# sbox_share_sched

**src/rtl/sbox_share_sched.sv**
```systemverilog
// sbox_share_sched
// Shares a narrow bank of LANES combinational AES S-boxes between the cipher
// state path (16-byte SubBytes) and the key expansion path (4-byte SubWord).
// Requests are arbitrated round-robin. The captured operand is streamed
// through the bank LANES bytes per beat. The assembled result is then held
// on a valid/ready response channel until the consumer takes it.
module sbox_share_sched #(
   parameter int LANES = 4
) (
   input  logic               clk,
   input  logic               rst_n,
   input  logic               st_req_valid,
   output logic               st_req_ready,
   input  logic [127:0]       st_req_data,
   input  logic               kx_req_valid,
   output logic               kx_req_ready,
   input  logic [31:0]        kx_req_word,
   output logic               st_rsp_valid,
   input  logic               st_rsp_ready,
   output logic [127:0]       st_rsp_data,
   output logic               kx_rsp_valid,
   input  logic               kx_rsp_ready,
   output logic [31:0]        kx_rsp_word,
   output logic [8*LANES-1:0] sbox_in,
   input  logic [8*LANES-1:0] sbox_out,
   output logic               busy
);

   localparam int W     = 8 * LANES;
   localparam int NB_ST = 16 / LANES;
   localparam int NB_KX = 4 / LANES;
   localparam int CW    = (NB_ST > 1) ? $clog2(NB_ST) : 1;

   localparam logic [CW-1:0] LAST_ST = CW'(NB_ST - 1);
   localparam logic [CW-1:0] LAST_KX = CW'(NB_KX - 1);

   localparam logic GRANT_ST = 1'b0;
   localparam logic GRANT_KX = 1'b1;

   // Only bank widths that divide a 32-bit word evenly are supported.
   if (LANES != 1 && LANES != 2 && LANES != 4) begin : g_lanes_check
      $error("sbox_share_sched: LANES must be 1, 2 or 4");
   end

   typedef enum logic [2:0] {
      IDLE    = 3'd0,
      ST_RUN  = 3'd1,
      KX_RUN  = 3'd2,
      ST_HOLD = 3'd3,
      KX_HOLD = 3'd4
   } state_t;

   state_t                     state_r;
   state_t                     state_s;
   logic                       last_grant_r;
   logic [CW-1:0]              beat_r;
   logic [NB_ST-1:0][W-1:0]    cap_r;
   logic [NB_ST-1:0][W-1:0]    st_res_r;
   logic [31:0]                kx_res_r;

   assign st_rsp_data = st_res_r;
   assign kx_rsp_word = kx_res_r;

   // State register; reset mid-job simply abandons the job.
   always_ff @(posedge clk or negedge rst_n) begin
      if (!rst_n) begin
         state_r <= IDLE;
      end else begin
         state_r <= state_s;
      end
   end

   // Next-state logic: accept in IDLE, stream beats, hold until the response is taken.
   always_comb begin
      state_s = state_r;
      case (state_r)
         IDLE: begin
            if (st_req_ready) begin
               state_s = ST_RUN;
            end else if (kx_req_ready) begin
               state_s = KX_RUN;
            end else begin
               state_s = IDLE;
            end
         end
         ST_RUN: begin
            if (beat_r == LAST_ST) begin
               state_s = ST_HOLD;
            end else begin
               state_s = ST_RUN;
            end
         end
         KX_RUN: begin
            if (beat_r == LAST_KX) begin
               state_s = KX_HOLD;
            end else begin
               state_s = KX_RUN;
            end
         end
         ST_HOLD: begin
            if (st_rsp_ready) begin
               state_s = IDLE;
            end else begin
               state_s = ST_HOLD;
            end
         end
         KX_HOLD: begin
            if (kx_rsp_ready) begin
               state_s = IDLE;
            end else begin
               state_s = KX_HOLD;
            end
         end
         default: state_s = IDLE;
      endcase
   end

   // Output decode. In IDLE, ready goes to the single valid requester; on a tie it goes to the requester not granted last.
   always_comb begin
      st_req_ready = 1'b0;
      kx_req_ready = 1'b0;
      st_rsp_valid = 1'b0;
      kx_rsp_valid = 1'b0;
      sbox_in      = '0;
      busy         = 1'b1;
      case (state_r)
         IDLE: begin
            busy = 1'b0;
            if (rst_n && st_req_valid && (!kx_req_valid || (last_grant_r == GRANT_KX))) begin
               st_req_ready = 1'b1;
            end else begin
               st_req_ready = 1'b0;
            end
            if (rst_n && kx_req_valid && (!st_req_valid || (last_grant_r == GRANT_ST))) begin
               kx_req_ready = 1'b1;
            end else begin
               kx_req_ready = 1'b0;
            end
         end
         ST_RUN:  sbox_in = cap_r[beat_r];
         KX_RUN:  sbox_in = cap_r[beat_r];
         ST_HOLD: st_rsp_valid = 1'b1;
         KX_HOLD: kx_rsp_valid = 1'b1;
         default: busy = 1'b0;
      endcase
   end

   // Datapath: capture the operand on acceptance, then register one slice of bank output per beat.
   always_ff @(posedge clk or negedge rst_n) begin
      if (!rst_n) begin
         last_grant_r <= GRANT_ST;
         beat_r       <= '0;
         cap_r        <= '0;
         st_res_r     <= '0;
         kx_res_r     <= 32'd0;
      end else begin
         case (state_r)
            IDLE: begin
               if (st_req_ready) begin
                  cap_r        <= st_req_data;
                  last_grant_r <= GRANT_ST;
                  beat_r       <= '0;
               end else if (kx_req_ready) begin
                  cap_r        <= {96'd0, kx_req_word};
                  last_grant_r <= GRANT_KX;
                  beat_r       <= '0;
               end
            end
            ST_RUN: begin
               st_res_r[beat_r] <= sbox_out;
               beat_r <= (beat_r == LAST_ST) ? '0 : beat_r + CW'(1);
            end
            KX_RUN: begin
               for (int b = 0; b < NB_KX; b++) begin
                  if (beat_r == CW'(b)) begin
                     kx_res_r[W*b +: W] <= sbox_out;
                  end
               end
               beat_r <= (beat_r == LAST_KX) ? '0 : beat_r + CW'(1);
            end
            default: beat_r <= beat_r;
         endcase
      end
   end

endmodule

```
**config.mk**
```make
export PLATFORM = sky130hd
export DESIGN_NAME = sbox_share_sched
export DESIGN_NICKNAME = d
export VERILOG_FILES = /design/src/rtl/sbox_share_sched.sv
export SDC_FILE = /design/constraint.sdc
export NUM_CORES = 1
export LEC_CHECK = 0
export CAP_MARGIN = 20
export CORE_ASPECT_RATIO = 1.5
export CORE_UTILIZATION = 30
export CTS_CLUSTER_SIZE = 16
export DETAILED_ROUTE_END_ITERATION = 12
export GPL_TIMING_DRIVEN = 0
export HOLD_SLACK_MARGIN = 0.1
export PLACE_DENSITY = 0.56
export SYNTH_ARGS = -nofsm -noshare
export SYNTH_HDL_FRONTEND = slang
export SYNTH_SLANG_ARGS = --single-unit
```
**constraint.sdc**
```tcl
create_clock -name clk -period 2.35 [get_ports clk]
set_input_delay 0.47 -clock clk [delete_from_list [all_inputs] [get_ports clk]]
set_output_delay 0.47 -clock clk [all_outputs]
set_load 0.02 [all_outputs]
```
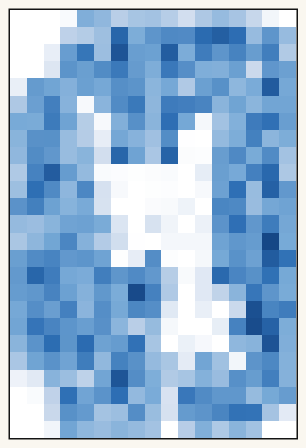
Fig. 1. Cell area per tile (sbox_share_sched).
The die is cut into 17 by 25 equal tiles; white is low, dark blue is high, 0 to 100% covered.
tiles over 75% full = 5.9%
emptiest ninth of the die = centre
fullest tile = 91%
nearly empty tiles = 11%
mean over tiles = 43%

==> flow_metrics.rpt <==
PHYSICAL IMPLEMENTATION REPORT
----------------------------------------------------
[Run]
  Number of warnings in the stage logs ........................ 32

[Final timing]
  Final setup vio count ........................ 34
  Final Max Slew Viols ........................ 0
  Worst path setup slack after routing ........................ -266 ps

[Detailed routing]
  Routed wire length ........................ 42900 um

[Global route]
  Global route overflow ........................ 0
  Global routing usage summed across all routing layers ........................ between 20 and 25%
  Top Usage Layer GRT ........................ met2

[Floorplan]
  Number of well taps ........................ between 500 and 600
  Standard cell core area ........................ 0.0405 mm^2
  Pre-Place Util ........................ 30.6%

[Cells and area]
  Final design utilization ........................ 46.3%
  Number of ordinary and repair buffers in the finished layout ........................ 505
  Non-Clock Buffer Area Fraction ........................ approximately a quarter
  Multi-input gate share of total cell area ........................ around a quarter

[Critical path]
  Crit path largest cell delay ........................ 490 ps

[Synth]
  Distinct cell type count after synthesis ........................ 39
  And+or+nand+nor area frac ........................ under 10%
  Number of standard cells reported by yosys ........................ just under 900
  Dominant non-sequential cell family after synthesis ........................ multiplexers

[Power]
  Power dissipated by switching net loads ........................ a little under 10000 uW
  Peak supply drop ........................ approximately 0.00069 V

[Placed design]
  Setup slack after placement ........................ -2210 ps

[CTS]
  Number of buffers created by CTS ........................ 30

[Outcome]
  Failing checks ........................ setup timing
  Result of the run ........................ complete, but fails checks

[Min path]
  Hold path cells ........................ 3

----------------------------------------------------
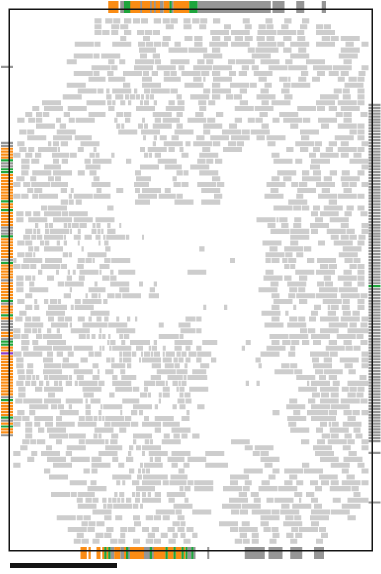
Fig. 2. I/O pins on the die edge (sbox_share_sched).
Bar = 50 um. Pins as bars across the die edge, other pins in grey.
`st_req_data` -> orange  # pins 128, direction input, edge 68 left, 32 bottom, 28 top
`sbox_in` -> green  # pins 32, direction output, edge 14 left, 9 bottom, 8 top, 1 right
`kx_req_valid` -> purple  # pins 1, direction input, edge left
all pins by edge = 118 right, 102 left, 93 top, 82 bottom

## power groups by stage
stage,clock network [uW],registers (uW),logic (uW)
3_3_place_gp,0,8830,12900
6_report,4790,8810,14000
5_1_grt,5100,9110,14700
4_1_cts,4930,8830,14200
3_5_place_dp,0,8870,13000
2_1_floorplan,0,10300,5510
## layer usage
| metal | up-vias | wire, um |
|---|---|---|
| met5 | - | 0 |
| met4 | 0 | 1490 |
| met3 | 78 | 2790 |
| met2 | 395 | 22900 |
| met1 | 4786 | 15700 |
| li1 | 4187 | - |
## cell usage after synthesis, drive strengths merged
master,instances
o21ai,32
and3b,1
a32o,1
a21boi,1
or4,1
or3b,1
nor4bb,1
nor2b,1
inv,3
clkbuf,39
nand3,1
nand2,5
a311o,1
ha,5
or2,2
o22ai,1
or4b,1
mux2,160
nor4b,1
buf,38
a2111oi,1
nor2,5
a31oi,33
nor3b,5
mux4,32
and2,35
xnor2,1
a21oi,38
a211o,1
nand2b,2
dfrtp,294
nand3b,33
a22o,96
## flip-flops by register name (all words and copies together) (netlist names)
register and flops:
beat_r 2, cap_r 128, kx_rsp_word 32, last_grant_r 1
st_rsp_data 128, state_r 3

# pipeline_flow_ctrl

Fig. 3: pipeline_flow_ctrl, cell area per tile
The die is cut into 12 by 12 equal tiles; white is low, dark blue is high, 0 to 100% covered.
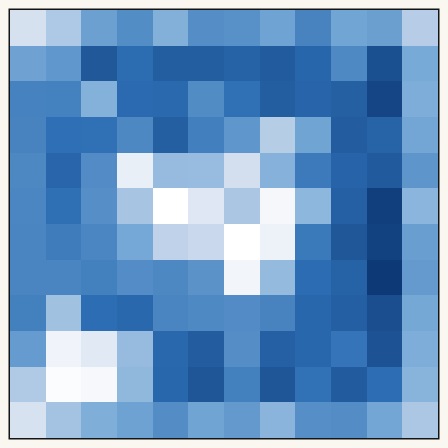
Fig. 4: pipeline_flow_ctrl, cell placement
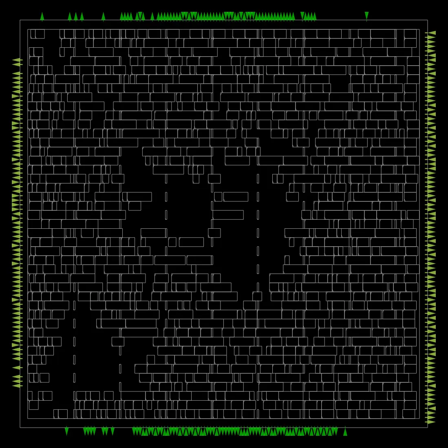
Fig. 5: pipeline_flow_ctrl, a small window of the routed layout
Region (82, 82) to (102, 102) um. Cells in grey, sequential cells in the stronger grey; small squares are vias.
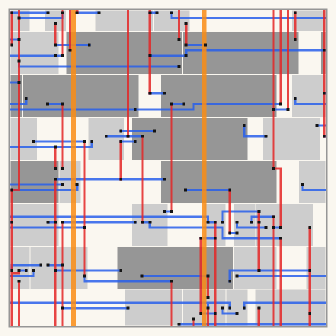
$ cat src/rtl/pipeline_flow_ctrl.sv
// Front-end pipeline registers (PC, IF/ID, ID/EX) with stall/flush handling and stallF watchdog.
// Optional performance counters are built when PIPE_PERF_CNT_EN is defined.
module pipeline_flow_ctrl #(
    parameter logic [31:0] RESET_PC  = 32'h0000_0000,
    parameter int unsigned CTRL_W    = 16,
    parameter int unsigned MAX_STALL = 8,
    parameter logic [31:0] NOP_INSTR = 32'h0000_0013
) (
    input  logic              clk_i,
    input  logic              rst_ni,
    input  logic              stallF_i,
    input  logic              stallD_i,
    input  logic              flushD_i,
    input  logic              flushE_i,
    input  logic [31:0]       pc_next_i,
    input  logic [31:0]       instr_F_i,
    input  logic [CTRL_W-1:0] ctrl_D_i,
    output logic [31:0]       pc_F_o,
    output logic [31:0]       pc_D_o,
    output logic [31:0]       instr_D_o,
    output logic              valid_D_o,
    output logic [31:0]       pc_E_o,
    output logic [CTRL_W-1:0] ctrl_E_o,
    output logic              valid_E_o,
    output logic              stall_timeout_o,
    output logic [31:0]       stall_cnt_o,
    output logic [31:0]       flush_cnt_o
);

    localparam int unsigned      CNT_W   = $clog2(MAX_STALL + 1);
    localparam logic [CNT_W-1:0] MAX_CNT = CNT_W'(MAX_STALL);

    typedef enum logic [1:0] {
        WD_IDLE,
        WD_COUNTING,
        WD_TRIPPED
    } wd_state_t;

    logic [31:0]       r_pc_F;
    logic [31:0]       r_pc_D;
    logic [31:0]       r_instr_D;
    logic              r_valid_D;
    logic [31:0]       r_pc_E;
    logic [CTRL_W-1:0] r_ctrl_E;
    logic              r_valid_E;

    wd_state_t         r_wd_state;
    wd_state_t         w_wd_state_nxt;
    logic [CNT_W-1:0]  r_wd_cnt;
    logic [CNT_W-1:0]  w_wd_cnt_nxt;
    logic [CNT_W-1:0]  w_wd_cnt_inc;
    logic              w_wd_hit;
    logic              r_timeout;

    // A redirect must never be lost under a concurrent load-use stall.
    always_ff @(posedge clk_i) begin
        if (!rst_ni) begin
            r_pc_F <= RESET_PC;
        end else if (!stallF_i || flushD_i) begin
            r_pc_F <= pc_next_i;
        end
    end

    always_ff @(posedge clk_i) begin
        if (!rst_ni || flushD_i) begin
            r_instr_D <= NOP_INSTR;
            r_pc_D    <= '0;
            r_valid_D <= 1'b0;
        end else if (!stallD_i) begin
            r_instr_D <= instr_F_i;
            r_pc_D    <= r_pc_F;
            r_valid_D <= 1'b1;
        end
    end

    always_ff @(posedge clk_i) begin
        if (!rst_ni || flushE_i) begin
            r_ctrl_E  <= '0;
            r_pc_E    <= '0;
            r_valid_E <= 1'b0;
        end else begin
            r_ctrl_E  <= ctrl_D_i;
            r_pc_E    <= r_pc_D;
            r_valid_E <= r_valid_D;
        end
    end

    assign w_wd_hit     = stallF_i & ~flushD_i;
    assign w_wd_cnt_inc = r_wd_cnt + CNT_W'(1);

    always_ff @(posedge clk_i) begin
        if (!rst_ni) begin
            r_wd_state <= WD_IDLE;
            r_wd_cnt   <= '0;
            r_timeout  <= 1'b0;
        end else begin
            r_wd_state <= w_wd_state_nxt;
            r_wd_cnt   <= w_wd_cnt_nxt;
            r_timeout  <= (w_wd_state_nxt == WD_TRIPPED);
        end
    end

    always_comb begin
        w_wd_state_nxt = r_wd_state;
        w_wd_cnt_nxt   = r_wd_cnt;
        case (r_wd_state)
            WD_IDLE, WD_COUNTING: begin
                if (w_wd_hit) begin
                    w_wd_cnt_nxt   = w_wd_cnt_inc;
                    w_wd_state_nxt = (w_wd_cnt_inc == MAX_CNT) ? WD_TRIPPED : WD_COUNTING;
                end else begin
                    w_wd_cnt_nxt   = '0;
                    w_wd_state_nxt = WD_IDLE;
                end
            end
            WD_TRIPPED: begin
                w_wd_cnt_nxt   = MAX_CNT;
                w_wd_state_nxt = WD_TRIPPED;
            end
            default: begin
                w_wd_cnt_nxt   = '0;
                w_wd_state_nxt = WD_IDLE;
            end
        endcase
    end

`ifdef PIPE_PERF_CNT_EN
    logic [31:0] r_stall_cnt;
    logic [31:0] r_flush_cnt;

    always_ff @(posedge clk_i) begin
        if (!rst_ni) begin
            r_stall_cnt <= '0;
            r_flush_cnt <= '0;
        end else begin
            if (stallD_i && !flushD_i && (r_stall_cnt != '1)) begin
                r_stall_cnt <= r_stall_cnt + 32'd1;
            end
            if (flushD_i && (r_flush_cnt != '1)) begin
                r_flush_cnt <= r_flush_cnt + 32'd1;
            end
        end
    end

    assign stall_cnt_o = r_stall_cnt;
    assign flush_cnt_o = r_flush_cnt;
`else
    assign stall_cnt_o = '0;
    assign flush_cnt_o = '0;
`endif

    assign pc_F_o          = r_pc_F;
    assign pc_D_o          = r_pc_D;
    assign instr_D_o       = r_instr_D;
    assign valid_D_o       = r_valid_D;
    assign pc_E_o          = r_pc_E;
    assign ctrl_E_o        = r_ctrl_E;
    assign valid_E_o       = r_valid_E;
    assign stall_timeout_o = r_timeout;

endmodule

$ cat config.mk
export PLATFORM = sky130hd
export DESIGN_NAME = pipeline_flow_ctrl
export DESIGN_NICKNAME = d
export VERILOG_FILES = /design/src/rtl/pipeline_flow_ctrl.sv
export SDC_FILE = /design/constraint.sdc
export NUM_CORES = 1
export LEC_CHECK = 0
export ABC_CLOCK_PERIOD_IN_PS = 3200
export CORE_MARGIN = 2
export CORE_UTILIZATION = 40
export DETAILED_ROUTE_END_ITERATION = 12
export GPL_TIMING_DRIVEN = 0
export MAX_ROUTING_LAYER = met4
export PLACE_DENSITY = 0.81
export SETUP_SLACK_MARGIN = 0.1
export SKIP_CTS_REPAIR_TIMING = 1
export SYNTH_ARGS = -nofsm -noshare
export SYNTH_HDL_FRONTEND = slang
export SYNTH_SLANG_ARGS = --single-unit
export TNS_END_PERCENT = 30
$ cat constraint.sdc
create_clock -name clk_i -period 3.2 [get_ports clk_i]
set_clock_uncertainty 0.05 [all_clocks]
set_input_delay 0.64 -clock clk_i [delete_from_list [all_inputs] [get_ports clk_i]]
set_output_delay 0.64 -clock clk_i [all_outputs]
set_load 0.05 [all_outputs]
==> flow_metrics.rpt <==
PHYSICAL IMPLEMENTATION REPORT
----------------------------------------------------
[Outcome]
  Result of the run ........................ finished, final reports clean

[Final timing]
  Crit path time final ........................ about 2400 ps
  Unrepaired setup endpoints after global routing ........................ false

[CTS]
  Number of clock sinks ........................ 153
  Clock buffer depth ........................ 2

[Critical path]
  CP max stage cell ........................ sky130_fd_sc_hd__clkdlybuf4s50_1
  Family with the most delay on the worst path ........................ buffers and inverters
  Critical-path maximum fanout ........................ 3
  Kind of critical path ........................ register to output port
  Worst r2r src ........................ r_wd_cnt[0]

[Synth]
  And+or+nand+nor area frac ........................ 15.7%
  Fraction of registers with async set/reset ........................ 0%
  Count of yosys warnings during synthesis ........................ 0
  Most frequent cell after synthesis ........................ sky130_fd_sc_hd__dfxtp_1
  Top area contributor share ........................ a little over half
  Cell taking the most area after synthesis ........................ sky130_fd_sc_hd__dfxtp_1

[Cells and area]
  Count of fill cells added during filler insertion ........................ roughly 1100
  Nets ........................ around 950

[Detailed routing]
  Pre-Repair DR Iteration Count ........................ 4
  Violation tally from detailed-route iteration zero ........................ 175
  Routed wire length ........................ 15000 um

[Placed design]
  Sum of net half-perimeters after detailed placement ........................ 11300 um

[Power]
  Switching share of power ........................ roughly 28%
  Clock share of power ........................ approximately 42%

----------------------------------------------------
About Fig. 3:
tiles over 75% full = 29%
nearly empty tiles = 1.4%
mean over tiles = 59%
emptiest ninth of the die = centre
fullest tile = 96%

About Fig. 4:
final std cells w/o fill: 1053
Row Count: 43
number of well taps: 180
final design utilization: 65.4%

About Fig. 5:
metal 1 -> blue
metal 4 -> orange
metal 2 -> red
most frequent = dfxtp_1 (7)
netlist names of flops here include = `pc_D_o` (3), `pc_E_o` (2)
sequential cells in the window = 7
cells with their middle in the window = 24

[how the worst min path moves through the flow]
stage	startpoint	endpoint	slack (ps)	cells after the start
after floorplan	r_wd_cnt[0]	r_wd_cnt[0]	380	1
after global placement	valid_D_o	valid_D_o	390	2
after detailed placement	valid_D_o	valid_D_o	400	2
after CTS	valid_D_o	valid_D_o	410	2
after global routing	r_wd_cnt[0]	r_wd_cnt[0]	430	1
final	valid_D_o	valid_D_o	410	2
[through the flow]
stage               setup WS (ps)  total power (uW)  util [%]  hold slack [ps]
floorplan                    1730              2610         -              380
global placement              896              2880      60.9              393
detailed placement            909              2880      60.9              404
CTS                           797              4960      65.4              413
global route                  783              5090      65.4              426
finish                        826              4910      65.4              409
[layer usage]
layer	global-route usage [%]	share of wire (%)	up-vias	routed length, um
li1	-	-	2257	-
met1	22.5	40	1994	6020
met2	32.8	48	214	7200
met3	6.83	8.7	32	1300
met4	10.1	3.0	0	450
met5	-	0	-	0
[layout make-up]
type,count,area [um^2],area share [%]
clock inverter,15,191,2.13
multi-input combinational,361,2080,23.1
tap,180,225,2.50
sequential,153,3060,34.0
buffer,95,708,7.86
timing repair buffer,231,2310,25.7
inverter,1,3.75,0.0417
clock buffer,17,425,4.72

# vad_decision

Fig. 6: vad_decision, I/O pins on the die edge
Bar = 20 um. Pins as bars across the die edge, other pins in grey.
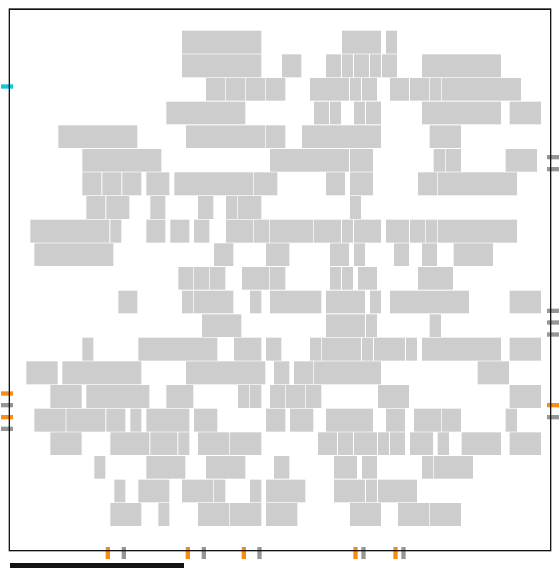
Fig. 7: vad_decision, cell placement
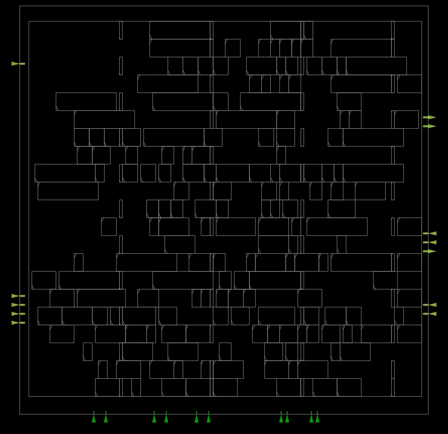
Fig. 8: vad_decision, a small window of the routed layout
Region (37, 37) to (57, 57) um. Cells in grey, sequential cells in the stronger grey; small squares are vias.
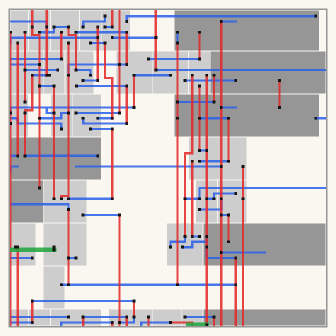
**src/rtl/vad_decision.sv**
```systemverilog
// vad_decision: frame-level speech/non-speech decision with onset/hangover
// smoothing. Raw decision is (score_sp - score_ns) > 0, evaluated without
// overflow. The smoothed flag is registered and presented one cycle after the
// frame strobe.
// Optional feature: define VAD_DEC_STATS_EN to add the saturating
// speech_frames counter and its output port.
module vad_decision #(
  parameter int SCORE_W = 8,
  parameter int ONSET_N = 3,
  parameter int HANG_N  = 8,
  parameter int CNT_W   = 16
) (
  input  logic               clk,
  input  logic               rst_n,
  input  logic               score_valid,
  input  logic [SCORE_W-1:0] score_sp,
  input  logic [SCORE_W-1:0] score_ns,
  output logic               vad_valid,
  output logic               vad_out,
`ifdef VAD_DEC_STATS_EN
  output logic               vad_edge,
  output logic [CNT_W-1:0]   speech_frames
`else
  output logic               vad_edge
`endif
);

  typedef enum logic [1:0] {
    SIL    = 2'd0,
    SPEECH = 2'd1,
    HANG   = 2'd2
  } state_e;

  localparam logic [7:0] ONSET_L = 8'(ONSET_N);
  localparam logic [7:0] HANG_L  = 8'(HANG_N);

  state_e     state_q, state_d;
  logic [7:0] onset_cnt_q, onset_cnt_d;
  logic [7:0] hang_cnt_q, hang_cnt_d;
  logic       vad_out_q, vad_out_d;
  logic       vad_valid_q, vad_valid_d;
  logic       vad_edge_q, vad_edge_d;

  logic signed [SCORE_W:0] diff;
  logic                    raw;

  // Sign-extend both scores by one bit so the difference can never wrap.
  always_comb begin
    diff = $signed({score_sp[SCORE_W-1], score_sp}) -
           $signed({score_ns[SCORE_W-1], score_ns});
    raw  = !diff[SCORE_W] && (diff != '0);
  end

  // Next-state logic: the FSM advances only on strobed frames.
  always_comb begin
    // NOTE: every always_comb output gets a default first so no path can infer a latch.
    state_d     = state_q;
    onset_cnt_d = onset_cnt_q;
    hang_cnt_d  = hang_cnt_q;
    if (score_valid) begin
      case (state_q)
        SIL: begin
          if (raw) begin
            if (onset_cnt_q + 8'd1 >= ONSET_L) begin
              state_d     = SPEECH;
              onset_cnt_d = 8'd0;
            end else begin
              onset_cnt_d = onset_cnt_q + 8'd1;
            end
          end else begin
            onset_cnt_d = 8'd0;
          end
        end
        SPEECH: begin
          if (!raw) begin
            if (HANG_L <= 8'd1) begin
              state_d    = SIL;
              hang_cnt_d = 8'd0;
            end else begin
              state_d    = HANG;
              hang_cnt_d = 8'd1;
            end
          end
        end
        HANG: begin
          if (raw) begin
            state_d    = SPEECH;
            hang_cnt_d = 8'd0;
          end else if (hang_cnt_q + 8'd1 >= HANG_L) begin
            state_d    = SIL;
            hang_cnt_d = 8'd0;
          end else begin
            hang_cnt_d = hang_cnt_q + 8'd1;
          end
        end
        default: begin
          state_d     = SIL;
          onset_cnt_d = 8'd0;
          hang_cnt_d  = 8'd0;
        end
      endcase
    end
  end

  // Output strobes and the held flag derived from the post-transition state.
  always_comb begin
    vad_valid_d = score_valid;
    vad_out_d   = vad_out_q;
    vad_edge_d  = 1'b0;
    if (score_valid) begin
      vad_out_d  = (state_d != SIL);
      vad_edge_d = vad_out_d ^ vad_out_q;
    end
  end

  // State and output registers.
  always_ff @(posedge clk or negedge rst_n) begin
    if (!rst_n) begin
      state_q     <= SIL;
      onset_cnt_q <= 8'd0;
      hang_cnt_q  <= 8'd0;
      vad_out_q   <= 1'b0;
      vad_valid_q <= 1'b0;
      vad_edge_q  <= 1'b0;
    end else begin
      // NOTE: sequential state uses non-blocking assignment so all flops update together.
      state_q     <= state_d;
      onset_cnt_q <= onset_cnt_d;
      hang_cnt_q  <= hang_cnt_d;
      vad_out_q   <= vad_out_d;
      vad_valid_q <= vad_valid_d;
      vad_edge_q  <= vad_edge_d;
    end
  end

  assign vad_valid = vad_valid_q;
  assign vad_out   = vad_out_q;
  assign vad_edge  = vad_edge_q;

`ifdef VAD_DEC_STATS_EN
  logic [CNT_W-1:0] speech_frames_q, speech_frames_d;

  // Saturating count of processed frames that end in speech.
  always_comb begin
    speech_frames_d = speech_frames_q;
    if (score_valid && vad_out_d && (speech_frames_q != '1))
      speech_frames_d = speech_frames_q + 1'b1;
  end

  // Statistics counter register, cleared only by reset.
  always_ff @(posedge clk or negedge rst_n) begin
    if (!rst_n) speech_frames_q <= '0;
    else        speech_frames_q <= speech_frames_d;
  end

  assign speech_frames = speech_frames_q;
`endif

endmodule

```
**config.mk**
```make
export PLATFORM = sky130hd
export DESIGN_NAME = vad_decision
export DESIGN_NICKNAME = d
export VERILOG_FILES = /design/src/rtl/vad_decision.sv
export SDC_FILE = /design/constraint.sdc
export NUM_CORES = 1
export LEC_CHECK = 0
export CAP_MARGIN = 20
export CORE_UTILIZATION = 41
export CTS_CLUSTER_SIZE = 16
export DETAILED_ROUTE_END_ITERATION = 10
export GPL_TIMING_DRIVEN = 0
export PLACE_DENSITY_LB_ADDON = 0.15
export RECOVER_POWER = 100
export SYNTH_ARGS = -nofsm -noshare
export SYNTH_HDL_FRONTEND = slang
export SYNTH_SLANG_ARGS = --single-unit
```
**constraint.sdc**
```tcl
create_clock -name clk -period 3.5 [get_ports clk]
set_input_delay 0.7 -clock clk [delete_from_list [all_inputs] [get_ports clk]]
set_output_delay 0.7 -clock clk [all_outputs]
set_load 0.005 [all_outputs]
```
==> flow_metrics.rpt <==
PHYSICAL IMPLEMENTATION REPORT
----------------------------------------------------
[Synth]
  Distinct cell type count after synthesis ........................ roughly 48
  Number of synthesized register bits ........................ 21
  Adder Share, Synth ........................ 14.8%
  Dominant non-sequential cell family after synthesis ........................ simple AND/OR/NAND/NOR gates
  Most common flop cell mapped by yosys ........................ sky130_fd_sc_hd__dfrtp_1

[CTS]
  Clock buffer depth ........................ 2
  Number of buffers added to fix hold violations after cts ........................ 0

[Critical path]
  Kind of critical path ........................ primary input to register
  Critical-path maximum fanout ........................ 7

[Power]
  Clock share of power ........................ 13.9%
  Power density of the placed cells ........................ about 460 mW/mm^2
  Combinational-cell power consumption ........................ between 300 and 400 uW
  Switching share of power ........................ between 30% and 40%
  Final Total Pwr ........................ slightly above 800 uW

[Detailed routing]
  Via/cell ratio ........................ about 5.2

[Global route]
  Maximum number of pins on one net before global-route repair ........................ 22

[Outcome]
  Result of the run ........................ finished, final reports clean

[Final timing]
  TNS Setup ........................ 0 ps

[Cells and area]
  Number of inserted diodes ........................ 0

----------------------------------------------------
About Fig. 6:
`score_ns` -> orange  # pins 8, direction input, edge 5 bottom, 2 left, 1 right
`clk` -> cyan  # pins 1, direction input, edge left
all pins by edge = 10 bottom, 7 right, 5 left

About Fig. 7:
final std cells w/o fill: 229
final design utilization: 51.8%
Row Count: 21

About Fig. 8:
metal 1 -> blue
metal 2 -> red
metal 3 -> green
most frequent = nand2_1 (5), dfrtp_1 (5), o21ai_0 (3)
sequential cells in the window = 5
netlist names of flops here include = `onset_cnt_q` (3)
cells with their middle in the window = 26

flip-flops by register name, indices dropped and copies added (netlist names):
name and cells:
vad_edge 1, onset_cnt_q 8, hang_cnt_q 8, state_q 2
vad_out 1, vad_valid 1
layout make-up:
type                       instances  area (um^2)
buffer                             1         3.75
clock buffer                       4         26.3
fill                             327         1650
inverter                          17         63.8
multi-input combinational        119          881
sequential                        21          526
tap                               46         57.6
timing repair buffer              21          210
layer usage:
layer  track usage (%)  share of wire, %  vias up  routed length (um)
met5                 0                 0        -                   0
met4              3.49              0.95        0                  26
met3              3.31               4.9        4                 135
met2              25.4                45       37                1230
met1              21.7                49      553                1340
li1                  -                 -      607                   -
worst max-delay path by stage:
stage / startpoint / endpoint / slack, ps / cells after the start
2_1_floorplan: score_sp[0] / vad_edge / 550 / 11
3_3_place_gp: score_ns[2] / hang_cnt_q[2] / -20 / 11
3_5_place_dp: score_ns[2] / vad_edge / -20 / 11
4_1_cts: score_ns[2] / hang_cnt_q[2] / 300 / 11
5_1_grt: score_ns[0] / vad_edge / 100 / 11
6_report: score_ns[0] / vad_edge / 220 / 11

# fetch_stage

File: config.mk
export PLATFORM = sky130hd
export DESIGN_NAME = fetch_stage
export DESIGN_NICKNAME = d
export VERILOG_FILES = /design/src/rtl/fetch_pkg.sv /design/src/rtl/fetch_queue.sv /design/src/rtl/fetch_stage.sv
export SDC_FILE = /design/constraint.sdc
export NUM_CORES = 1
export LEC_CHECK = 0
export ABC_AREA = 1
export CAP_MARGIN = 20
export CORE_MARGIN = 4
export CORE_UTILIZATION = 65
export CTS_BUF_LIST = sky130_fd_sc_hd__clkbuf_2
export DETAILED_ROUTE_END_ITERATION = 10
export DONT_BUFFER_PORTS = 1
export PLACE_DENSITY = 0.83
export SLEW_MARGIN = 0
export SYNTH_ARGS = -nofsm -noshare
export SYNTH_HDL_FRONTEND = slang
export SYNTH_SLANG_ARGS = --single-unit
File: constraint.sdc
create_clock -name clk -period 6.85 [get_ports clk]
set_input_delay 1.37 -clock clk [delete_from_list [all_inputs] [get_ports clk]]
set_output_delay 1.37 -clock clk [all_outputs]
set_load 0.02 [all_outputs]
File: src/rtl/fetch_pkg.sv
// Shared types and defaults for the instruction-fetch stage.
package fetch_pkg;

    typedef struct packed {
        logic [31:0] pc;
        logic [31:0] instr;
        logic [31:0] pred;
    } fetch_entry_t;

    typedef enum logic [1:0] {
        StIdle = 2'd0,
        StWait = 2'd1,
        StDrop = 2'd2
    } fetch_state_t;

    localparam logic [31:0] DEFAULT_RESET_PC = 32'h0000_0000;

endpackage

File: src/rtl/fetch_queue.sv
// Circular FIFO of fetched entries towards decode; flush empties it in one cycle.
module fetch_queue
    import fetch_pkg::*;
#(
    parameter int unsigned FQ_DEPTH = 4
) (
    input  logic                       clk,
    input  logic                       resetn,
    input  logic                       flush,
    input  logic                       push,
    input  fetch_entry_t               push_data,
    input  logic                       pop,
    output logic                       out_valid,
    output fetch_entry_t               out_data,
    output logic [$clog2(FQ_DEPTH):0]  count
);

    localparam int unsigned PW = $clog2(FQ_DEPTH);
    localparam int unsigned CW = PW + 1;

    fetch_entry_t      mem [FQ_DEPTH];
    logic [PW-1:0]     rd_ptr_q;
    logic [PW-1:0]     wr_ptr_q;
    logic [CW-1:0]     count_q;

    always_ff @(posedge clk) begin
        if (!resetn || flush) begin
            rd_ptr_q <= '0;
            wr_ptr_q <= '0;
            count_q  <= '0;
        end else begin
            if (push) wr_ptr_q <= wr_ptr_q + PW'(1);
            if (pop)  rd_ptr_q <= rd_ptr_q + PW'(1);
            count_q <= count_q + CW'(push) - CW'(pop);
        end
    end

    // Push into a full queue with a pop writes the slot the head is vacating.
    always_ff @(posedge clk) begin
        if (push) mem[wr_ptr_q] <= push_data;
    end

    assign out_valid = (count_q != '0);
    assign out_data  = mem[rd_ptr_q];
    assign count     = count_q;

endmodule

File: src/rtl/fetch_stage.sv
// Instruction-fetch stage: owns the fetch PC, keeps one imem request in flight and
// queues {pc, instr, pred} towards decode. Redirects flush the queue and restart fetch.
module fetch_stage
    import fetch_pkg::*;
#(
    parameter logic [31:0] RESET_PC = DEFAULT_RESET_PC,
    parameter int unsigned FQ_DEPTH = 4
) (
    input  logic        clk,
    input  logic        resetn,
    output logic        imem_req_valid,
    input  logic        imem_req_ready,
    output logic [31:0] imem_req_addr,
    input  logic        imem_resp_valid,
    input  logic [31:0] imem_resp_data,
    output logic [31:0] pred_pc,
    output logic [31:0] pred_instr,
    input  logic [31:0] pred_target,
    input  logic        redirect_valid,
    input  logic [31:0] redirect_pc,
    output logic        out_valid,
    input  logic        out_ready,
    output logic [31:0] out_pc,
    output logic [31:0] out_instr,
    output logic [31:0] out_pred
);

    localparam int unsigned CW = $clog2(FQ_DEPTH) + 1;
    localparam int unsigned OW = CW + 1;
    localparam logic [31:0] ALIGN_MASK = 32'hFFFF_FFFC;

    fetch_state_t  state_q, state_d;
    logic [31:0]   fetch_pc_q, fetch_pc_d;
    logic [31:0]   req_pc_q, req_pc_d;

    logic          resp_fire;
    logic          push, pop, req_fire, space;
    logic          q_valid;
    logic [CW-1:0] q_count;
    logic [OW-1:0] occ_next;
    logic [31:0]   target_aligned;
    fetch_entry_t  push_data, q_data;

    assign resp_fire      = (state_q == StWait) && imem_resp_valid;
    assign target_aligned = pred_target & ALIGN_MASK;

    assign push = resetn && resp_fire && !redirect_valid;
    assign pop  = resetn && q_valid && out_ready && !redirect_valid;

    // A request reserves a queue slot, so its response can always be pushed.
    assign occ_next = OW'(q_count) + OW'(push) - OW'(pop);
    assign space    = occ_next < OW'(FQ_DEPTH);

    assign imem_req_valid = resetn && !redirect_valid && space
                            && ((state_q == StIdle) || resp_fire);
    assign imem_req_addr  = resp_fire ? target_aligned : fetch_pc_q;
    assign req_fire       = imem_req_valid && imem_req_ready;

    assign pred_pc    = req_pc_q;
    assign pred_instr = imem_resp_data;

    assign push_data = '{pc: req_pc_q, instr: imem_resp_data, pred: pred_target};

    fetch_queue #(
        .FQ_DEPTH (FQ_DEPTH)
    ) u_queue (
        .clk       (clk),
        .resetn    (resetn),
        .flush     (redirect_valid),
        .push      (push),
        .push_data (push_data),
        .pop       (pop),
        .out_valid (q_valid),
        .out_data  (q_data),
        .count     (q_count)
    );

    assign out_valid = resetn && q_valid;
    assign out_pc    = q_data.pc;
    assign out_instr = q_data.instr;
    assign out_pred  = q_data.pred;

    always_comb begin
        state_d    = state_q;
        fetch_pc_d = fetch_pc_q;
        req_pc_d   = req_pc_q;
        if (redirect_valid) begin
            fetch_pc_d = redirect_pc & ALIGN_MASK;
            // A response arriving alongside the redirect retires the stale request.
            if (state_q != StIdle) state_d = imem_resp_valid ? StIdle : StDrop;
        end else begin
            unique case (state_q)
                StIdle: begin
                    if (req_fire) begin
                        state_d  = StWait;
                        req_pc_d = fetch_pc_q;
                    end
                end
                StWait: begin
                    if (imem_resp_valid) begin
                        if (req_fire) begin
                            req_pc_d = target_aligned;
                        end else begin
                            fetch_pc_d = target_aligned;
                            state_d    = StIdle;
                        end
                    end
                end
                StDrop: begin
                    if (imem_resp_valid) state_d = StIdle;
                end
                default: state_d = StIdle;
            endcase
        end
    end

    always_ff @(posedge clk) begin
        if (!resetn) begin
            state_q    <= StIdle;
            fetch_pc_q <= RESET_PC & ALIGN_MASK;
            req_pc_q   <= RESET_PC & ALIGN_MASK;
        end else begin
            state_q    <= state_d;
            fetch_pc_q <= fetch_pc_d;
            req_pc_q   <= req_pc_d;
        end
    end

endmodule

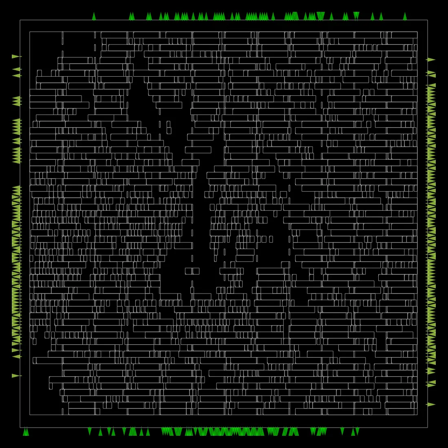
Fig. 9. Cell placement (fetch_stage).
flop count: 447
number of well taps: 341
final std cells w/o fill: 1966
final design utilization: 69.5%

==> flow_metrics.rpt <==
PHYSICAL IMPLEMENTATION REPORT
----------------------------------------------------
[CTS]
  Number of clock sinks ........................ roughly 450
  Clock tree from TritonCTS ........................ done
  Count of cells resized by post-cts repair ........................ 0
  Number of buffers created by CTS ........................ 104

[Cells and area]
  Flop area ........................ 0.0127 mm^2

[Detailed routing]
  Violation tally from detailed-route iteration zero ........................ 1176
  ANT nets after route ........................ 0
  Routed wire length ........................ around 42000 um

[Outcome]
  Result of the run ........................ finished, final reports clean

[Global route]
  Wire length of the first global-routing pass ........................ roughly 63000 um

[Power]
  Switching share of power ........................ between 20% and 30%
  Peak supply drop ........................ 0.000147 V

[Critical path]
  Sort of element at the end of the critical path ........................ output port
  Endpoint arrival time on the critical path ........................ approximately 4000 ps
  Critical-path maximum fanout ........................ 33
  Worst Setup Start Kind ........................ primary input

[Synth]
  Area figure in the yosys stat output ........................ around 0.018 mm^2
  Fraction of registers with async set/reset ........................ 0%
  Netlist Area Pre-Place ........................ between 0.015 and 0.02 mm^2

[Final timing]
  Final setup vio count ........................ 0

[Run]
  MaxCap Viol Count ........................ 0

[Floorplan]
  Die width ........................ 174 um
  Number of top-level design ports ........................ around 300
  Standard cell core area ........................ ~0.027 mm^2

----------------------------------------------------
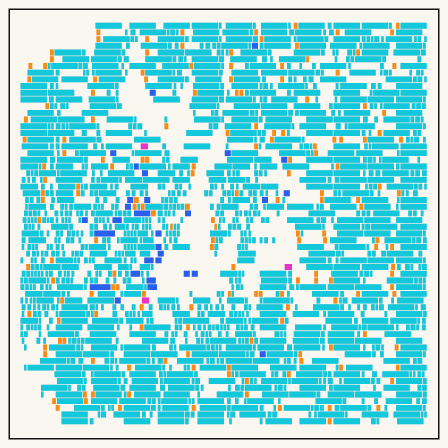
Fig. 10. Sizing map (fetch_stage).
_0 and _1 cells -> cyan  # cells 1420
_3 and _4 cells -> blue  # cells 30
_2 cells -> orange  # cells 168
_6 and larger -> magenta  # cells 3

-- final cells by class --
type	count	area share (%)
Clock inverter	37	0.902
Antenna cell	4	0.0534
Clock buffer	158	4.22
Inverter	57	1.16
Multi-Input combinational cell	904	22.7
Timing Repair Buffer	18	0.722
Sequential cell	447	67.9
Tap cell	341	2.28
-- worst max path at each step --
stage / from / to / slack (ps)
final: resetn / imem_req_valid / 1500
after global routing: resetn / imem_req_valid / 1230
after CTS: resetn / imem_req_valid / 1530
after detailed placement: resetn / imem_req_valid / 1530
after global placement: resetn / imem_req_valid / 1590
after floorplan: redirect_valid / u_queue.mem[0][0] / 400
-- registers in the layout (all words and copies together), names as in the netlist, named ones only --
| name | count |
|---|---|
| u_queue.mem | 376 |
| fetch_pc_q | 30 |
| pred_pc | 30 |
| u_queue.count | 3 |
| state_q | 2 |
| u_queue.rd_ptr_q | 2 |
| u_queue.wr_ptr_q | 2 |
-- layer usage --
| layer | vias to the layer above | part of all wire (%) |
|---|---|---|
| met5 | - | 0 |
| met1 | 5613 | 38 |
| met2 | 570 | 49 |
| met4 | 0 | 3.1 |
| li1 | 5514 | - |
| met3 | 84 | 9.8 |

# int_div_lane

Fig. 11: int_div_lane, cell area per tile
The die is cut into 17 by 17 equal tiles; white is low, dark blue is high, 0 to 100% covered.
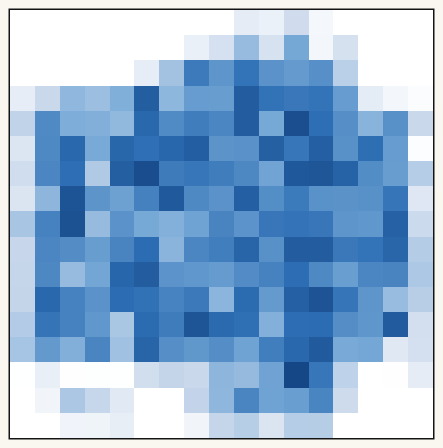
Fig. 12: int_div_lane, I/O pins on the die edge
Bar = 50 um. Pins as bars across the die edge, other pins in grey.
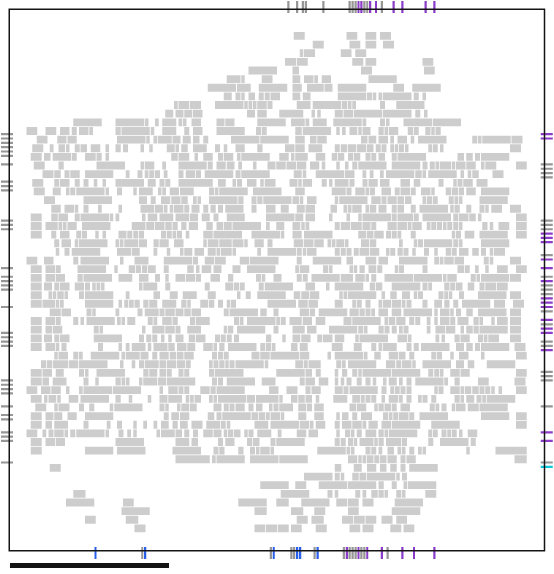
<file path="src/rtl/int_div_lane.sv">
// Iterative radix-2 restoring divider lane: signed/unsigned 32-bit quotient or
// remainder, one operation in flight, valid/ready on both sides, tag carried through.
module int_div_lane #(
  parameter int TAG_WIDTH = 6
) (
  input  logic                 clk,
  input  logic                 reset,
  input  logic                 flush,
  input  logic                 in_valid,
  output logic                 in_ready,
  input  logic [31:0]          op0,
  input  logic [31:0]          op1,
  input  logic                 is_signed,
  input  logic                 want_rem,
  input  logic [TAG_WIDTH-1:0] in_tag,
  output logic                 out_valid,
  input  logic                 out_ready,
  output logic [31:0]          result,
  output logic [TAG_WIDTH-1:0] out_tag
);

  typedef enum logic [1:0] {
    IDLE = 2'd0,
    CALC = 2'd1,
    FIX  = 2'd2,
    DONE = 2'd3
  } state_t;

  state_t                 state_q;
  logic [31:0]            dvd_q;
  logic [31:0]            rem_q;
  logic [31:0]            divisor_q;
  logic [4:0]             cnt_q;
  logic                   q_neg_q;
  logic                   r_neg_q;
  logic                   want_rem_q;
  logic [TAG_WIDTH-1:0]   tag_q;
  logic [31:0]            result_q;

  logic [31:0]            mag0_s;
  logic [31:0]            mag1_s;
  logic [32:0]            partial_s;
  logic [32:0]            trial_s;
  logic [31:0]            rem_d;
  logic [31:0]            dvd_d;
  logic [31:0]            quo_fix_s;
  logic [31:0]            rem_fix_s;
  logic [31:0]            fix_s;

  assign in_ready  = (state_q == IDLE);
  assign out_valid = (state_q == DONE);
  assign result    = result_q;
  assign out_tag   = tag_q;

  // Operand magnitudes and one restoring step; a clear borrow bit means the divisor fits.
  always_comb begin
    mag0_s    = op0;
    mag1_s    = op1;
    if (is_signed && op0[31]) begin
      mag0_s = 32'd0 - op0;
    end else begin
      mag0_s = op0;
    end
    if (is_signed && op1[31]) begin
      mag1_s = 32'd0 - op1;
    end else begin
      mag1_s = op1;
    end
    partial_s = {rem_q, dvd_q[31]};
    trial_s   = partial_s - {1'b0, divisor_q};
    if (!trial_s[32]) begin
      rem_d = trial_s[31:0];
      dvd_d = {dvd_q[30:0], 1'b1};
    end else begin
      rem_d = partial_s[31:0];
      dvd_d = {dvd_q[30:0], 1'b0};
    end
    quo_fix_s = q_neg_q ? (32'd0 - dvd_q) : dvd_q;
    rem_fix_s = r_neg_q ? (32'd0 - rem_q) : rem_q;
    fix_s     = want_rem_q ? rem_fix_s : quo_fix_s;
  end

  // Control FSM and datapath registers; flush outranks both handshakes.
  always_ff @(posedge clk or negedge reset) begin
    if (!reset) begin
      state_q    <= IDLE;
      dvd_q      <= 32'd0;
      rem_q      <= 32'd0;
      divisor_q  <= 32'd0;
      cnt_q      <= 5'd0;
      q_neg_q    <= 1'b0;
      r_neg_q    <= 1'b0;
      want_rem_q <= 1'b0;
      tag_q      <= {TAG_WIDTH{1'b0}};
      result_q   <= 32'd0;
    end else if (flush) begin
      state_q <= IDLE;
    end else begin
      case (state_q)
        IDLE: begin
          if (in_valid) begin
            tag_q      <= in_tag;
            want_rem_q <= want_rem;
            q_neg_q    <= is_signed & (op0[31] ^ op1[31]);
            r_neg_q    <= is_signed & op0[31];
            dvd_q      <= mag0_s;
            divisor_q  <= mag1_s;
            rem_q      <= 32'd0;
            cnt_q      <= 5'd31;
            if (op1 == 32'd0) begin
              result_q <= want_rem ? op0 : 32'hFFFF_FFFF;
              state_q  <= DONE;
            end else begin
              state_q  <= CALC;
            end
          end
        end
        CALC: begin
          rem_q <= rem_d;
          dvd_q <= dvd_d;
          cnt_q <= cnt_q - 5'd1;
          if (cnt_q == 5'd0) begin
            state_q <= FIX;
          end
        end
        FIX: begin
          result_q <= fix_s;
          state_q  <= DONE;
        end
        DONE: begin
          if (out_ready) begin
            state_q <= IDLE;
          end
        end
        default: state_q <= IDLE;
      endcase
    end
  end

endmodule

</file>
<file path="config.mk">
export PLATFORM = sky130hd
export DESIGN_NAME = int_div_lane
export DESIGN_NICKNAME = d
export VERILOG_FILES = /design/src/rtl/int_div_lane.sv
export SDC_FILE = /design/constraint.sdc
export NUM_CORES = 1
export LEC_CHECK = 0
export CAP_MARGIN = 20
export CORE_AREA = 5 5 163 165
export CTS_CLUSTER_DIAMETER = 80
export DETAILED_ROUTE_END_ITERATION = 10
export DIE_AREA = 0 0 168 170
export PLACE_DENSITY = 0.76
export SYNTH_ARGS = -nofsm -noshare
export SYNTH_HDL_FRONTEND = slang
export SYNTH_SLANG_ARGS = --single-unit
</file>
<file path="constraint.sdc">
create_clock -name clk -period 5.5 [get_ports clk]
set_clock_uncertainty 0.15 [all_clocks]
set_input_delay 1.1 -clock clk [delete_from_list [all_inputs] [get_ports clk]]
set_output_delay 1.1 -clock clk [all_outputs]
set_load 0.01 [all_outputs]
</file>
==> flow_metrics.rpt <==
PHYSICAL IMPLEMENTATION REPORT
----------------------------------------------------
[Synth]
  Most frequent cells after synthesis ........................ 174 x sky130_fd_sc_hd__nand2_1, 149 x sky130_fd_sc_hd__o21ai_0, 144 x sky130_fd_sc_hd__dfrtp_1
  Mux area share ........................ 1.64%
  Distinct cell type count after synthesis ........................ around 80
  Fraction of registers with async set/reset ........................ 100%
  Most frequent cell after synthesis ........................ sky130_fd_sc_hd__nand2_1
  Number of synthesized register bits ........................ between 100 and 150

[Cells and area]
  Combinational cell area excluding buffers and inverters ........................ slightly below 0.007 mm^2
  Clkbuf count ........................ 19
  Most frequently placed logic cells in the final layout ........................ 174 x sky130_fd_sc_hd__nand2_1, 149 x sky130_fd_sc_hd__o21ai_0, 144 x sky130_fd_sc_hd__dfrtp_1
  Ratio of cells with drive above 1 in the final layout ........................ under 10%
  Flip-flop and latch share of the layout cell area ........................ 27.7%
  Leading cell category by total area ........................ multi-input combinational cells
  Count of fill cells added during filler insertion ........................ about 2300
  Count of multi-input gates ........................ around 1100
  Post-route cell area ........................ ~0.013 mm^2
  Non-Clock Buffer Area Fraction ........................ roughly 10%

[Detailed routing]
  Overall via count from detail_route ........................ approximately 10000

[Critical path]
  Critical-path maximum fanout ........................ 23
  Kind of critical path ........................ register to register
  Endpoint arrival time on the critical path ........................ ~4500 ps

[Placed design]
  Setup slack after placement ........................ 934 ps
  Count of port buffers added during placement ........................ ~120

[CTS]
  H-tree lvl count ........................ 4

[Outcome]
  Result of the run ........................ finished, final reports clean

[Floorplan]
  Standard cell core area ........................ approximately 0.025 mm^2
  Pre-Place Util ........................ roughly 44%
  Row Count ........................ around 58

[Final timing]
  Worst path setup slack after routing ........................ 1210 ps

[Global route]
  Global route overflow ........................ 0

[Power]
  Combinational Power Share ........................ 56.7%

----------------------------------------------------
## Picture notes: Fig. 11
tiles over 75% full = 16%
nearly empty tiles = 18%
mean over tiles = 44%
fullest tile = 91%

## Picture notes: Fig. 12
`result` -> purple  # pins 32, direction output, edge 17 right, 8 top, 7 bottom
`out_tag` -> blue  # pins 6, direction output, edge bottom
`clk` -> cyan  # pins 1, direction input, edge right
all pins by edge = 39 right, 34 left, 25 bottom, 19 top

==> layer usage <==
metal | vias up | part of all wire [%] | routed length [um] | GRT usage, %
met5 | - | 0 | 0 | 0
met4 | 0 | 1.2 | 344 | 4.41
met3 | 34 | 5.9 | 1740 | 3.09
met2 | 336 | 46 | 13500 | 32.9
met1 | 4805 | 47 | 13900 | 28.7
li1 | 5074 | - | - | -
==> worst paths after layout <==
check | slack (ps) | from | end | cells after the start
min in group asynchronous | 410 | reset | result[7] | 1
max in group asynchronous | 3570 | reset | rem_q[10] | 3
max | 1210 | dvd_q[31] | rem_q[26] | 13
min | 330 | result[21] | result[21] | 2
min reg2reg | 330 | result[21] | result[21] | 2
max reg2reg | 1210 | dvd_q[31] | rem_q[26] | 13
==> worst max-delay path, delay by kind of cell, from the launching register on <==
family                   cells  cell delay, ps
AND-OR/OR-AND                4            1260
XOR/XNOR                     1             870
adder cells (fa/ha/maj)      2             640
buffers and inverters        2             390
flip-flops                   1             380
AND/OR/NAND/NOR              4             520

# blowfish128_feistel

Fig. 13: blowfish128_feistel, cell area per tile
The die is cut into 30 by 38 equal tiles; white is low, dark blue is high, 0 to 100% covered.
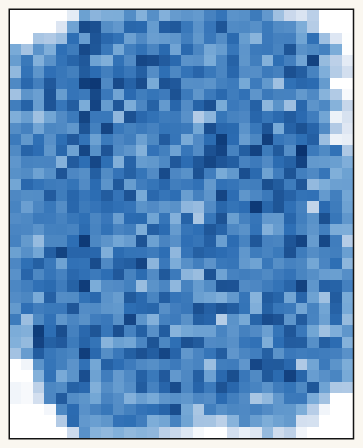
Fig. 14: blowfish128_feistel, a small window of the routed layout
Region (218, 275) to (238, 295) um. Cells in grey, sequential cells in the stronger grey; small squares are vias.
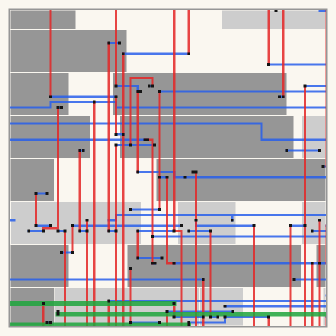
File: config.mk
export PLATFORM = sky130hd
export DESIGN_NAME = blowfish128_feistel
export DESIGN_NICKNAME = d
export VERILOG_FILES = /design/src/rtl/blowfish128_feistel.sv
export SDC_FILE = /design/constraint.sdc
export NUM_CORES = 2
export LEC_CHECK = 0
export CORE_ASPECT_RATIO = 1.25
export CORE_UTILIZATION = 55
export CTS_BUF_LIST = sky130_fd_sc_hd__clkbuf_16
export CTS_CLUSTER_SIZE = 14
export DETAILED_ROUTE_END_ITERATION = 7
export MAX_ROUTING_LAYER = met4
export PLACE_DENSITY_LB_ADDON = 0.1
export SYNTH_ARGS = -nofsm -noshare
export SYNTH_HDL_FRONTEND = slang
export SYNTH_SLANG_ARGS = --single-unit
File: constraint.sdc
create_clock -name Clk -period 11.22 [get_ports Clk]
set_input_delay 1.122 -clock Clk [delete_from_list [all_inputs] [get_ports Clk]]
set_output_delay 1.122 -clock Clk [all_outputs]
set_load 0.1 [all_outputs]
File: src/rtl/blowfish128_feistel.sv
// Blowfish-128 Feistel round controller: holds the P-array and sequences an external F stage.
// Optional BLOWFISH128_DECRYPT_EN adds a Decrypt input that reverses the P-array key order.
module blowfish128_feistel #(
  parameter int ROUNDS = 16
) (
  input  logic         Clk,
  input  logic         Rst,
  input  logic         PWrEn,
  input  logic [4:0]   PWrAddr,
  input  logic [63:0]  PWrData,
  input  logic         InValid,
  output logic         InReady,
  input  logic [127:0] Din,
`ifdef BLOWFISH128_DECRYPT_EN
  input  logic         Decrypt,
`endif
  output logic [63:0]  FX,
  output logic         FEnable,
  output logic         FAck,
  input  logic [63:0]  FY,
  input  logic         FValid,
  output logic         OutValid,
  input  logic         OutReady,
  output logic [127:0] Dout,
  output logic         Busy
);

  localparam int NP = ROUNDS + 2;
  localparam int CW = $clog2(NP);
  localparam logic [CW-1:0] LAST_CNT = CW'(ROUNDS);
  localparam logic [CW-1:0] TOP_IDX  = CW'(ROUNDS + 1);

  // IDLE wait block | KEY whiten L | FWAIT run F | SWAP exchange halves | FINAL output whitening | DONE hold result
  typedef enum logic [2:0] {IDLE, KEY, FWAIT, SWAP, FINAL, DONE} state_t;

  state_t        state;
  logic [63:0]   p_mem [NP];
  logic [63:0]   l_q;
  logic [63:0]   r_q;
  logic [CW-1:0] cnt;
  logic          dec_q;
  logic          dec_in;
  logic          accept;
  logic          p_we;
  logic [CW-1:0] p_waddr;
  logic [CW-1:0] key_idx;
  logic [63:0]   key_p;
  logic [63:0]   l_key;
  logic [63:0]   fin_l_p;
  logic [63:0]   fin_r_p;

`ifdef BLOWFISH128_DECRYPT_EN
  assign dec_in = Decrypt;
`else
  assign dec_in = 1'b0;
`endif

  assign accept  = InValid && InReady && (state == IDLE);
  assign p_we    = PWrEn && (state == IDLE) && (32'(PWrAddr) <= 32'(ROUNDS + 1));
  assign p_waddr = CW'(PWrAddr);

  assign key_idx = dec_q ? (TOP_IDX - cnt) : cnt;
  assign key_p   = p_mem[key_idx];
  assign l_key   = l_q ^ key_p;
  assign fin_r_p = dec_q ? p_mem[1] : p_mem[ROUNDS];
  assign fin_l_p = dec_q ? p_mem[0] : p_mem[ROUNDS+1];

  // FAck/FEnable decode straight from state so an async reset drops them at once
  assign FEnable = (state == FWAIT);
  assign FAck    = FEnable && FValid;
  assign Busy    = (state != IDLE);

  always_ff @(posedge Clk) begin
    if (p_we) p_mem[p_waddr] <= PWrData;
  end

  always_ff @(posedge Clk or posedge Rst) begin
    if (Rst) begin
      state    <= IDLE;
      InReady  <= 1'b0;
      OutValid <= 1'b0;
      Dout     <= '0;
      FX       <= '0;
      cnt      <= '0;
      l_q      <= '0;
      r_q      <= '0;
      dec_q    <= 1'b0;
    end else begin
      case (state)
        IDLE: begin
          InReady <= 1'b1;
          if (accept) begin
            l_q     <= Din[127:64];
            r_q     <= Din[63:0];
            dec_q   <= dec_in;
            cnt     <= '0;
            InReady <= 1'b0;
            state   <= KEY;
          end
        end
        KEY: begin
          l_q   <= l_key;
          FX    <= l_key;
          state <= FWAIT;
        end
        FWAIT: begin
          if (FValid) begin
            r_q   <= r_q ^ FY;
            state <= SWAP;
          end
        end
        SWAP: begin
          l_q   <= r_q;
          r_q   <= l_q;
          cnt   <= cnt + 1'b1;
          state <= ((cnt + 1'b1) == LAST_CNT) ? FINAL : KEY;
        end
        FINAL: begin
          // last swap undone implicitly: upper half comes from R, lower half from L
          Dout     <= {r_q ^ fin_l_p, l_q ^ fin_r_p};
          OutValid <= 1'b1;
          state    <= DONE;
        end
        DONE: begin
          if (OutReady) begin
            OutValid <= 1'b0;
            InReady  <= 1'b1;
            state    <= IDLE;
          end
        end
        default: state <= IDLE;
      endcase
    end
  end

endmodule

==> flow_metrics.rpt <==
PHYSICAL IMPLEMENTATION REPORT
----------------------------------------------------
[Outcome]
  Result of the run ........................ finished, final reports clean

[Cells and area]
  Non-Clock Buffer Area Fraction ........................ slightly above 7%
  Leading cell category by total area ........................ registers

[Synth]
  Count of yosys warnings during synthesis ........................ 0
  Cell taking the most area after synthesis ........................ sky130_fd_sc_hd__edfxtp_1
  Post-synthesis share of cell area spent on xor and xnor gates ........................ under 10%
  Number of synthesized register bits ........................ about 1500

[Detailed routing]
  Via/cell ratio ........................ 6.54

[Power]
  Cell internal power dissipation ........................ around 12000 uW

[Critical path]
  Critical-path maximum fanout ........................ about 55
  Worst r2r src ........................ state[0]

[Floorplan]
  Standard cell core area ........................ 0.113 mm^2

[Placed design]
  Count of port buffers added during placement ........................ between 400 and 500

[Final timing]
  Final setup vio count ........................ 0
  Crit path time final ........................ roughly 6000 ps

----------------------------------------------------
Notes on Fig. 13 above:
nearly empty tiles = 4.3%
fullest tile = 99%
mean over tiles = 62%
tiles over 75% full = 24%

Notes on Fig. 14 above:
metal 1 -> blue
metal 2 -> red
metal 3 -> green
cells with their middle in the window = 9
sequential cells in the window = 5
netlist names of flops here include = `p_mem` (5)
most frequent = edfxtp_1 (5)

-- power by group through the flow --
stage / Combinational, uW / Clock (uW) / Sequential [uW]
after CTS: 7790 / 4880 / 7320
after detailed placement: 7760 / 0 / 7420
after floorplan: 3810 / 0 / 9120
after global routing: 8230 / 5070 / 7400
after global placement: 7640 / 0 / 7410
final: 7840 / 4830 / 7340
-- stage by stage --
stage	worst slack [ps]	hold WS [ps]	cell area, um^2	instances	util, %
floorplan	958	531	62700	4385	-
global placement	6100	488	68500	6068	60.6
detailed placement	6020	491	68500	6068	60.6
CTS	5160	511	73200	6341	64.7
global route	5140	534	73200	6356	64.7
finish	5120	510	73200	6357	64.8
-- layer usage --
| layer | global-route usage [%] | up-vias | part of all wire (%) |
|---|---|---|---|
| li1 | - | 17700 | - |
| met2 | 52.5 | 2277 | 48 |
| met1 | 44.6 | 21300 | 40 |
| met4 | 12.1 | 0 | 3.0 |
| met3 | 5.55 | 368 | 8.7 |
| met5 | - | - | 0 |
-- sequential cells by signal (all words and copies together) (netlist names) --
register and flops:
FX 64, InReady 1, r_q 64, l_q 64, OutValid 1, Dout 128, p_mem 1152, state 3
cnt 5

# acc_dummy_responder

Fig. 15: acc_dummy_responder, cell placement
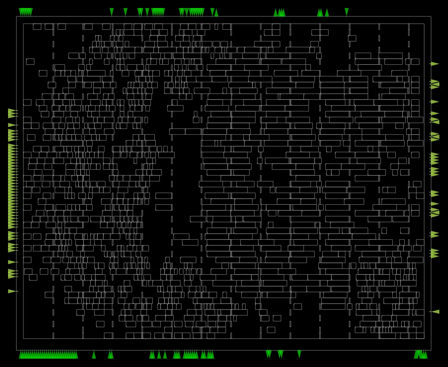
==> src/rtl/acc_dummy_responder.sv <==
// Offload responder: computes dummy-op results after a fixed latency and returns in-order tagged responses.
// Optional address check enabled by defining ACC_DUMMY_ERR_CHECK_EN.
module acc_dummy_responder #(
    parameter int DataWidth = 32,
    parameter int IdWidth   = 5,
    parameter int AccAddr   = 0,
    parameter int Latency   = 2,
    parameter int Depth     = 4
) (
    input  logic                 clk_i,
    input  logic                 rst_ni,
    input  logic                 req_valid_i,
    output logic                 req_ready_o,
    input  logic [31:0]          req_instr_i,
    input  logic [DataWidth-1:0] req_rs1_i,
    input  logic [DataWidth-1:0] req_rs2_i,
    input  logic [DataWidth-1:0] req_rs3_i,
    input  logic [IdWidth-1:0]   req_id_i,
    output logic                 rsp_valid_o,
    input  logic                 rsp_ready_i,
    output logic [DataWidth-1:0] rsp_data_o,
    output logic [IdWidth-1:0]   rsp_id_o,
    output logic                 rsp_error_o
);

    typedef struct packed {
        logic                 err;
        logic [IdWidth-1:0]   id;
        logic [DataWidth-1:0] data;
    } rsp_t;

    localparam int PtrW = (Depth > 1) ? $clog2(Depth) : 1;
    localparam int CntW = $clog2(Depth + 1);
    localparam logic [CntW-1:0] DepthC = CntW'(Depth);
    localparam logic [PtrW-1:0] PtrLast = PtrW'(Depth - 1);

    logic [CntW-1:0]      outstanding;
    logic                 acc_wb;
    logic                 pop;
    logic                 push_vld;
    logic                 addr_err;
    logic [DataWidth-1:0] op_res;
    rsp_t                 new_rsp;
    rsp_t                 push_rsp;

    // Ready depends only on registered credit state, never on this cycle's pop.
    assign req_ready_o = outstanding < DepthC;
    assign acc_wb      = req_valid_i & req_ready_o & req_instr_i[11];

`ifdef ACC_DUMMY_ERR_CHECK_EN
    localparam logic [4:0] AccAddrC = 5'(AccAddr);
    logic unused_instr;
    assign addr_err     = req_instr_i[31:27] != AccAddrC;
    assign unused_instr = ^{req_instr_i[26:12], req_instr_i[10:2]};
`else
    localparam int unused_acc_addr = AccAddr;
    logic unused_instr;
    assign addr_err     = 1'b0;
    assign unused_instr = ^{req_instr_i[31:12], req_instr_i[10:2]};
`endif

    always_comb begin
        op_res = '0;
        case (req_instr_i[1:0])
            2'b00:   op_res = req_rs1_i + req_rs2_i;
            2'b01:   op_res = req_rs1_i ^ req_rs2_i;
            2'b10:   op_res = req_rs1_i + req_rs2_i + req_rs3_i;
            default: op_res = req_rs1_i;
        endcase
    end

    always_comb begin
        new_rsp      = '0;
        new_rsp.err  = addr_err;
        new_rsp.id   = req_id_i;
        new_rsp.data = addr_err ? '0 : op_res;
    end

    // The FIFO write is the last latency stage, so only Latency-1 register stages precede it.
    generate
        if (Latency == 1) begin : g_nopipe
            assign push_vld = acc_wb;
            assign push_rsp = new_rsp;
        end else begin : g_pipe
            localparam int STAGES = Latency - 2;
            logic [STAGES:0] vld_pipe;
            rsp_t            rsp_pipe [STAGES+1];

            always_ff @(posedge clk_i) begin
                if (!rst_ni) begin
                    vld_pipe <= '0;
                end else begin
                    vld_pipe[0] <= acc_wb;
                    for (int i = 1; i <= STAGES; i++) vld_pipe[i] <= vld_pipe[i-1];
                end
            end

            always_ff @(posedge clk_i) begin
                rsp_pipe[0] <= new_rsp;
                for (int i = 1; i <= STAGES; i++) rsp_pipe[i] <= rsp_pipe[i-1];
            end

            assign push_vld = vld_pipe[STAGES];
            assign push_rsp = rsp_pipe[STAGES];
        end
    endgenerate

    rsp_t            mem [Depth];
    rsp_t            head;
    logic [PtrW-1:0] wptr;
    logic [PtrW-1:0] rptr;
    logic [CntW-1:0] cnt;

    assign rsp_valid_o = cnt != '0;
    assign pop         = rsp_valid_o & rsp_ready_i;
    assign head        = mem[rptr];
    assign rsp_data_o  = rsp_valid_o ? head.data : '0;
    assign rsp_id_o    = rsp_valid_o ? head.id : '0;
    assign rsp_error_o = rsp_valid_o & head.err;

    // Credit limit bounds pipeline+FIFO occupancy, so a push never finds the FIFO full.
    always_ff @(posedge clk_i) begin
        if (push_vld) mem[wptr] <= push_rsp;
    end

    always_ff @(posedge clk_i) begin
        if (!rst_ni) begin
            wptr        <= '0;
            rptr        <= '0;
            cnt         <= '0;
            outstanding <= '0;
        end else begin
            if (push_vld) wptr <= (wptr == PtrLast) ? '0 : wptr + PtrW'(1);
            if (pop)      rptr <= (rptr == PtrLast) ? '0 : rptr + PtrW'(1);
            case ({push_vld, pop})
                2'b10:   cnt <= cnt + CntW'(1);
                2'b01:   cnt <= cnt - CntW'(1);
                default: cnt <= cnt;
            endcase
            case ({acc_wb, pop})
                2'b10:   outstanding <= outstanding + CntW'(1);
                2'b01:   outstanding <= outstanding - CntW'(1);
                default: outstanding <= outstanding;
            endcase
        end
    end

endmodule

==> config.mk <==
export PLATFORM = sky130hd
export DESIGN_NAME = acc_dummy_responder
export DESIGN_NICKNAME = d
export VERILOG_FILES = /design/src/rtl/acc_dummy_responder.sv
export SDC_FILE = /design/constraint.sdc
export NUM_CORES = 1
export LEC_CHECK = 0
export ABC_CLOCK_PERIOD_IN_PS = 7000
export CORE_ASPECT_RATIO = 0.8
export CORE_MARGIN = 3
export CORE_UTILIZATION = 40
export DETAILED_ROUTE_END_ITERATION = 6
export PLACE_DENSITY_LB_ADDON = 0.25
export SLEW_MARGIN = 30
export SYNTH_ARGS = -nofsm -noshare
export SYNTH_HDL_FRONTEND = slang
export SYNTH_SLANG_ARGS = --single-unit
export TNS_END_PERCENT = 1
==> constraint.sdc <==
create_clock -name clk_i -period 7 [get_ports clk_i]
set_input_delay 1.05 -clock clk_i [delete_from_list [all_inputs] [get_ports clk_i]]
set_output_delay 1.05 -clock clk_i [all_outputs]
set_load 0.03 [all_outputs]
==> flow_metrics.rpt <==
PHYSICAL IMPLEMENTATION REPORT
----------------------------------------------------
[Power]
  Switching share of power ........................ roughly a third
  Sequential share of power ........................ 37.0%

[Min path]
  Hold path startpoint ........................ g_pipe.rsp_pipe[0][17]
  Worst Hold Class ........................ register to register

[Synth]
  Mapped Cells ........................ between 900 and 1000
  Dominant non-sequential cell family after synthesis ........................ AND-OR/OR-AND gates
  Distinct cell type count after synthesis ........................ 68
  Register share after synthesis ........................ a little under 50%

[Cells and area]
  Multi-input gate share of total cell area ........................ 40.1%
  Leading cell category by total area ........................ multi-input combinational cells

[Final timing]
  Number of hold violations in the final report ........................ 0

[Floorplan]
  Pre-Place Util ........................ 40.9%
  Standard cell core area ........................ between 0.02 and 0.03 mm^2

[Outcome]
  Result of the run ........................ finished, final reports clean

[CTS]
  Number of clock sinks ........................ 198
  Post-CTS setup-driven buffer insertion count ........................ 0
  Clock tree from TritonCTS ........................ done

[Placed design]
  Total placed instance area ........................ about 0.013 mm^2

[Critical path]
  Crit-path cells ........................ clkdlybuf4s50_1, ha_1, or4_1, o21ai_2, o32ai_2, a221o_1, a21oi_1, o21ai_0, xor2_1, ha_1, o21ai_0, a21o_1, a31oi_1, o21ai_0, a2111oi_0, buf_4, nor2_1, o311ai_0, buf_4, nand4_1, nor3b_2, xor2_1

[Detailed routing]
  Overall via count from detail_route ........................ 7805

----------------------------------------------------
About Fig. 15:
flip-flop and latch share of the layout cell area: 40.0%
final std cells w/o fill: 1461

## state kept, by name (all words and copies together), names as in the netlist, named ones only
signal	flops
wptr	2
g_pipe.rsp_pipe	37
cnt	3
g_pipe.vld_pipe	1
mem	148
outstanding	3
rptr	2
## metal layers
layer	up-vias	global-route usage (%)	share of wire, %
li1	3875	-	-
met1	3704	27.1	52
met2	211	24.5	42
met3	15	2.79	5.5
met4	0	3.24	0.74
met5	-	0	0
## cells in the mapped netlist, drive strengths merged, types with 9 or more instances
master    n  area (um^2)
a211oi   16          120
a21o     32          240
a21oi    67          335
and2     44          275
buf      11         45.1
clkbuf   36          135
dfxtp    50         1000
edfxtp  148         4440
ha       72          901
inv      36          135
mux2i    12          120
mux4     43          968
nand2    38          143
nand3    13         65.1
nor2     65          246
nor2b     9         56.3
nor3     24          120
o21a     16          120
o21ai    48          244
xnor2    36          315
xor2     21          184
## power groups by stage
stage,Clock (uW),Sequential [uW],Combinational (uW)
after floorplan,0,1440,1060
after global placement,0,1460,1540
after detailed placement,0,1470,1550
after CTS,929,1440,1550
after global routing,980,1450,1680
final,910,1440,1540

# oled_draw_queue

Fig. 16: oled_draw_queue, a small window of the routed layout
Region (156, 156) to (176, 176) um. Cells in grey, sequential cells in the stronger grey; small squares are vias.
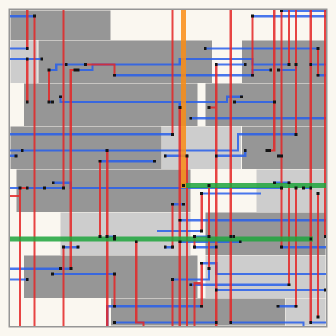
Fig. 17: oled_draw_queue, cell placement
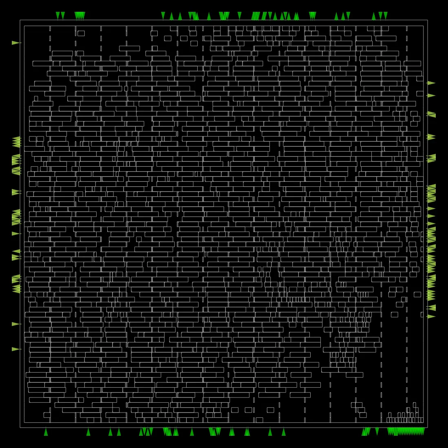
<file path="src/rtl/oled_draw_queue_pkg.sv">
// Shared types and constants for the SSD1331 draw-request queue.
//   byte_t      - one command byte
//   draw_op_t   - high-level drawing operations (codes 5..7 are illegal)
//   draw_req_t  - one raw request as stored in the FIFO
//   OPC_*       - SSD1331 opcodes, CMD_* - byte-count codes for the controller
//   clamp/col_* - helpers used when formatting a request into a command image
package oled_draw_queue_pkg;

  typedef logic [7:0] byte_t;

  typedef enum logic [2:0] {
    OpFillEn = 3'd0,
    OpClear  = 3'd1,
    OpCopy   = 3'd2,
    OpLine   = 3'd3,
    OpRect   = 3'd4
  } draw_op_t;

  localparam byte_t OPC_LINE  = 8'h21;
  localparam byte_t OPC_RECT  = 8'h22;
  localparam byte_t OPC_COPY  = 8'h23;
  localparam byte_t OPC_CLEAR = 8'h25;
  localparam byte_t OPC_FILL  = 8'h26;

  localparam logic [3:0] CMD_2B  = 4'd0;
  localparam logic [3:0] CMD_5B  = 4'd1;
  localparam logic [3:0] CMD_7B  = 4'd2;
  localparam logic [3:0] CMD_8B  = 4'd3;
  localparam logic [3:0] CMD_11B = 4'd4;

  localparam byte_t COL_MAX = 8'd95;
  localparam byte_t ROW_MAX = 8'd63;

  // Op kept as raw bits so illegal codes survive the FIFO and can be reported.
  typedef struct packed {
    logic [2:0]  op;
    logic [6:0]  x0;
    logic [5:0]  y0;
    logic [6:0]  x1;
    logic [5:0]  y1;
    logic [6:0]  x2;
    logic [5:0]  y2;
    logic [15:0] col;
    logic [15:0] fill;
  } draw_req_t;

  function automatic byte_t clamp(input byte_t v, input byte_t max);
    return (v > max) ? max : v;
  endfunction

  // RGB565 -> three 6-bit colour bytes; 5-bit channels are left-aligned.
  function automatic byte_t col_r(input logic [15:0] c);
    return {2'b00, c[15:11], 1'b0};
  endfunction

  function automatic byte_t col_g(input logic [15:0] c);
    return {2'b00, c[10:5]};
  endfunction

  function automatic byte_t col_b(input logic [15:0] c);
    return {2'b00, c[4:0], 1'b0};
  endfunction

endpackage

</file>
<file path="src/rtl/draw_req_fifo.sv">
// Synchronous FIFO of raw draw requests.
//   clk, rst      - clock, asynchronous active-high reset
//   push, wdata   - write; ignored when full
//   pop, rdata    - read; rdata always shows the head entry, ignored when empty
//   full, empty   - status
//   count         - current number of entries (0..DEPTH)
module draw_req_fifo
  import oled_draw_queue_pkg::*;
#(
  parameter int unsigned DEPTH = 8
) (
  input  logic                   clk,
  input  logic                   rst,
  input  logic                   push,
  input  draw_req_t              wdata,
  input  logic                   pop,
  output draw_req_t              rdata,
  output logic                   full,
  output logic                   empty,
  output logic [$clog2(DEPTH):0] count
);

  localparam int unsigned PtrW = $clog2(DEPTH);
  localparam int unsigned CntW = PtrW + 1;

  draw_req_t       mem_q [DEPTH];
  logic [PtrW-1:0] wr_ptr_q, rd_ptr_q;
  logic [CntW-1:0] count_q;
  logic            do_push, do_pop;

  assign full    = (count_q == CntW'(DEPTH));
  assign empty   = (count_q == '0);
  assign do_push = push && !full;
  assign do_pop  = pop && !empty;
  assign rdata   = mem_q[rd_ptr_q];
  assign count   = count_q;

  // Pointers wrap naturally because DEPTH is a power of two.
  always_ff @(posedge clk or posedge rst) begin
    if (rst) begin
      wr_ptr_q <= '0;
      rd_ptr_q <= '0;
      count_q  <= '0;
    end else begin
      if (do_push) wr_ptr_q <= wr_ptr_q + PtrW'(1);
      if (do_pop)  rd_ptr_q <= rd_ptr_q + PtrW'(1);
      if (do_push && !do_pop) begin
        count_q <= count_q + CntW'(1);
      end else if (!do_push && do_pop) begin
        count_q <= count_q - CntW'(1);
      end
    end
  end

  always_ff @(posedge clk) begin
    if (do_push) mem_q[wr_ptr_q] <= wdata;
  end

endmodule

</file>
<file path="src/rtl/oled_draw_queue.sv">
// Queues high-level drawing requests and issues them to the SSD1331 controller
// as an 11-byte command image (IR, IR[10] sent first) plus byte-count code (cmd).
//   clk, rst                - clock, asynchronous active-high reset
//   req_valid/req_ready     - request handshake (ready = FIFO not full)
//   req_op, req_x*/y*       - operation and coordinates (raw, clamped when loaded)
//   req_col, req_fill       - RGB565 outline and fill colours
//   rdy                     - controller ready; drops after exec, rises when done
//   exec                    - 1-cycle issue strobe
//   cmd, IR                 - command image, stable from load until the next load
//   busy                    - queue non-empty or a command in flight
//   err                     - 1-cycle pulse when an illegal op is dropped
module oled_draw_queue
  import oled_draw_queue_pkg::*;
#(
  parameter int unsigned DEPTH   = 8,
  parameter int unsigned GAP_CYC = 0
) (
  input  logic         clk,
  input  logic         rst,
  input  logic         req_valid,
  output logic         req_ready,
  input  logic [2:0]   req_op,
  input  logic [6:0]   req_x0,
  input  logic [6:0]   req_x1,
  input  logic [6:0]   req_x2,
  input  logic [5:0]   req_y0,
  input  logic [5:0]   req_y1,
  input  logic [5:0]   req_y2,
  input  logic [15:0]  req_col,
  input  logic [15:0]  req_fill,
  input  logic         rdy,
  output logic         exec,
  output logic [3:0]   cmd,
  output byte_t [10:0] IR,
  output logic         busy,
  output logic         err
);

  localparam int unsigned GapW = $clog2(GAP_CYC + 2);
  localparam logic [GapW-1:0] GapLast = GapW'(GAP_CYC - 1);

  typedef enum logic [2:0] {StIdle, StLoad, StIssue, StWaitLo, StWaitHi, StGap} state_t;

  state_t       state_q, state_d;
  byte_t [10:0] ir_q, ir_d, fmt_ir;
  logic [3:0]   cmd_q, cmd_d, fmt_cmd;
  logic         exec_q, exec_d, err_q, err_d, op_legal;
  logic [GapW-1:0] gap_cnt_q, gap_cnt_d;

  draw_req_t              fifo_wdata, head;
  logic                   fifo_pop, fifo_full, fifo_empty;
  logic [$clog2(DEPTH):0] fifo_count;
  byte_t                  cx0, cx1, cx2, cy0, cy1, cy2;

  assign fifo_wdata = '{op: req_op, x0: req_x0, y0: req_y0, x1: req_x1, y1: req_y1,
                        x2: req_x2, y2: req_y2, col: req_col, fill: req_fill};

  draw_req_fifo #(
    .DEPTH(DEPTH)
  ) u_fifo (
    .clk  (clk),
    .rst  (rst),
    .push (req_valid),
    .wdata(fifo_wdata),
    .pop  (fifo_pop),
    .rdata(head),
    .full (fifo_full),
    .empty(fifo_empty),
    .count(fifo_count)
  );

  assign cx0 = clamp({1'b0, head.x0}, COL_MAX);
  assign cx1 = clamp({1'b0, head.x1}, COL_MAX);
  assign cx2 = clamp({1'b0, head.x2}, COL_MAX);
  assign cy0 = clamp({2'b00, head.y0}, ROW_MAX);
  assign cy1 = clamp({2'b00, head.y1}, ROW_MAX);
  assign cy2 = clamp({2'b00, head.y2}, ROW_MAX);

  // Command image for the FIFO head; only consumed in StLoad.
  always_comb begin
    fmt_ir   = '0;
    fmt_cmd  = CMD_2B;
    op_legal = 1'b1;
    case (head.op)
      OpFillEn: begin
        fmt_ir[10:9] = {OPC_FILL, 7'b0, head.x0[0]};
        fmt_cmd      = CMD_2B;
      end
      OpClear: begin
        fmt_ir[10:6] = {OPC_CLEAR, cx0, cy0, cx1, cy1};
        fmt_cmd      = CMD_5B;
      end
      OpCopy: begin
        fmt_ir[10:4] = {OPC_COPY, cx0, cy0, cx1, cy1, cx2, cy2};
        fmt_cmd      = CMD_7B;
      end
      OpLine: begin
        fmt_ir[10:3] = {OPC_LINE, cx0, cy0, cx1, cy1,
                        col_r(head.col), col_g(head.col), col_b(head.col)};
        fmt_cmd      = CMD_8B;
      end
      OpRect: begin
        fmt_ir       = {OPC_RECT, cx0, cy0, cx1, cy1,
                        col_r(head.col), col_g(head.col), col_b(head.col),
                        col_r(head.fill), col_g(head.fill), col_b(head.fill)};
        fmt_cmd      = CMD_11B;
      end
      default: op_legal = 1'b0;
    endcase
  end

  always_comb begin
    state_d   = state_q;
    ir_d      = ir_q;
    cmd_d     = cmd_q;
    exec_d    = 1'b0;
    err_d     = 1'b0;
    gap_cnt_d = gap_cnt_q;
    fifo_pop  = 1'b0;
    unique case (state_q)
      StIdle: begin
        if (!fifo_empty) state_d = StLoad;
      end
      StLoad: begin
        fifo_pop = 1'b1;
        if (op_legal) begin
          ir_d    = fmt_ir;
          cmd_d   = fmt_cmd;
          state_d = StIssue;
        end else begin
          err_d   = 1'b1;
          state_d = StIdle;
        end
      end
      StIssue: begin
        if (rdy) begin
          exec_d  = 1'b1;
          state_d = StWaitLo;
        end
      end
      // rdy may still be high from before exec; only its fall marks acceptance.
      StWaitLo: begin
        if (!rdy) state_d = StWaitHi;
      end
      StWaitHi: begin
        if (rdy) begin
          if (GAP_CYC > 0) begin
            gap_cnt_d = '0;
            state_d   = StGap;
          end else begin
            state_d   = StIdle;
          end
        end
      end
      StGap: begin
        if (gap_cnt_q == GapLast) begin
          state_d = StIdle;
        end else begin
          gap_cnt_d = gap_cnt_q + GapW'(1);
        end
      end
      default: state_d = StIdle;
    endcase
  end

  always_ff @(posedge clk or posedge rst) begin
    if (rst) begin
      state_q   <= StIdle;
      ir_q      <= '0;
      cmd_q     <= '0;
      exec_q    <= 1'b0;
      err_q     <= 1'b0;
      gap_cnt_q <= '0;
    end else begin
      state_q   <= state_d;
      ir_q      <= ir_d;
      cmd_q     <= cmd_d;
      exec_q    <= exec_d;
      err_q     <= err_d;
      gap_cnt_q <= gap_cnt_d;
    end
  end

  assign req_ready = !fifo_full;
  assign exec      = exec_q;
  assign err       = err_q;
  assign cmd       = cmd_q;
  assign IR        = ir_q;
  assign busy      = (fifo_count != '0) || (state_q != StIdle);

endmodule

</file>
<file path="config.mk">
export PLATFORM = sky130hd
export DESIGN_NAME = oled_draw_queue
export DESIGN_NICKNAME = d
export VERILOG_FILES = /design/src/rtl/oled_draw_queue_pkg.sv /design/src/rtl/draw_req_fifo.sv /design/src/rtl/oled_draw_queue.sv
export SDC_FILE = /design/constraint.sdc
export NUM_CORES = 1
export LEC_CHECK = 0
export CORE_MARGIN = 2
export CORE_UTILIZATION = 55
export CTS_CLUSTER_SIZE = 24
export DETAILED_ROUTE_END_ITERATION = 10
export MAX_ROUTING_LAYER = met4
export PLACE_DENSITY = 0.72
export SKIP_LAST_GASP = 1
export SLEW_MARGIN = 20
export SYNTH_ARGS = -nofsm -noshare
export SYNTH_HDL_FRONTEND = slang
export SYNTH_SLANG_ARGS = --single-unit
</file>
<file path="constraint.sdc">
create_clock -name clk -period 10.9 [get_ports clk]
set_input_delay 1.635 -clock clk [delete_from_list [all_inputs] [get_ports clk]]
set_output_delay 1.635 -clock clk [all_outputs]
set_load 0.02 [all_outputs]
</file>
==> flow_metrics.rpt <==
PHYSICAL IMPLEMENTATION REPORT
----------------------------------------------------
[Outcome]
  Result of the run ........................ finished, final reports clean

[Detailed routing]
  Pre-Repair DR Iteration Count ........................ 5
  Met3 layer wire length in the routed design ........................ about 3000 um
  Overall via count from detail_route ........................ around 12000

[Synth]
  Mux area share ........................ 16.1%
  Top area contributor share ........................ roughly 69%
  AND-OR/OR-AND share of the synthesized area ........................ 2.97%
  Cell taking the most area after synthesis ........................ sky130_fd_sc_hd__edfxtp_1

[Cells and area]
  Flip-flop and latch share of the layout cell area ........................ between 60% and 70%
  Non-Clock Buffer Area Fraction ........................ under 10%
  Nets ........................ between 1000 and 1500

[Final timing]
  Unrepaired setup endpoints after global routing ........................ false
  Final setup vio count ........................ 0
  Worst-Margin Slew ........................ approximately 1100 ps

[Run]
  Number of warnings in the stage logs ........................ 26

[Critical path]
  Family with the most delay on the worst path ........................ simple AND/OR/NAND/NOR gates
  Critical-path maximum fanout ........................ about 52
  Sort of element at the end of the critical path ........................ register
  Worst r2r src ........................ u_fifo.rd_ptr_q[0]

[Floorplan]
  Number of well taps ........................ between 600 and 700

[Power]
  Peak supply drop ........................ 0.000160 V
  Cell internal power dissipation ........................ ~5800 uW
  Final Total Pwr ........................ around 8300 uW

[Placed design]
  Total placed instance area ........................ around 0.028 mm^2
  Setup slack after placement ........................ between 6000 and 7000 ps

[Global route]
  Top Usage Layer GRT ........................ met2

[CTS]
  Clk latency late pin ........................ roughly 590 ps

----------------------------------------------------
## Picture notes: Fig. 16
metal 2 -> red
metal 3 -> green
metal 1 -> blue
metal 4 -> orange
sequential cells in the window = 9
netlist names of flops here include = `u_fifo.mem_q` (9)
most frequent = edfxtp_1 (9), mux4_2 (2)
cells with their middle in the window = 14

## Picture notes: Fig. 17
Row Count: 79
final std cells w/o fill: 2014
count of fill cells added during filler insertion: 3067
final design utilization: 64.9%
standard cell core area: 0.0465 mm^2

[sequential cells by signal, indices dropped and copies added, names as in the netlist]
register	cells
err	1
u_fifo.mem_q	592
gap_cnt_q	1
state_q	3
cmd	3
u_fifo.wr_ptr_q	3
u_fifo.rd_ptr_q	3
IR	64
u_fifo.count	4
exec	1
[placed cells by master, fill, tap and decap left out, types with 16 or more instances in the layout]
cell type	n
sky130_fd_sc_hd__conb_1	25
sky130_fd_sc_hd__mux4_2	148
sky130_fd_sc_hd__mux2i_1	54
sky130_fd_sc_hd__dfrtp_1	80
sky130_fd_sc_hd__edfxtp_1	592
sky130_fd_sc_hd__o2bb2ai_1	20
sky130_fd_sc_hd__buf_4	16
sky130_fd_sc_hd__mux2_2	25
sky130_fd_sc_hd__nor2_1	17
sky130_fd_sc_hd__nand2_1	24
sky130_fd_sc_hd__a22o_1	16
sky130_fd_sc_hd__clkbuf_1	16
sky130_fd_sc_hd__clkdlybuf4s50_1	148
sky130_fd_sc_hd__clkbuf_16	68
[power by group through the flow]
stage               Clock, uW  Sequential (uW)  Combinational, uW
floorplan                   0             3600               1690
global route             2430             3640               2580
detailed placement          0             3690               2370
finish                   2290             3600               2400
global placement            0             3670               2330
CTS                      2330             3640               2390

# td4_prog_mem_flat

Fig. 18: td4_prog_mem_flat, cell area per tile
The die is cut into 13 by 13 equal tiles; white is low, dark blue is high, 0 to 100% covered.
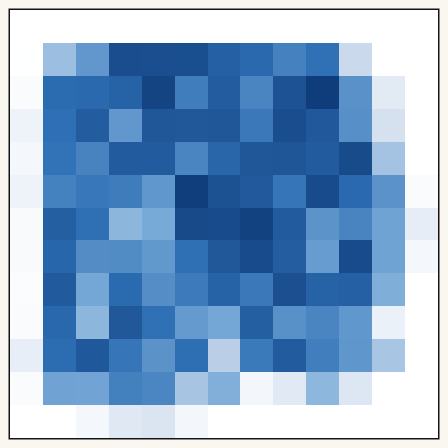
Fig. 19: td4_prog_mem_flat, a small window of the routed layout
Region (90, 90) to (110, 110) um. Cells in grey, sequential cells in the stronger grey; small squares are vias.
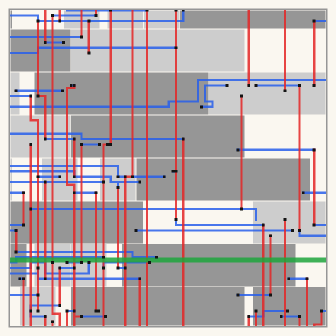
===== src/rtl/td4_prog_mem_if.sv =====
// Bus bundle for the TD4 program memory: CPU fetch port, loader handshake and status.
// The master side is the loader/CPU environment; the memory block is the slave.
interface td4_prog_mem_if;
    logic [3:0] addr_rom;
    logic [7:0] data_rom;
    logic       cpu_clr_n;
    logic       ld_start;
    logic [3:0] ld_len;
    logic       ld_valid;
    logic [7:0] ld_data;
    logic       ld_ready;
    logic       ld_busy;
    logic       ld_done;
    logic [7:0] ld_sum;

    modport master (
        output addr_rom, ld_start, ld_len, ld_valid, ld_data,
        input  data_rom, cpu_clr_n, ld_ready, ld_busy, ld_done, ld_sum
    );

    modport slave (
        input  addr_rom, ld_start, ld_len, ld_valid, ld_data,
        output data_rom, cpu_clr_n, ld_ready, ld_busy, ld_done, ld_sum
    );
endinterface


===== src/rtl/td4_prog_mem.sv =====
// 16x8 TD4 program memory with a streaming loader; holds the CPU in reset while
// loading and for RELEASE_CYCLES cycles afterwards.
module td4_prog_mem #(
    parameter int RELEASE_CYCLES = 3
) (
    input  logic                clk,
    input  logic                clr,
    td4_prog_mem_if.slave       bus
);
    localparam logic [1:0] S_RUN  = 2'd0;
    localparam logic [1:0] S_LOAD = 2'd1;
    localparam logic [1:0] S_REL  = 2'd2;
    localparam logic [3:0] REL_INIT = 4'(RELEASE_CYCLES);

    logic [1:0] r_state;
    logic [3:0] r_wr_ptr;
    logic [3:0] r_last;
    logic [3:0] r_cnt;
    logic [7:0] r_sum;
    logic       r_from_load;
    logic       r_done;
    logic       r_cpu_clr_n;
    logic [7:0] r_mem [16];
    logic       w_accept;

    assign w_accept = (r_state == S_LOAD) && bus.ld_valid;

    // Reset wipes the whole array so an aborted load never leaves a partial program.
    always_ff @(posedge clk) begin
        if (clr) begin
            for (int i = 0; i < 16; i++) r_mem[i] <= 8'h00;
        end else if (w_accept) begin
            r_mem[r_wr_ptr] <= bus.ld_data;
        end
    end

    always_ff @(posedge clk) begin
        if (clr) begin
            r_state     <= S_REL;
            r_wr_ptr    <= 4'd0;
            r_last      <= 4'd0;
            r_cnt       <= REL_INIT;
            r_sum       <= 8'h00;
            r_from_load <= 1'b0;
            r_done      <= 1'b0;
            r_cpu_clr_n <= 1'b0;
        end else begin
            r_done <= 1'b0;
            case (r_state)
                S_RUN: begin
                    if (bus.ld_start) begin
                        r_state     <= S_LOAD;
                        r_wr_ptr    <= 4'd0;
                        r_last      <= bus.ld_len;
                        r_sum       <= 8'h00;
                        r_cpu_clr_n <= 1'b0;
                    end
                end
                S_LOAD: begin
                    if (bus.ld_valid) begin
                        r_sum <= r_sum + bus.ld_data;
                        // Compare before incrementing so ld_len=15 finishes without wrapping.
                        if (r_wr_ptr == r_last) begin
                            r_state     <= S_REL;
                            r_cnt       <= REL_INIT;
                            r_from_load <= 1'b1;
                        end else begin
                            r_wr_ptr <= r_wr_ptr + 4'd1;
                        end
                    end
                end
                S_REL: begin
                    if (r_cnt == 4'd1) begin
                        r_state     <= S_RUN;
                        r_done      <= r_from_load;
                        r_from_load <= 1'b0;
                        r_cpu_clr_n <= 1'b1;
                    end else begin
                        r_cnt <= r_cnt - 4'd1;
                    end
                end
                default: begin
                    r_state     <= S_REL;
                    r_cnt       <= REL_INIT;
                    r_from_load <= 1'b0;
                    r_cpu_clr_n <= 1'b0;
                end
            endcase
        end
    end

    assign bus.data_rom  = (r_state == S_RUN) ? r_mem[bus.addr_rom] : 8'h00;
    assign bus.ld_ready  = (r_state == S_LOAD);
    assign bus.ld_busy   = (r_state != S_RUN);
    assign bus.ld_done   = r_done;
    assign bus.ld_sum    = r_sum;
    assign bus.cpu_clr_n = r_cpu_clr_n;
endmodule


===== src/flat_wrapper.sv =====
// flat-port wrapper written by rule: the top's interface ports become plain ports
module td4_prog_mem_flat 
#(
    parameter int RELEASE_CYCLES = 3
)
  (clk, clr, bus_addr_rom, bus_ld_start, bus_ld_len, bus_ld_valid, bus_ld_data, bus_data_rom, bus_cpu_clr_n, bus_ld_ready, bus_ld_busy, bus_ld_done, bus_ld_sum);
  td4_prog_mem_if bus_i ();
  input  logic clk;
  input  logic clr;
  input wire logic [$bits(bus_i.addr_rom)-1:0] bus_addr_rom;
  input wire logic [$bits(bus_i.ld_start)-1:0] bus_ld_start;
  input wire logic [$bits(bus_i.ld_len)-1:0] bus_ld_len;
  input wire logic [$bits(bus_i.ld_valid)-1:0] bus_ld_valid;
  input wire logic [$bits(bus_i.ld_data)-1:0] bus_ld_data;
  output wire logic [$bits(bus_i.data_rom)-1:0] bus_data_rom;
  output wire logic [$bits(bus_i.cpu_clr_n)-1:0] bus_cpu_clr_n;
  output wire logic [$bits(bus_i.ld_ready)-1:0] bus_ld_ready;
  output wire logic [$bits(bus_i.ld_busy)-1:0] bus_ld_busy;
  output wire logic [$bits(bus_i.ld_done)-1:0] bus_ld_done;
  output wire logic [$bits(bus_i.ld_sum)-1:0] bus_ld_sum;
  assign bus_i.addr_rom = bus_addr_rom;
  assign bus_i.ld_start = bus_ld_start;
  assign bus_i.ld_len = bus_ld_len;
  assign bus_i.ld_valid = bus_ld_valid;
  assign bus_i.ld_data = bus_ld_data;
  assign bus_data_rom = bus_i.data_rom;
  assign bus_cpu_clr_n = bus_i.cpu_clr_n;
  assign bus_ld_ready = bus_i.ld_ready;
  assign bus_ld_busy = bus_i.ld_busy;
  assign bus_ld_done = bus_i.ld_done;
  assign bus_ld_sum = bus_i.ld_sum;
  td4_prog_mem #(.RELEASE_CYCLES(RELEASE_CYCLES)) u_core (.clk(clk), .clr(clr), .bus(bus_i));
endmodule

===== config.mk =====
export PLATFORM = sky130hd
export DESIGN_NAME = td4_prog_mem_flat
export DESIGN_NICKNAME = d
export VERILOG_FILES = /design/src/rtl/td4_prog_mem_if.sv /design/src/rtl/td4_prog_mem.sv /design/src/flat_wrapper.sv
export SDC_FILE = /design/constraint.sdc
export NUM_CORES = 1
export LEC_CHECK = 0
export ABC_AREA = 0
export CORE_MARGIN = 8
export CORE_UTILIZATION = 55
export CTS_CLUSTER_SIZE = 12
export DETAILED_ROUTE_END_ITERATION = 8
export GPL_ROUTABILITY_DRIVEN = 0
export GPL_TIMING_DRIVEN = 0
export PLACE_DENSITY = 0.74
export SLEW_MARGIN = 20
export SYNTH_ARGS = -nofsm -noshare
export SYNTH_HDL_FRONTEND = slang
export SYNTH_SLANG_ARGS = --single-unit

===== constraint.sdc =====
create_clock -name clk -period 3.8 [get_ports clk]
set_input_delay 1.14 -clock clk [delete_from_list [all_inputs] [get_ports clk]]
set_output_delay 1.14 -clock clk [all_outputs]
set_load 0.01 [all_outputs]

==> flow_metrics.rpt <==
PHYSICAL IMPLEMENTATION REPORT
----------------------------------------------------
[Cells and area]
  Area added between synthesis and finish ........................ 16.3%
  Register with the most flip-flops ........................ u_core.r_mem
  Final std cells w/o fill ........................ around 800

[CTS]
  Clock tree root driver cell ........................ sky130_fd_sc_hd__clkbuf_16
  Clock tree from TritonCTS ........................ done
  Clock-pin slew of the registers on the worst-case setup and hold paths ........................ 60 ps
  H-tree lvl count ........................ 4
  Number of buffers added to fix hold violations after cts ........................ 0

[Final timing]
  Crit share post-route ........................ between 90% and 100%
  Worst hold margin ........................ ~440 ps

[Global route]
  Global route overflow ........................ 0
  Global routing usage summed across all routing layers ........................ 20.3%
  Top Usage Layer GRT ........................ met2
  Antenna violations before repair ........................ 0

[Synth]
  Mapped Cells ........................ between 500 and 600
  Netlist Area Pre-Place ........................ approximately 0.0075 mm^2
  Top area contributor share ........................ 51.2%
  Most common flop cell mapped by yosys ........................ sky130_fd_sc_hd__edfxtp_1

[Critical path]
  Family with the most delay on the worst path ........................ multiplexers
  Worst Setup SP ........................ bus_addr_rom[0]
  Kind of critical path ........................ primary input to output port

[Outcome]
  Result of the run ........................ finished, final reports clean

[Floorplan]
  Die width ........................ around 130 um
  Number of top-level design ports ........................ approximately 40
  Row Count ........................ roughly 42

[Detailed routing]
  Total met2 wirelength after detailed routing ........................ between 8000 and 9000 um
  Top Metal Used ........................ met4
  Drc violations ........................ 0

[Placed design]
  Count of port buffers added during placement ........................ 35
  Placed instance count ........................ around 760

----------------------------------------------------
About Fig. 18:
fullest tile = 95%
mean over tiles = 48%
densest ninth of the die = centre
tiles over 75% full = 31%

About Fig. 19:
metal 2 -> red
metal 3 -> green
metal 1 -> blue
netlist names of flops here include = `u_core.r_mem` (6)
cells with their middle in the window = 15
most frequent = edfxtp_1 (6), and2_1 (5), mux4_2 (2)
sequential cells in the window = 6

-- final cells by class --
| class | count | area, um^2 |
|---|---|---|
| Fill cell | 988 | 4570 |
| Sequential cell | 153 | 4340 |
| Multi-Input combinational cell | 357 | 3010 |
| Clock buffer | 17 | 425 |
| Timing Repair Buffer | 36 | 363 |
| Tap cell | 176 | 220 |
| Buffer | 26 | 191 |
| Clock inverter | 14 | 134 |
| Inverter | 11 | 41.3 |
-- worst min-delay path, cell delays in order (launching register included) --
cell and delay [ps]:
sky130_fd_sc_hd__dfxtp_1 310, sky130_fd_sc_hd__inv_1 50, sky130_fd_sc_hd__nor4b_1 40
-- where the power goes --
group	leakage (uW)	internal, uW	switching (uW)
registers	0.00146	1900	43.0
clock network	0.000269	952	657
logic	0.00140	199	263
-- kinds of logic (layout without fill, tap and decap cells) --
kind of cell / count (synthesis) / in the layout / synth area share, %
and+or+nand+nor: 211 / 211 / 17.3
DFF: 153 / 153 / 57.9
AOI/OAI and AO/OA: 70 / 70 / 5.64
muxes: 52 / 52 / 13.0
buffers and inverters: 38 / 104 / 2.55
adders and majority gates: 14 / 14 / 2.44
xor gates and xnor gates: 10 / 10 / 1.17

# mem_arbiter

### config.mk
export PLATFORM = sky130hd
export DESIGN_NAME = mem_arbiter
export DESIGN_NICKNAME = d
export VERILOG_FILES = /design/src/rtl/mem_arbiter.sv
export SDC_FILE = /design/constraint.sdc
export NUM_CORES = 1
export LEC_CHECK = 0
export CAP_MARGIN = 20
export CORE_MARGIN = 10
export CORE_UTILIZATION = 29
export CTS_CLUSTER_DIAMETER = 120
export DETAILED_ROUTE_END_ITERATION = 7
export PLACE_DENSITY_LB_ADDON = 0.25
export RECOVER_POWER = 25
export SLEW_MARGIN = 20
export SYNTH_ARGS = -nofsm -noshare
export SYNTH_HDL_FRONTEND = slang
export SYNTH_SLANG_ARGS = --single-unit
### constraint.sdc
create_clock -name clk -period 1.4 [get_ports clk]
set_input_delay 0.28 -clock clk [delete_from_list [all_inputs] [get_ports clk]]
set_output_delay 0.28 -clock clk [all_outputs]
set_load 0.02 [all_outputs]
### src/rtl/mem_arbiter.sv
// mem_arbiter: two-port round-robin arbiter in front of a single-ported memory.
// Port 0 is the CPU, port 1 the auxiliary loader/DMA. Each transaction takes
// IDLE -> ISSUE -> RESP; ISSUE drives the memory for one cycle and RESP returns
// the one-cycle ack (plus read data). RESP may hand over straight to the other
// port, so alternating traffic is served at two cycles per transaction.
//
// Build option: define MEM_ARBITER_FIXED_PRIO_EN to make port 0 win every IDLE
// tie (no last_grant register). RESP handover to the waiting port is kept.
module mem_arbiter #(
    parameter int AW = 9,
    parameter int DW = 16
) (
    input  logic          clk,
    input  logic          reset,
    input  logic          req0,
    input  logic [1:0]    cmd0,
    input  logic [AW-1:0] addr0,
    input  logic [DW-1:0] wdata0,
    output logic          ack0,
    output logic [DW-1:0] rdata0,
    input  logic          req1,
    input  logic [1:0]    cmd1,
    input  logic [AW-1:0] addr1,
    input  logic [DW-1:0] wdata1,
    output logic          ack1,
    output logic [DW-1:0] rdata1,
    output logic [1:0]    mem_cmd,
    output logic [AW-1:0] mem_addr,
    output logic [DW-1:0] mem_wdata,
    input  logic [DW-1:0] mem_rdata,
    output logic          busy
);

    localparam logic [1:0] CMD_NONE  = 2'b00;
    localparam logic [1:0] CMD_READ  = 2'b01;
    localparam logic [1:0] CMD_WRITE = 2'b10;

    typedef enum logic [1:0] {
        IDLE  = 2'b00,
        ISSUE = 2'b01,
        RESP  = 2'b10
    } state_t;

    state_t        state_q;
    state_t        state_d;

    // Latched transaction of the granted port. These only change on the edge
    // that enters ISSUE, so outside ISSUE they naturally hold the last value
    // that was presented to the memory.
    logic [1:0]    lat_cmd_q;
    logic [AW-1:0] lat_addr_q;
    logic [DW-1:0] lat_wdata_q;
    logic          grant_q;      // port owning the in-flight transaction

    logic          load;         // capture a new request this cycle
    logic          load_port;    // which port is captured
    logic          tie_winner;   // winner when both ports request in IDLE
    logic [DW-1:0] resp_data;

`ifdef MEM_ARBITER_FIXED_PRIO_EN
    assign tie_winner = 1'b0;
`else
    logic          last_grant_q;
    assign tie_winner = ~last_grant_q;
`endif

    // Read data returned with the ack: memory data for reads, zero otherwise.
    assign resp_data = (lat_cmd_q == CMD_READ) ? mem_rdata : '0;

    // Memory address and write data come straight from the latched request.
    assign mem_addr  = lat_addr_q;
    assign mem_wdata = lat_wdata_q;

    // State register; reset abandons any in-flight transaction.
    always_ff @(posedge clk) begin
        // NOTE: sequential state uses non-blocking assignments so every flop
        // samples pre-edge values regardless of block evaluation order.
        if (reset) begin
            state_q <= IDLE;
        end else begin
            state_q <= state_d;
        end
    end

    // Transaction capture and grant bookkeeping.
    always_ff @(posedge clk) begin
        // NOTE: the datapath is reset as well, so mem_addr/mem_wdata read 0
        // after reset instead of leftover values from an abandoned request.
        if (reset) begin
            lat_cmd_q    <= CMD_NONE;
            lat_addr_q   <= '0;
            lat_wdata_q  <= '0;
            grant_q      <= 1'b0;
`ifndef MEM_ARBITER_FIXED_PRIO_EN
            last_grant_q <= 1'b1;
`endif
        end else if (load) begin
            lat_cmd_q    <= load_port ? cmd1   : cmd0;
            lat_addr_q   <= load_port ? addr1  : addr0;
            lat_wdata_q  <= load_port ? wdata1 : wdata0;
            grant_q      <= load_port;
`ifndef MEM_ARBITER_FIXED_PRIO_EN
            last_grant_q <= load_port;
`endif
        end
    end

    // Next-state, arbitration and output decode.
    always_comb begin
        // NOTE: every output of this block gets a default first, so no path
        // through the case can leave one unassigned and infer a latch.
        state_d   = state_q;
        load      = 1'b0;
        load_port = 1'b0;
        mem_cmd   = CMD_NONE;
        ack0      = 1'b0;
        ack1      = 1'b0;
        rdata0    = '0;
        rdata1    = '0;
        busy      = (state_q != IDLE);

        case (state_q)
            IDLE: begin
                if (req0 || req1) begin
                    load      = 1'b1;
                    load_port = (req0 && req1) ? tie_winner : req1;
                    state_d   = ISSUE;
                end
            end

            ISSUE: begin
                // None/reserved commands are granted but never reach memory.
                if (lat_cmd_q == CMD_READ || lat_cmd_q == CMD_WRITE) begin
                    mem_cmd = lat_cmd_q;
                end
                state_d = RESP;
            end

            RESP: begin
                if (grant_q) begin
                    ack1   = 1'b1;
                    rdata1 = resp_data;
                end else begin
                    ack0   = 1'b1;
                    rdata0 = resp_data;
                end
                // Only the other port is eligible; the just-acked port's req
                // is still its old request in this cycle.
                if (grant_q ? req0 : req1) begin
                    load      = 1'b1;
                    load_port = ~grant_q;
                    state_d   = ISSUE;
                end else begin
                    state_d = IDLE;
                end
            end

            default: begin
                state_d = IDLE;
            end
        endcase
    end

    // Safety properties: acks are exclusive and memory is only driven in ISSUE.
    assert property (@(posedge clk) disable iff (reset) !(ack0 && ack1));
    assert property (@(posedge clk) disable iff (reset)
                     (mem_cmd != CMD_NONE) |-> (state_q == ISSUE));

endmodule
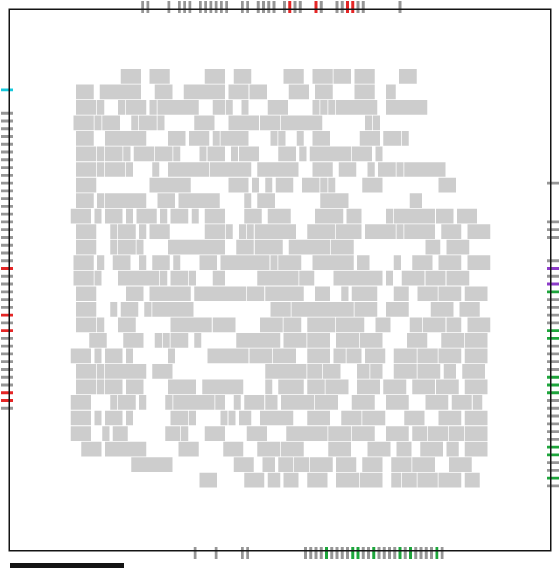
Fig. 20. I/O pins on the die edge (mem_arbiter).
Bar = 20 um. Pins as bars across the die edge, other pins in grey.
`mem_cmd` -> purple  # pins 2, direction output, edge right
`addr1` -> red  # pins 9, direction input, edge 5 left, 4 top
`clk` -> cyan  # pins 1, direction input, edge left
`rdata0` -> green  # pins 16, direction output, edge 9 right, 7 bottom

==> flow_metrics.rpt <==
PHYSICAL IMPLEMENTATION REPORT
----------------------------------------------------
[Min path]
  Hold path cells ........................ 2

[Outcome]
  Failing checks ........................ setup timing
  Result of the run ........................ complete, but fails checks

[Power]
  Static Leak ........................ between 0.0015 and 0.002 uW
  Power density of the placed cells ........................ ~840 mW/mm^2

[Final timing]
  Worst path setup slack after routing ........................ -301 ps
  Crit share post-route ........................ 122%
  Final setup vio count ........................ approximately 67
  Worst-Margin Slew ........................ about 670 ps

[Placed design]
  Sum of net half-perimeters after detailed placement ........................ approximately 5200 um
  Setup slack after placement ........................ -586 ps

[Cells and area]
  Count of fill cells added during filler insertion ........................ around 480
  Clock-cell share of area ........................ between 2 and 3%
  Nets ........................ roughly 440
  Non-Clock Buffer Area Fraction ........................ a little under half

[Synth]
  Average size of a mapped cell ........................ 7.61 um^2
  Count of yosys warnings during synthesis ........................ 0
  Adder Share, Synth ........................ 0%
  Number of standard cells reported by yosys ........................ 212

[Detailed routing]
  Routed wire length ........................ 7810 um

[Floorplan]
  Row Count ........................ 27

[CTS]
  Number of buffers added to fix hold violations after cts ........................ 0
  Clock tree from TritonCTS ........................ done

[Critical path]
  Crit path largest cell delay ........................ approximately 360 ps

[Global route]
  Global route overflow ........................ 0

----------------------------------------------------
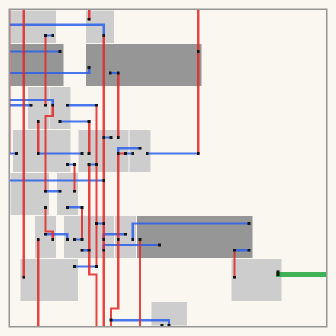
Fig. 21. A small window of the routed layout (mem_arbiter).
Region (61, 61) to (81, 81) um. Cells in grey, sequential cells in the stronger grey; small squares are vias.
metal 3 -> green
metal 2 -> red
metal 1 -> blue
netlist names of flops here include = `mem_addr` (2)
most frequent = nand2_1 (4), clkdlybuf4s50_1 (4)
sequential cells in the window = 2
cells with their middle in the window = 17

==> flip-flops by register name (all words and copies together) (netlist names) <==
register      count
mem_wdata        16
state_q           2
grant_q           1
mem_addr          9
last_grant_q      1
lat_cmd_q         2
==> cell families (layout without fill, tap and decap cells) <==
| family | after synthesis | after routing |
|---|---|---|
| AOI/OAI and AO/OA | 31 | 31 |
| buffers and inverters | 22 | 173 |
| DFF | 31 | 31 |
| and+or+nand+nor | 128 | 128 |
==> critical path: cells and delay by family (launching register included) <==
family	cells	cell delay [ps]
simple gates	2	480
flops	1	360
buf+inv	2	290
==> metrics by stage <==
step,hold slack [ps],utilization [%],setup TNS [ps],cells
final,451,66.0,-15730,435
after global routing,495,66.0,-19390,435
after CTS,457,62.0,-14990,432
after detailed placement,443,58.1,-29060,416
after global placement,441,58.1,-27200,416
after floorplan,344,-,-748,212
==> what timing repair did <==
action,CTS,global route
pin swaps,13,19
setup endpoints to repair,92,67
setup buffers,4,4
resized,249,51
gates cloned,5,1
==> report_power, final <==
| part | internal, uW | switching, uW | leakage (uW) |
|---|---|---|---|
| sequential | 985 | 56.1 | 0.000259 |
| combinational | 567 | 526 | 0.00131 |
| clock | 522 | 346 | 0.0000513 |

# tsp_seg_display

Fig. 22: tsp_seg_display, cell placement
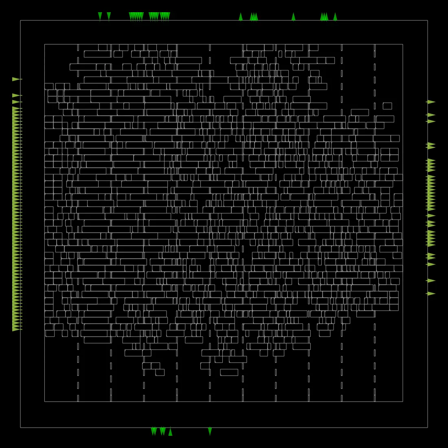
Fig. 23: tsp_seg_display, sizing map
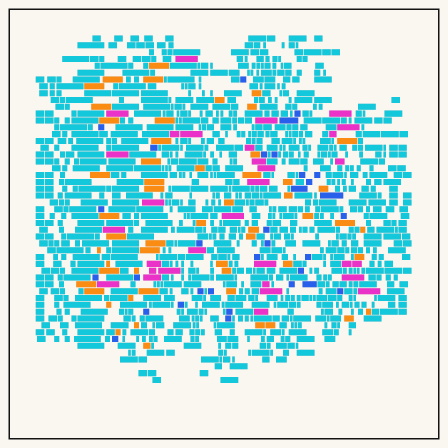
Fig. 24: tsp_seg_display, cell area per tile
The die is cut into 17 by 17 equal tiles; white is low, dark blue is high, 0 to 100% covered.
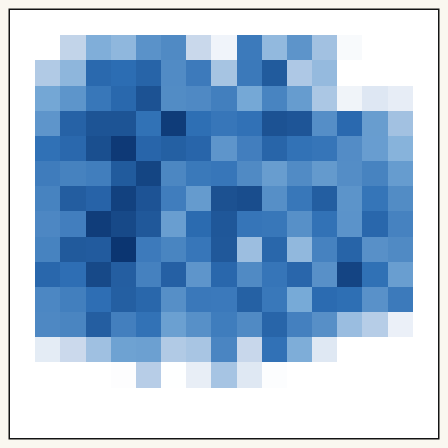
File: src/rtl/tsp_seg_display.sv
// tsp_seg_display
//   Multi-channel result display for the TSP wrapper. Latches up to NUM_CH
//   result words from the solver core. Shows the selected channel on
//   NUM_DIGITS active-low seven-segment digits, in hex or in decimal.
//   Decimal conversion uses a sequential double-dabble converter.
//
// Ports
//   clk      system clock
//   rst      synchronous reset, active high
//   ch_data  result words, channel k at [k*DATA_W +: DATA_W]
//   ch_valid one-cycle strobe per channel. There is no ready/backpressure:
//            a strobe sampled high at an edge always loads that channel.
//   sel      channel to display (out-of-range selects channel 0)
//   mode     0 = hex, 1 = decimal
//   hex      digit d at [d*7 +: 7], active low, bit0 = a .. bit6 = g,
//            digit 0 is rightmost
//   fresh    per-channel flag for a result that has not been displayed yet
//   busy     conversion in progress
module tsp_seg_display #(
   parameter int DATA_W     = 20,
   parameter int NUM_DIGITS = 6,
   parameter int NUM_CH     = 4,
   parameter int SEL_W      = $clog2(NUM_CH)
) (
   input  logic                         clk,
   input  logic                         rst,
   input  logic [NUM_CH*DATA_W-1:0]     ch_data,
   input  logic [NUM_CH-1:0]            ch_valid,
   input  logic [SEL_W-1:0]             sel,
   input  logic                         mode,
   output logic [NUM_DIGITS*7-1:0]      hex,
   output logic [NUM_CH-1:0]            fresh,
   output logic                         busy
);

   localparam int BCD_W = 4 * (NUM_DIGITS + 1);
   localparam int EXT_W = DATA_W + 4 * NUM_DIGITS;
   localparam int CNT_W = $clog2(DATA_W + 1);

   localparam logic [6:0] SEG_BLANK = 7'b1111111;
   localparam logic [6:0] SEG_DASH  = 7'b0111111;

   typedef enum logic [1:0] {S_IDLE, S_LOAD, S_SHIFT, S_UPDATE} state_t;

   state_t             state;
   logic [DATA_W-1:0]  ch_reg [NUM_CH];
   logic [SEL_W-1:0]   sel_q;
   logic               mode_q;
   logic               pending;
   logic [DATA_W-1:0]  snap;       // snapshot; also the double-dabble shift source
   logic               snap_mode;
   logic [SEL_W-1:0]   snap_sel;
   logic [BCD_W-1:0]   bcd;
   logic               dd_ovf;     // a bit was shifted out of the top BCD nibble
   logic [CNT_W-1:0]   count;

   logic [SEL_W-1:0]   sel_eff;
   logic               pending_set;
   logic [BCD_W-1:0]   bcd_adj;
   logic [NUM_CH-1:0]  fresh_clr;
   logic [EXT_W-1:0]   ext;
   logic [4*NUM_DIGITS-1:0] digs;
   logic               ovf;
   logic               seen;
   logic [3:0]         nib;
   logic [NUM_DIGITS*7-1:0] hex_next;

   function automatic logic [6:0] seg7(input logic [3:0] v);
      case (v)
         4'h0: seg7 = 7'b1000000;
         4'h1: seg7 = 7'b1111001;
         4'h2: seg7 = 7'b0100100;
         4'h3: seg7 = 7'b0110000;
         4'h4: seg7 = 7'b0011001;
         4'h5: seg7 = 7'b0010010;
         4'h6: seg7 = 7'b0000010;
         4'h7: seg7 = 7'b1111000;
         4'h8: seg7 = 7'b0000000;
         4'h9: seg7 = 7'b0010000;
         4'hA: seg7 = 7'b0001000;
         4'hB: seg7 = 7'b0000011;
         4'hC: seg7 = 7'b1000110;
         4'hD: seg7 = 7'b0100001;
         4'hE: seg7 = 7'b0000110;
         default: seg7 = 7'b0001110;
      endcase
   endfunction

   always_comb begin
      sel_eff = (32'(sel) < NUM_CH) ? sel : '0;
      pending_set = ch_valid[sel_eff] | (sel != sel_q) | (mode != mode_q);
   end

   // Double-dabble correction step: every nibble >= 5 gets +3 before the shift.
   always_comb begin
      bcd_adj = bcd;
      for (int n = 0; n < NUM_DIGITS + 1; n++) begin
         if (bcd[n*4 +: 4] >= 4'd5) bcd_adj[n*4 +: 4] = bcd[n*4 +: 4] + 4'd3;
      end
   end

   always_comb begin
      fresh_clr = '0;
      if (state == S_UPDATE) fresh_clr[snap_sel] = 1'b1;
   end

   // Digit encoding, with overflow dashes and leading-zero blanking.
   always_comb begin
      ext = '0;
      ext[DATA_W-1:0] = snap;
      if (snap_mode) begin
         digs = bcd[4*NUM_DIGITS-1:0];
         ovf  = (|bcd[BCD_W-1 -: 4]) | dd_ovf;
      end else begin
         digs = ext[4*NUM_DIGITS-1:0];
         ovf  = |ext[EXT_W-1:4*NUM_DIGITS];
      end
      seen     = 1'b0;
      nib      = '0;
      hex_next = '1;
      for (int d = NUM_DIGITS - 1; d >= 0; d--) begin
         nib = digs[d*4 +: 4];
         if (nib != 4'd0) seen = 1'b1;
         if (ovf)                  hex_next[d*7 +: 7] = SEG_DASH;
         else if (seen || d == 0)  hex_next[d*7 +: 7] = seg7(nib);
         else                      hex_next[d*7 +: 7] = SEG_BLANK;
      end
   end

   // Previous sel/mode for change detection; tracked through reset so that
   // leaving reset does not look like a change.
   always_ff @(posedge clk) begin
      sel_q  <= sel;
      mode_q <= mode;
   end

   always_ff @(posedge clk) begin
      if (rst) begin
         for (int k = 0; k < NUM_CH; k++) ch_reg[k] <= '0;
         fresh     <= '0;
         busy      <= 1'b0;
         state     <= S_IDLE;
         pending   <= 1'b1;
         hex       <= '1;
         snap      <= '0;
         snap_mode <= 1'b0;
         snap_sel  <= '0;
         bcd       <= '0;
         dd_ovf    <= 1'b0;
         count     <= '0;
      end else begin
         for (int k = 0; k < NUM_CH; k++) begin
            if (ch_valid[k]) ch_reg[k] <= ch_data[k*DATA_W +: DATA_W];
         end
         // A new strobe wins over the clear from a coincident update.
         fresh <= (fresh & ~fresh_clr) | ch_valid;

         if (state == S_IDLE && pending) pending <= pending_set;
         else                            pending <= pending | pending_set;

         case (state)
            S_IDLE: begin
               if (pending) begin
                  state <= S_LOAD;
                  busy  <= 1'b1;
               end
            end
            S_LOAD: begin
               snap      <= ch_reg[sel_eff];
               snap_mode <= mode;
               snap_sel  <= sel_eff;
               bcd       <= '0;
               dd_ovf    <= 1'b0;
               count     <= '0;
               state     <= mode ? S_SHIFT : S_UPDATE;
            end
            S_SHIFT: begin
               bcd    <= {bcd_adj[BCD_W-2:0], snap[DATA_W-1]};
               dd_ovf <= dd_ovf | bcd_adj[BCD_W-1];
               snap   <= snap << 1;
               count  <= count + CNT_W'(1);
               if (count == CNT_W'(DATA_W - 1)) state <= S_UPDATE;
            end
            default: begin
               hex   <= hex_next;
               busy  <= 1'b0;
               state <= S_IDLE;
            end
         endcase
      end
   end

endmodule

File: config.mk
export PLATFORM = sky130hd
export DESIGN_NAME = tsp_seg_display
export DESIGN_NICKNAME = d
export VERILOG_FILES = /design/src/rtl/tsp_seg_display.sv
export SDC_FILE = /design/constraint.sdc
export NUM_CORES = 1
export LEC_CHECK = 0
export ABC_AREA = 0
export CORE_MARGIN = 10
export CORE_UTILIZATION = 45
export DETAILED_ROUTE_END_ITERATION = 6
export PLACE_DENSITY = 0.74
export SKIP_CTS_REPAIR_TIMING = 1
export SLEW_MARGIN = 10
export SYNTH_ARGS = -nofsm -noshare
export SYNTH_HDL_FRONTEND = slang
export SYNTH_SLANG_ARGS = --single-unit
File: constraint.sdc
create_clock -name clk -period 2.7 [get_ports clk]
set_input_delay 0.54 -clock clk [delete_from_list [all_inputs] [get_ports clk]]
set_output_delay 0.54 -clock clk [all_outputs]
set_load 0.005 [all_outputs]
==> flow_metrics.rpt <==
PHYSICAL IMPLEMENTATION REPORT
----------------------------------------------------
[Outcome]
  Result of the run ........................ finished, final reports clean

[Floorplan]
  Standard cell core area ........................ approximately 0.022 mm^2
  Pre-Place Util ........................ a little under half

[CTS]
  H-tree lvl count ........................ 4

[Power]
  Clock share of power ........................ between 20% and 30%
  Power dissipated by switching net loads ........................ about 3300 uW
  Max power group ........................ sequential cells

[Critical path]
  Crit-path cells ........................ buf_4, mux2i_1, inv_1, ha_1, nor2_1, a21oi_1, a2111oi_0, o21bai_1
  CP max stage cell ........................ sky130_fd_sc_hd__a2111oi_0
  Sort of element at the end of the critical path ........................ register

[Placed design]
  Setup slack after placement ........................ 268 ps
  Routability Congestion ........................ between 0.8 and 0.9
  Total placed instance area ........................ ~0.012 mm^2

[Run]
  Number of warnings in the stage logs ........................ slightly below 70

[Synth]
  Post-synthesis share of cell area spent on xor and xnor gates ........................ slightly above 2%
  Floorplan Nets ........................ ~1100
  Number of standard cells reported by yosys ........................ ~1000
  Cell taking the most area after synthesis ........................ sky130_fd_sc_hd__edfxtp_1

[Global route]
  Top Usage Layer GRT ........................ met2

[Detailed routing]
  Met3 layer wire length in the routed design ........................ ~2000 um
  Violation tally from detailed-route iteration zero ........................ between 700 and 800

[Min path]
  Worst Hold Class ........................ register to register
  Hold path cells ........................ 1

[Final timing]
  Final Max Slew Viols ........................ 0
  Highest Clock Rate ........................ 420 MHz

[Cells and area]
  Area added between synthesis and finish ........................ 22.3%

----------------------------------------------------
About Fig. 22:
number of well taps: 285
Row Count: 55
flip-flop and latch share of the layout cell area: 37.0%
final std cells w/o fill: 1420
flop count: 190

About Fig. 23:
_3 and _4 cells -> blue  # cells 32
_2 cells -> orange  # cells 54
_0 and _1 cells -> cyan  # cells 1018
_6 and larger -> magenta  # cells 31

About Fig. 24:
fullest tile = 98%
mean over tiles = 42%
nearly empty tiles = 34%
emptiest ninth of the die = lower right
tiles over 75% full = 19%

kinds of logic after synthesis:
| logic type | Yosys count |
|---|---|
| simple gates | 340 |
| compound gates | 220 |
| flops | 190 |
| buf+inv | 110 |
| mux | 62 |
| fa+ha+maj | 57 |
| xor+xnor | 24 |
worst max path at each step:
| stage | start | endpoint | slack (ps) | cells after the start |
|---|---|---|---|---|
| floorplan | snap_mode | hex[12] | 120 | 9 |
| global placement | ch_valid[2] | ch_reg[2][12] | 300 | 3 |
| detailed placement | ch_valid[2] | ch_reg[2][18] | 270 | 3 |
| CTS | snap_mode | hex[9] | 330 | 8 |
| global route | snap_mode | hex[17] | 20 | 8 |
| finish | snap_mode | hex[17] | 320 | 8 |
final cells by class:
cell class                 instances  area [um^2]  area share (%)
clock buffer                      17          425            3.41
tap                              285          357            2.86
sequential                       190         4610            37.0
inverter                          47          176            1.42
multi-input combinational        703         5140            41.3
timing repair buffer             163         1600            12.8
clock inverter                    15          158            1.27
per-stage QoR:
stage               hold WS (ps)  utilization [%]  cells
floorplan                    441                -   1003
global placement             450             52.9   1388
detailed placement           455             52.9   1388
CTS                          472             55.5   1420
global route                 494             55.5   1420
finish                       469             55.5   1420


==> layout pictures side by side <==
A small window of the routed layout.
Plate I
Region (120, 120) to (140, 140) um. Cells in grey, sequential cells in the stronger grey; small squares are vias.
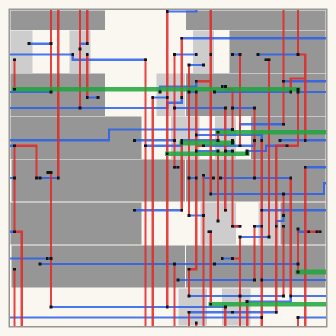
Plate II
Region (118, 118) to (138, 138) um. Cells in grey, sequential cells in the stronger grey; small squares are vias.
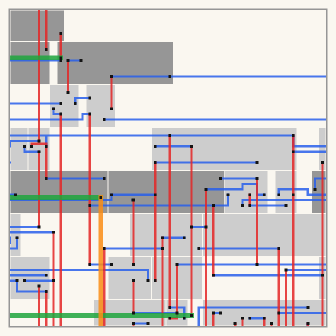
Plate III
Region (116, 178) to (136, 198) um. Cells in grey, sequential cells in the stronger grey; small squares are vias.
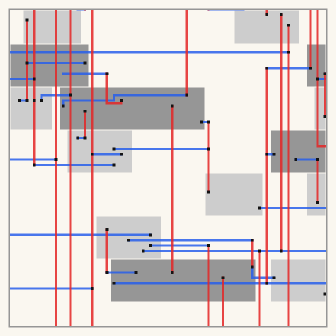
Plate IV
Region (116, 118) to (136, 138) um. Cells in grey, sequential cells in the stronger grey; small squares are vias.
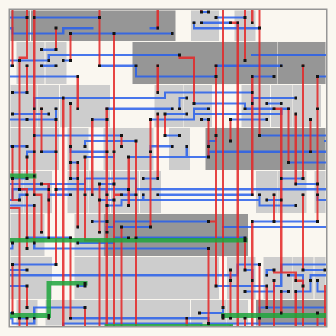
Plate V
Region (135, 107) to (155, 127) um. Cells in grey, sequential cells in the stronger grey; small squares are vias.
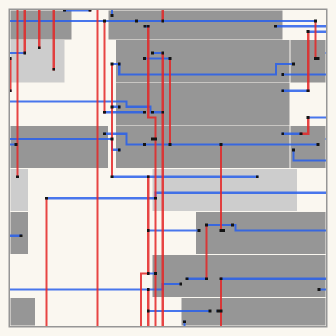
Plate V comes from acc_dummy_responder.
Plate II comes from tsp_seg_display.
Plate IV comes from int_div_lane.
Plate III comes from sbox_share_sched.
Plate I comes from fetch_stage.


==> screenshots <==
Sizing map.
shot_01.png
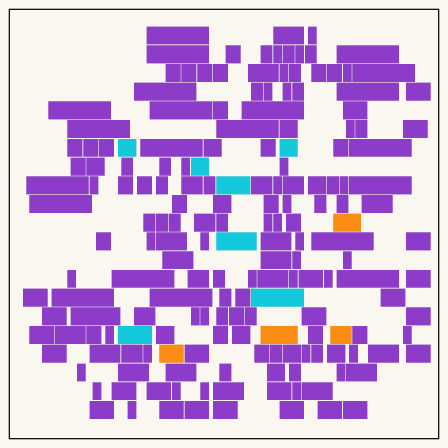
shot_02.png
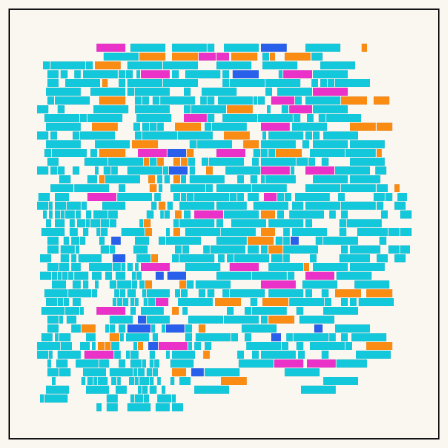
shot_03.png
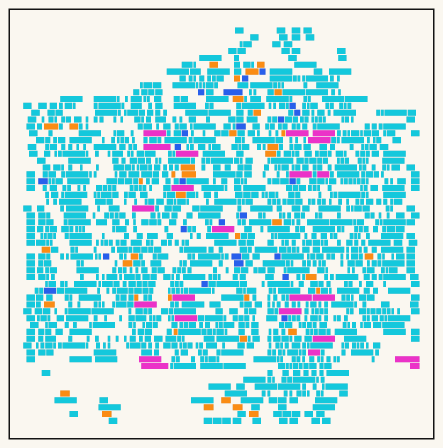
shot_04.png
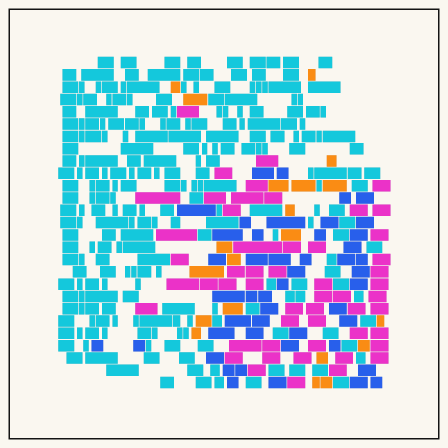
shot_05.png
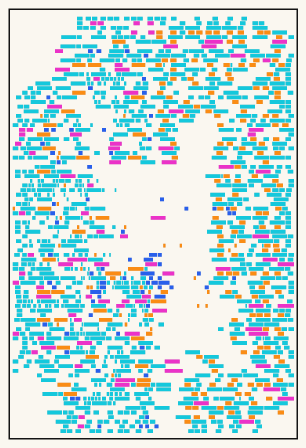
shot_06.png
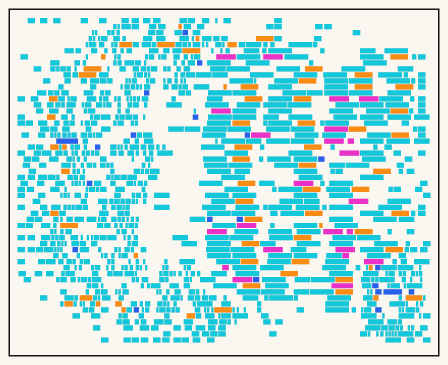
| from | picture |
|---|---|
| td4_prog_mem_flat | shot_02.png |
| sbox_share_sched | shot_05.png |
| int_div_lane | shot_03.png |
| acc_dummy_responder | shot_06.png |
| vad_decision | shot_01.png |
| mem_arbiter | shot_04.png |
- fewest cells: shot_01.png

Key to shot_06.png:
_3 and _4 cells -> blue  # cells 21
_0 and _1 cells -> cyan  # cells 986
_6 and larger -> magenta  # cells 23
_2 cells -> orange  # cells 66

No activity file was given, so power comes from the tool's default toggle rates.
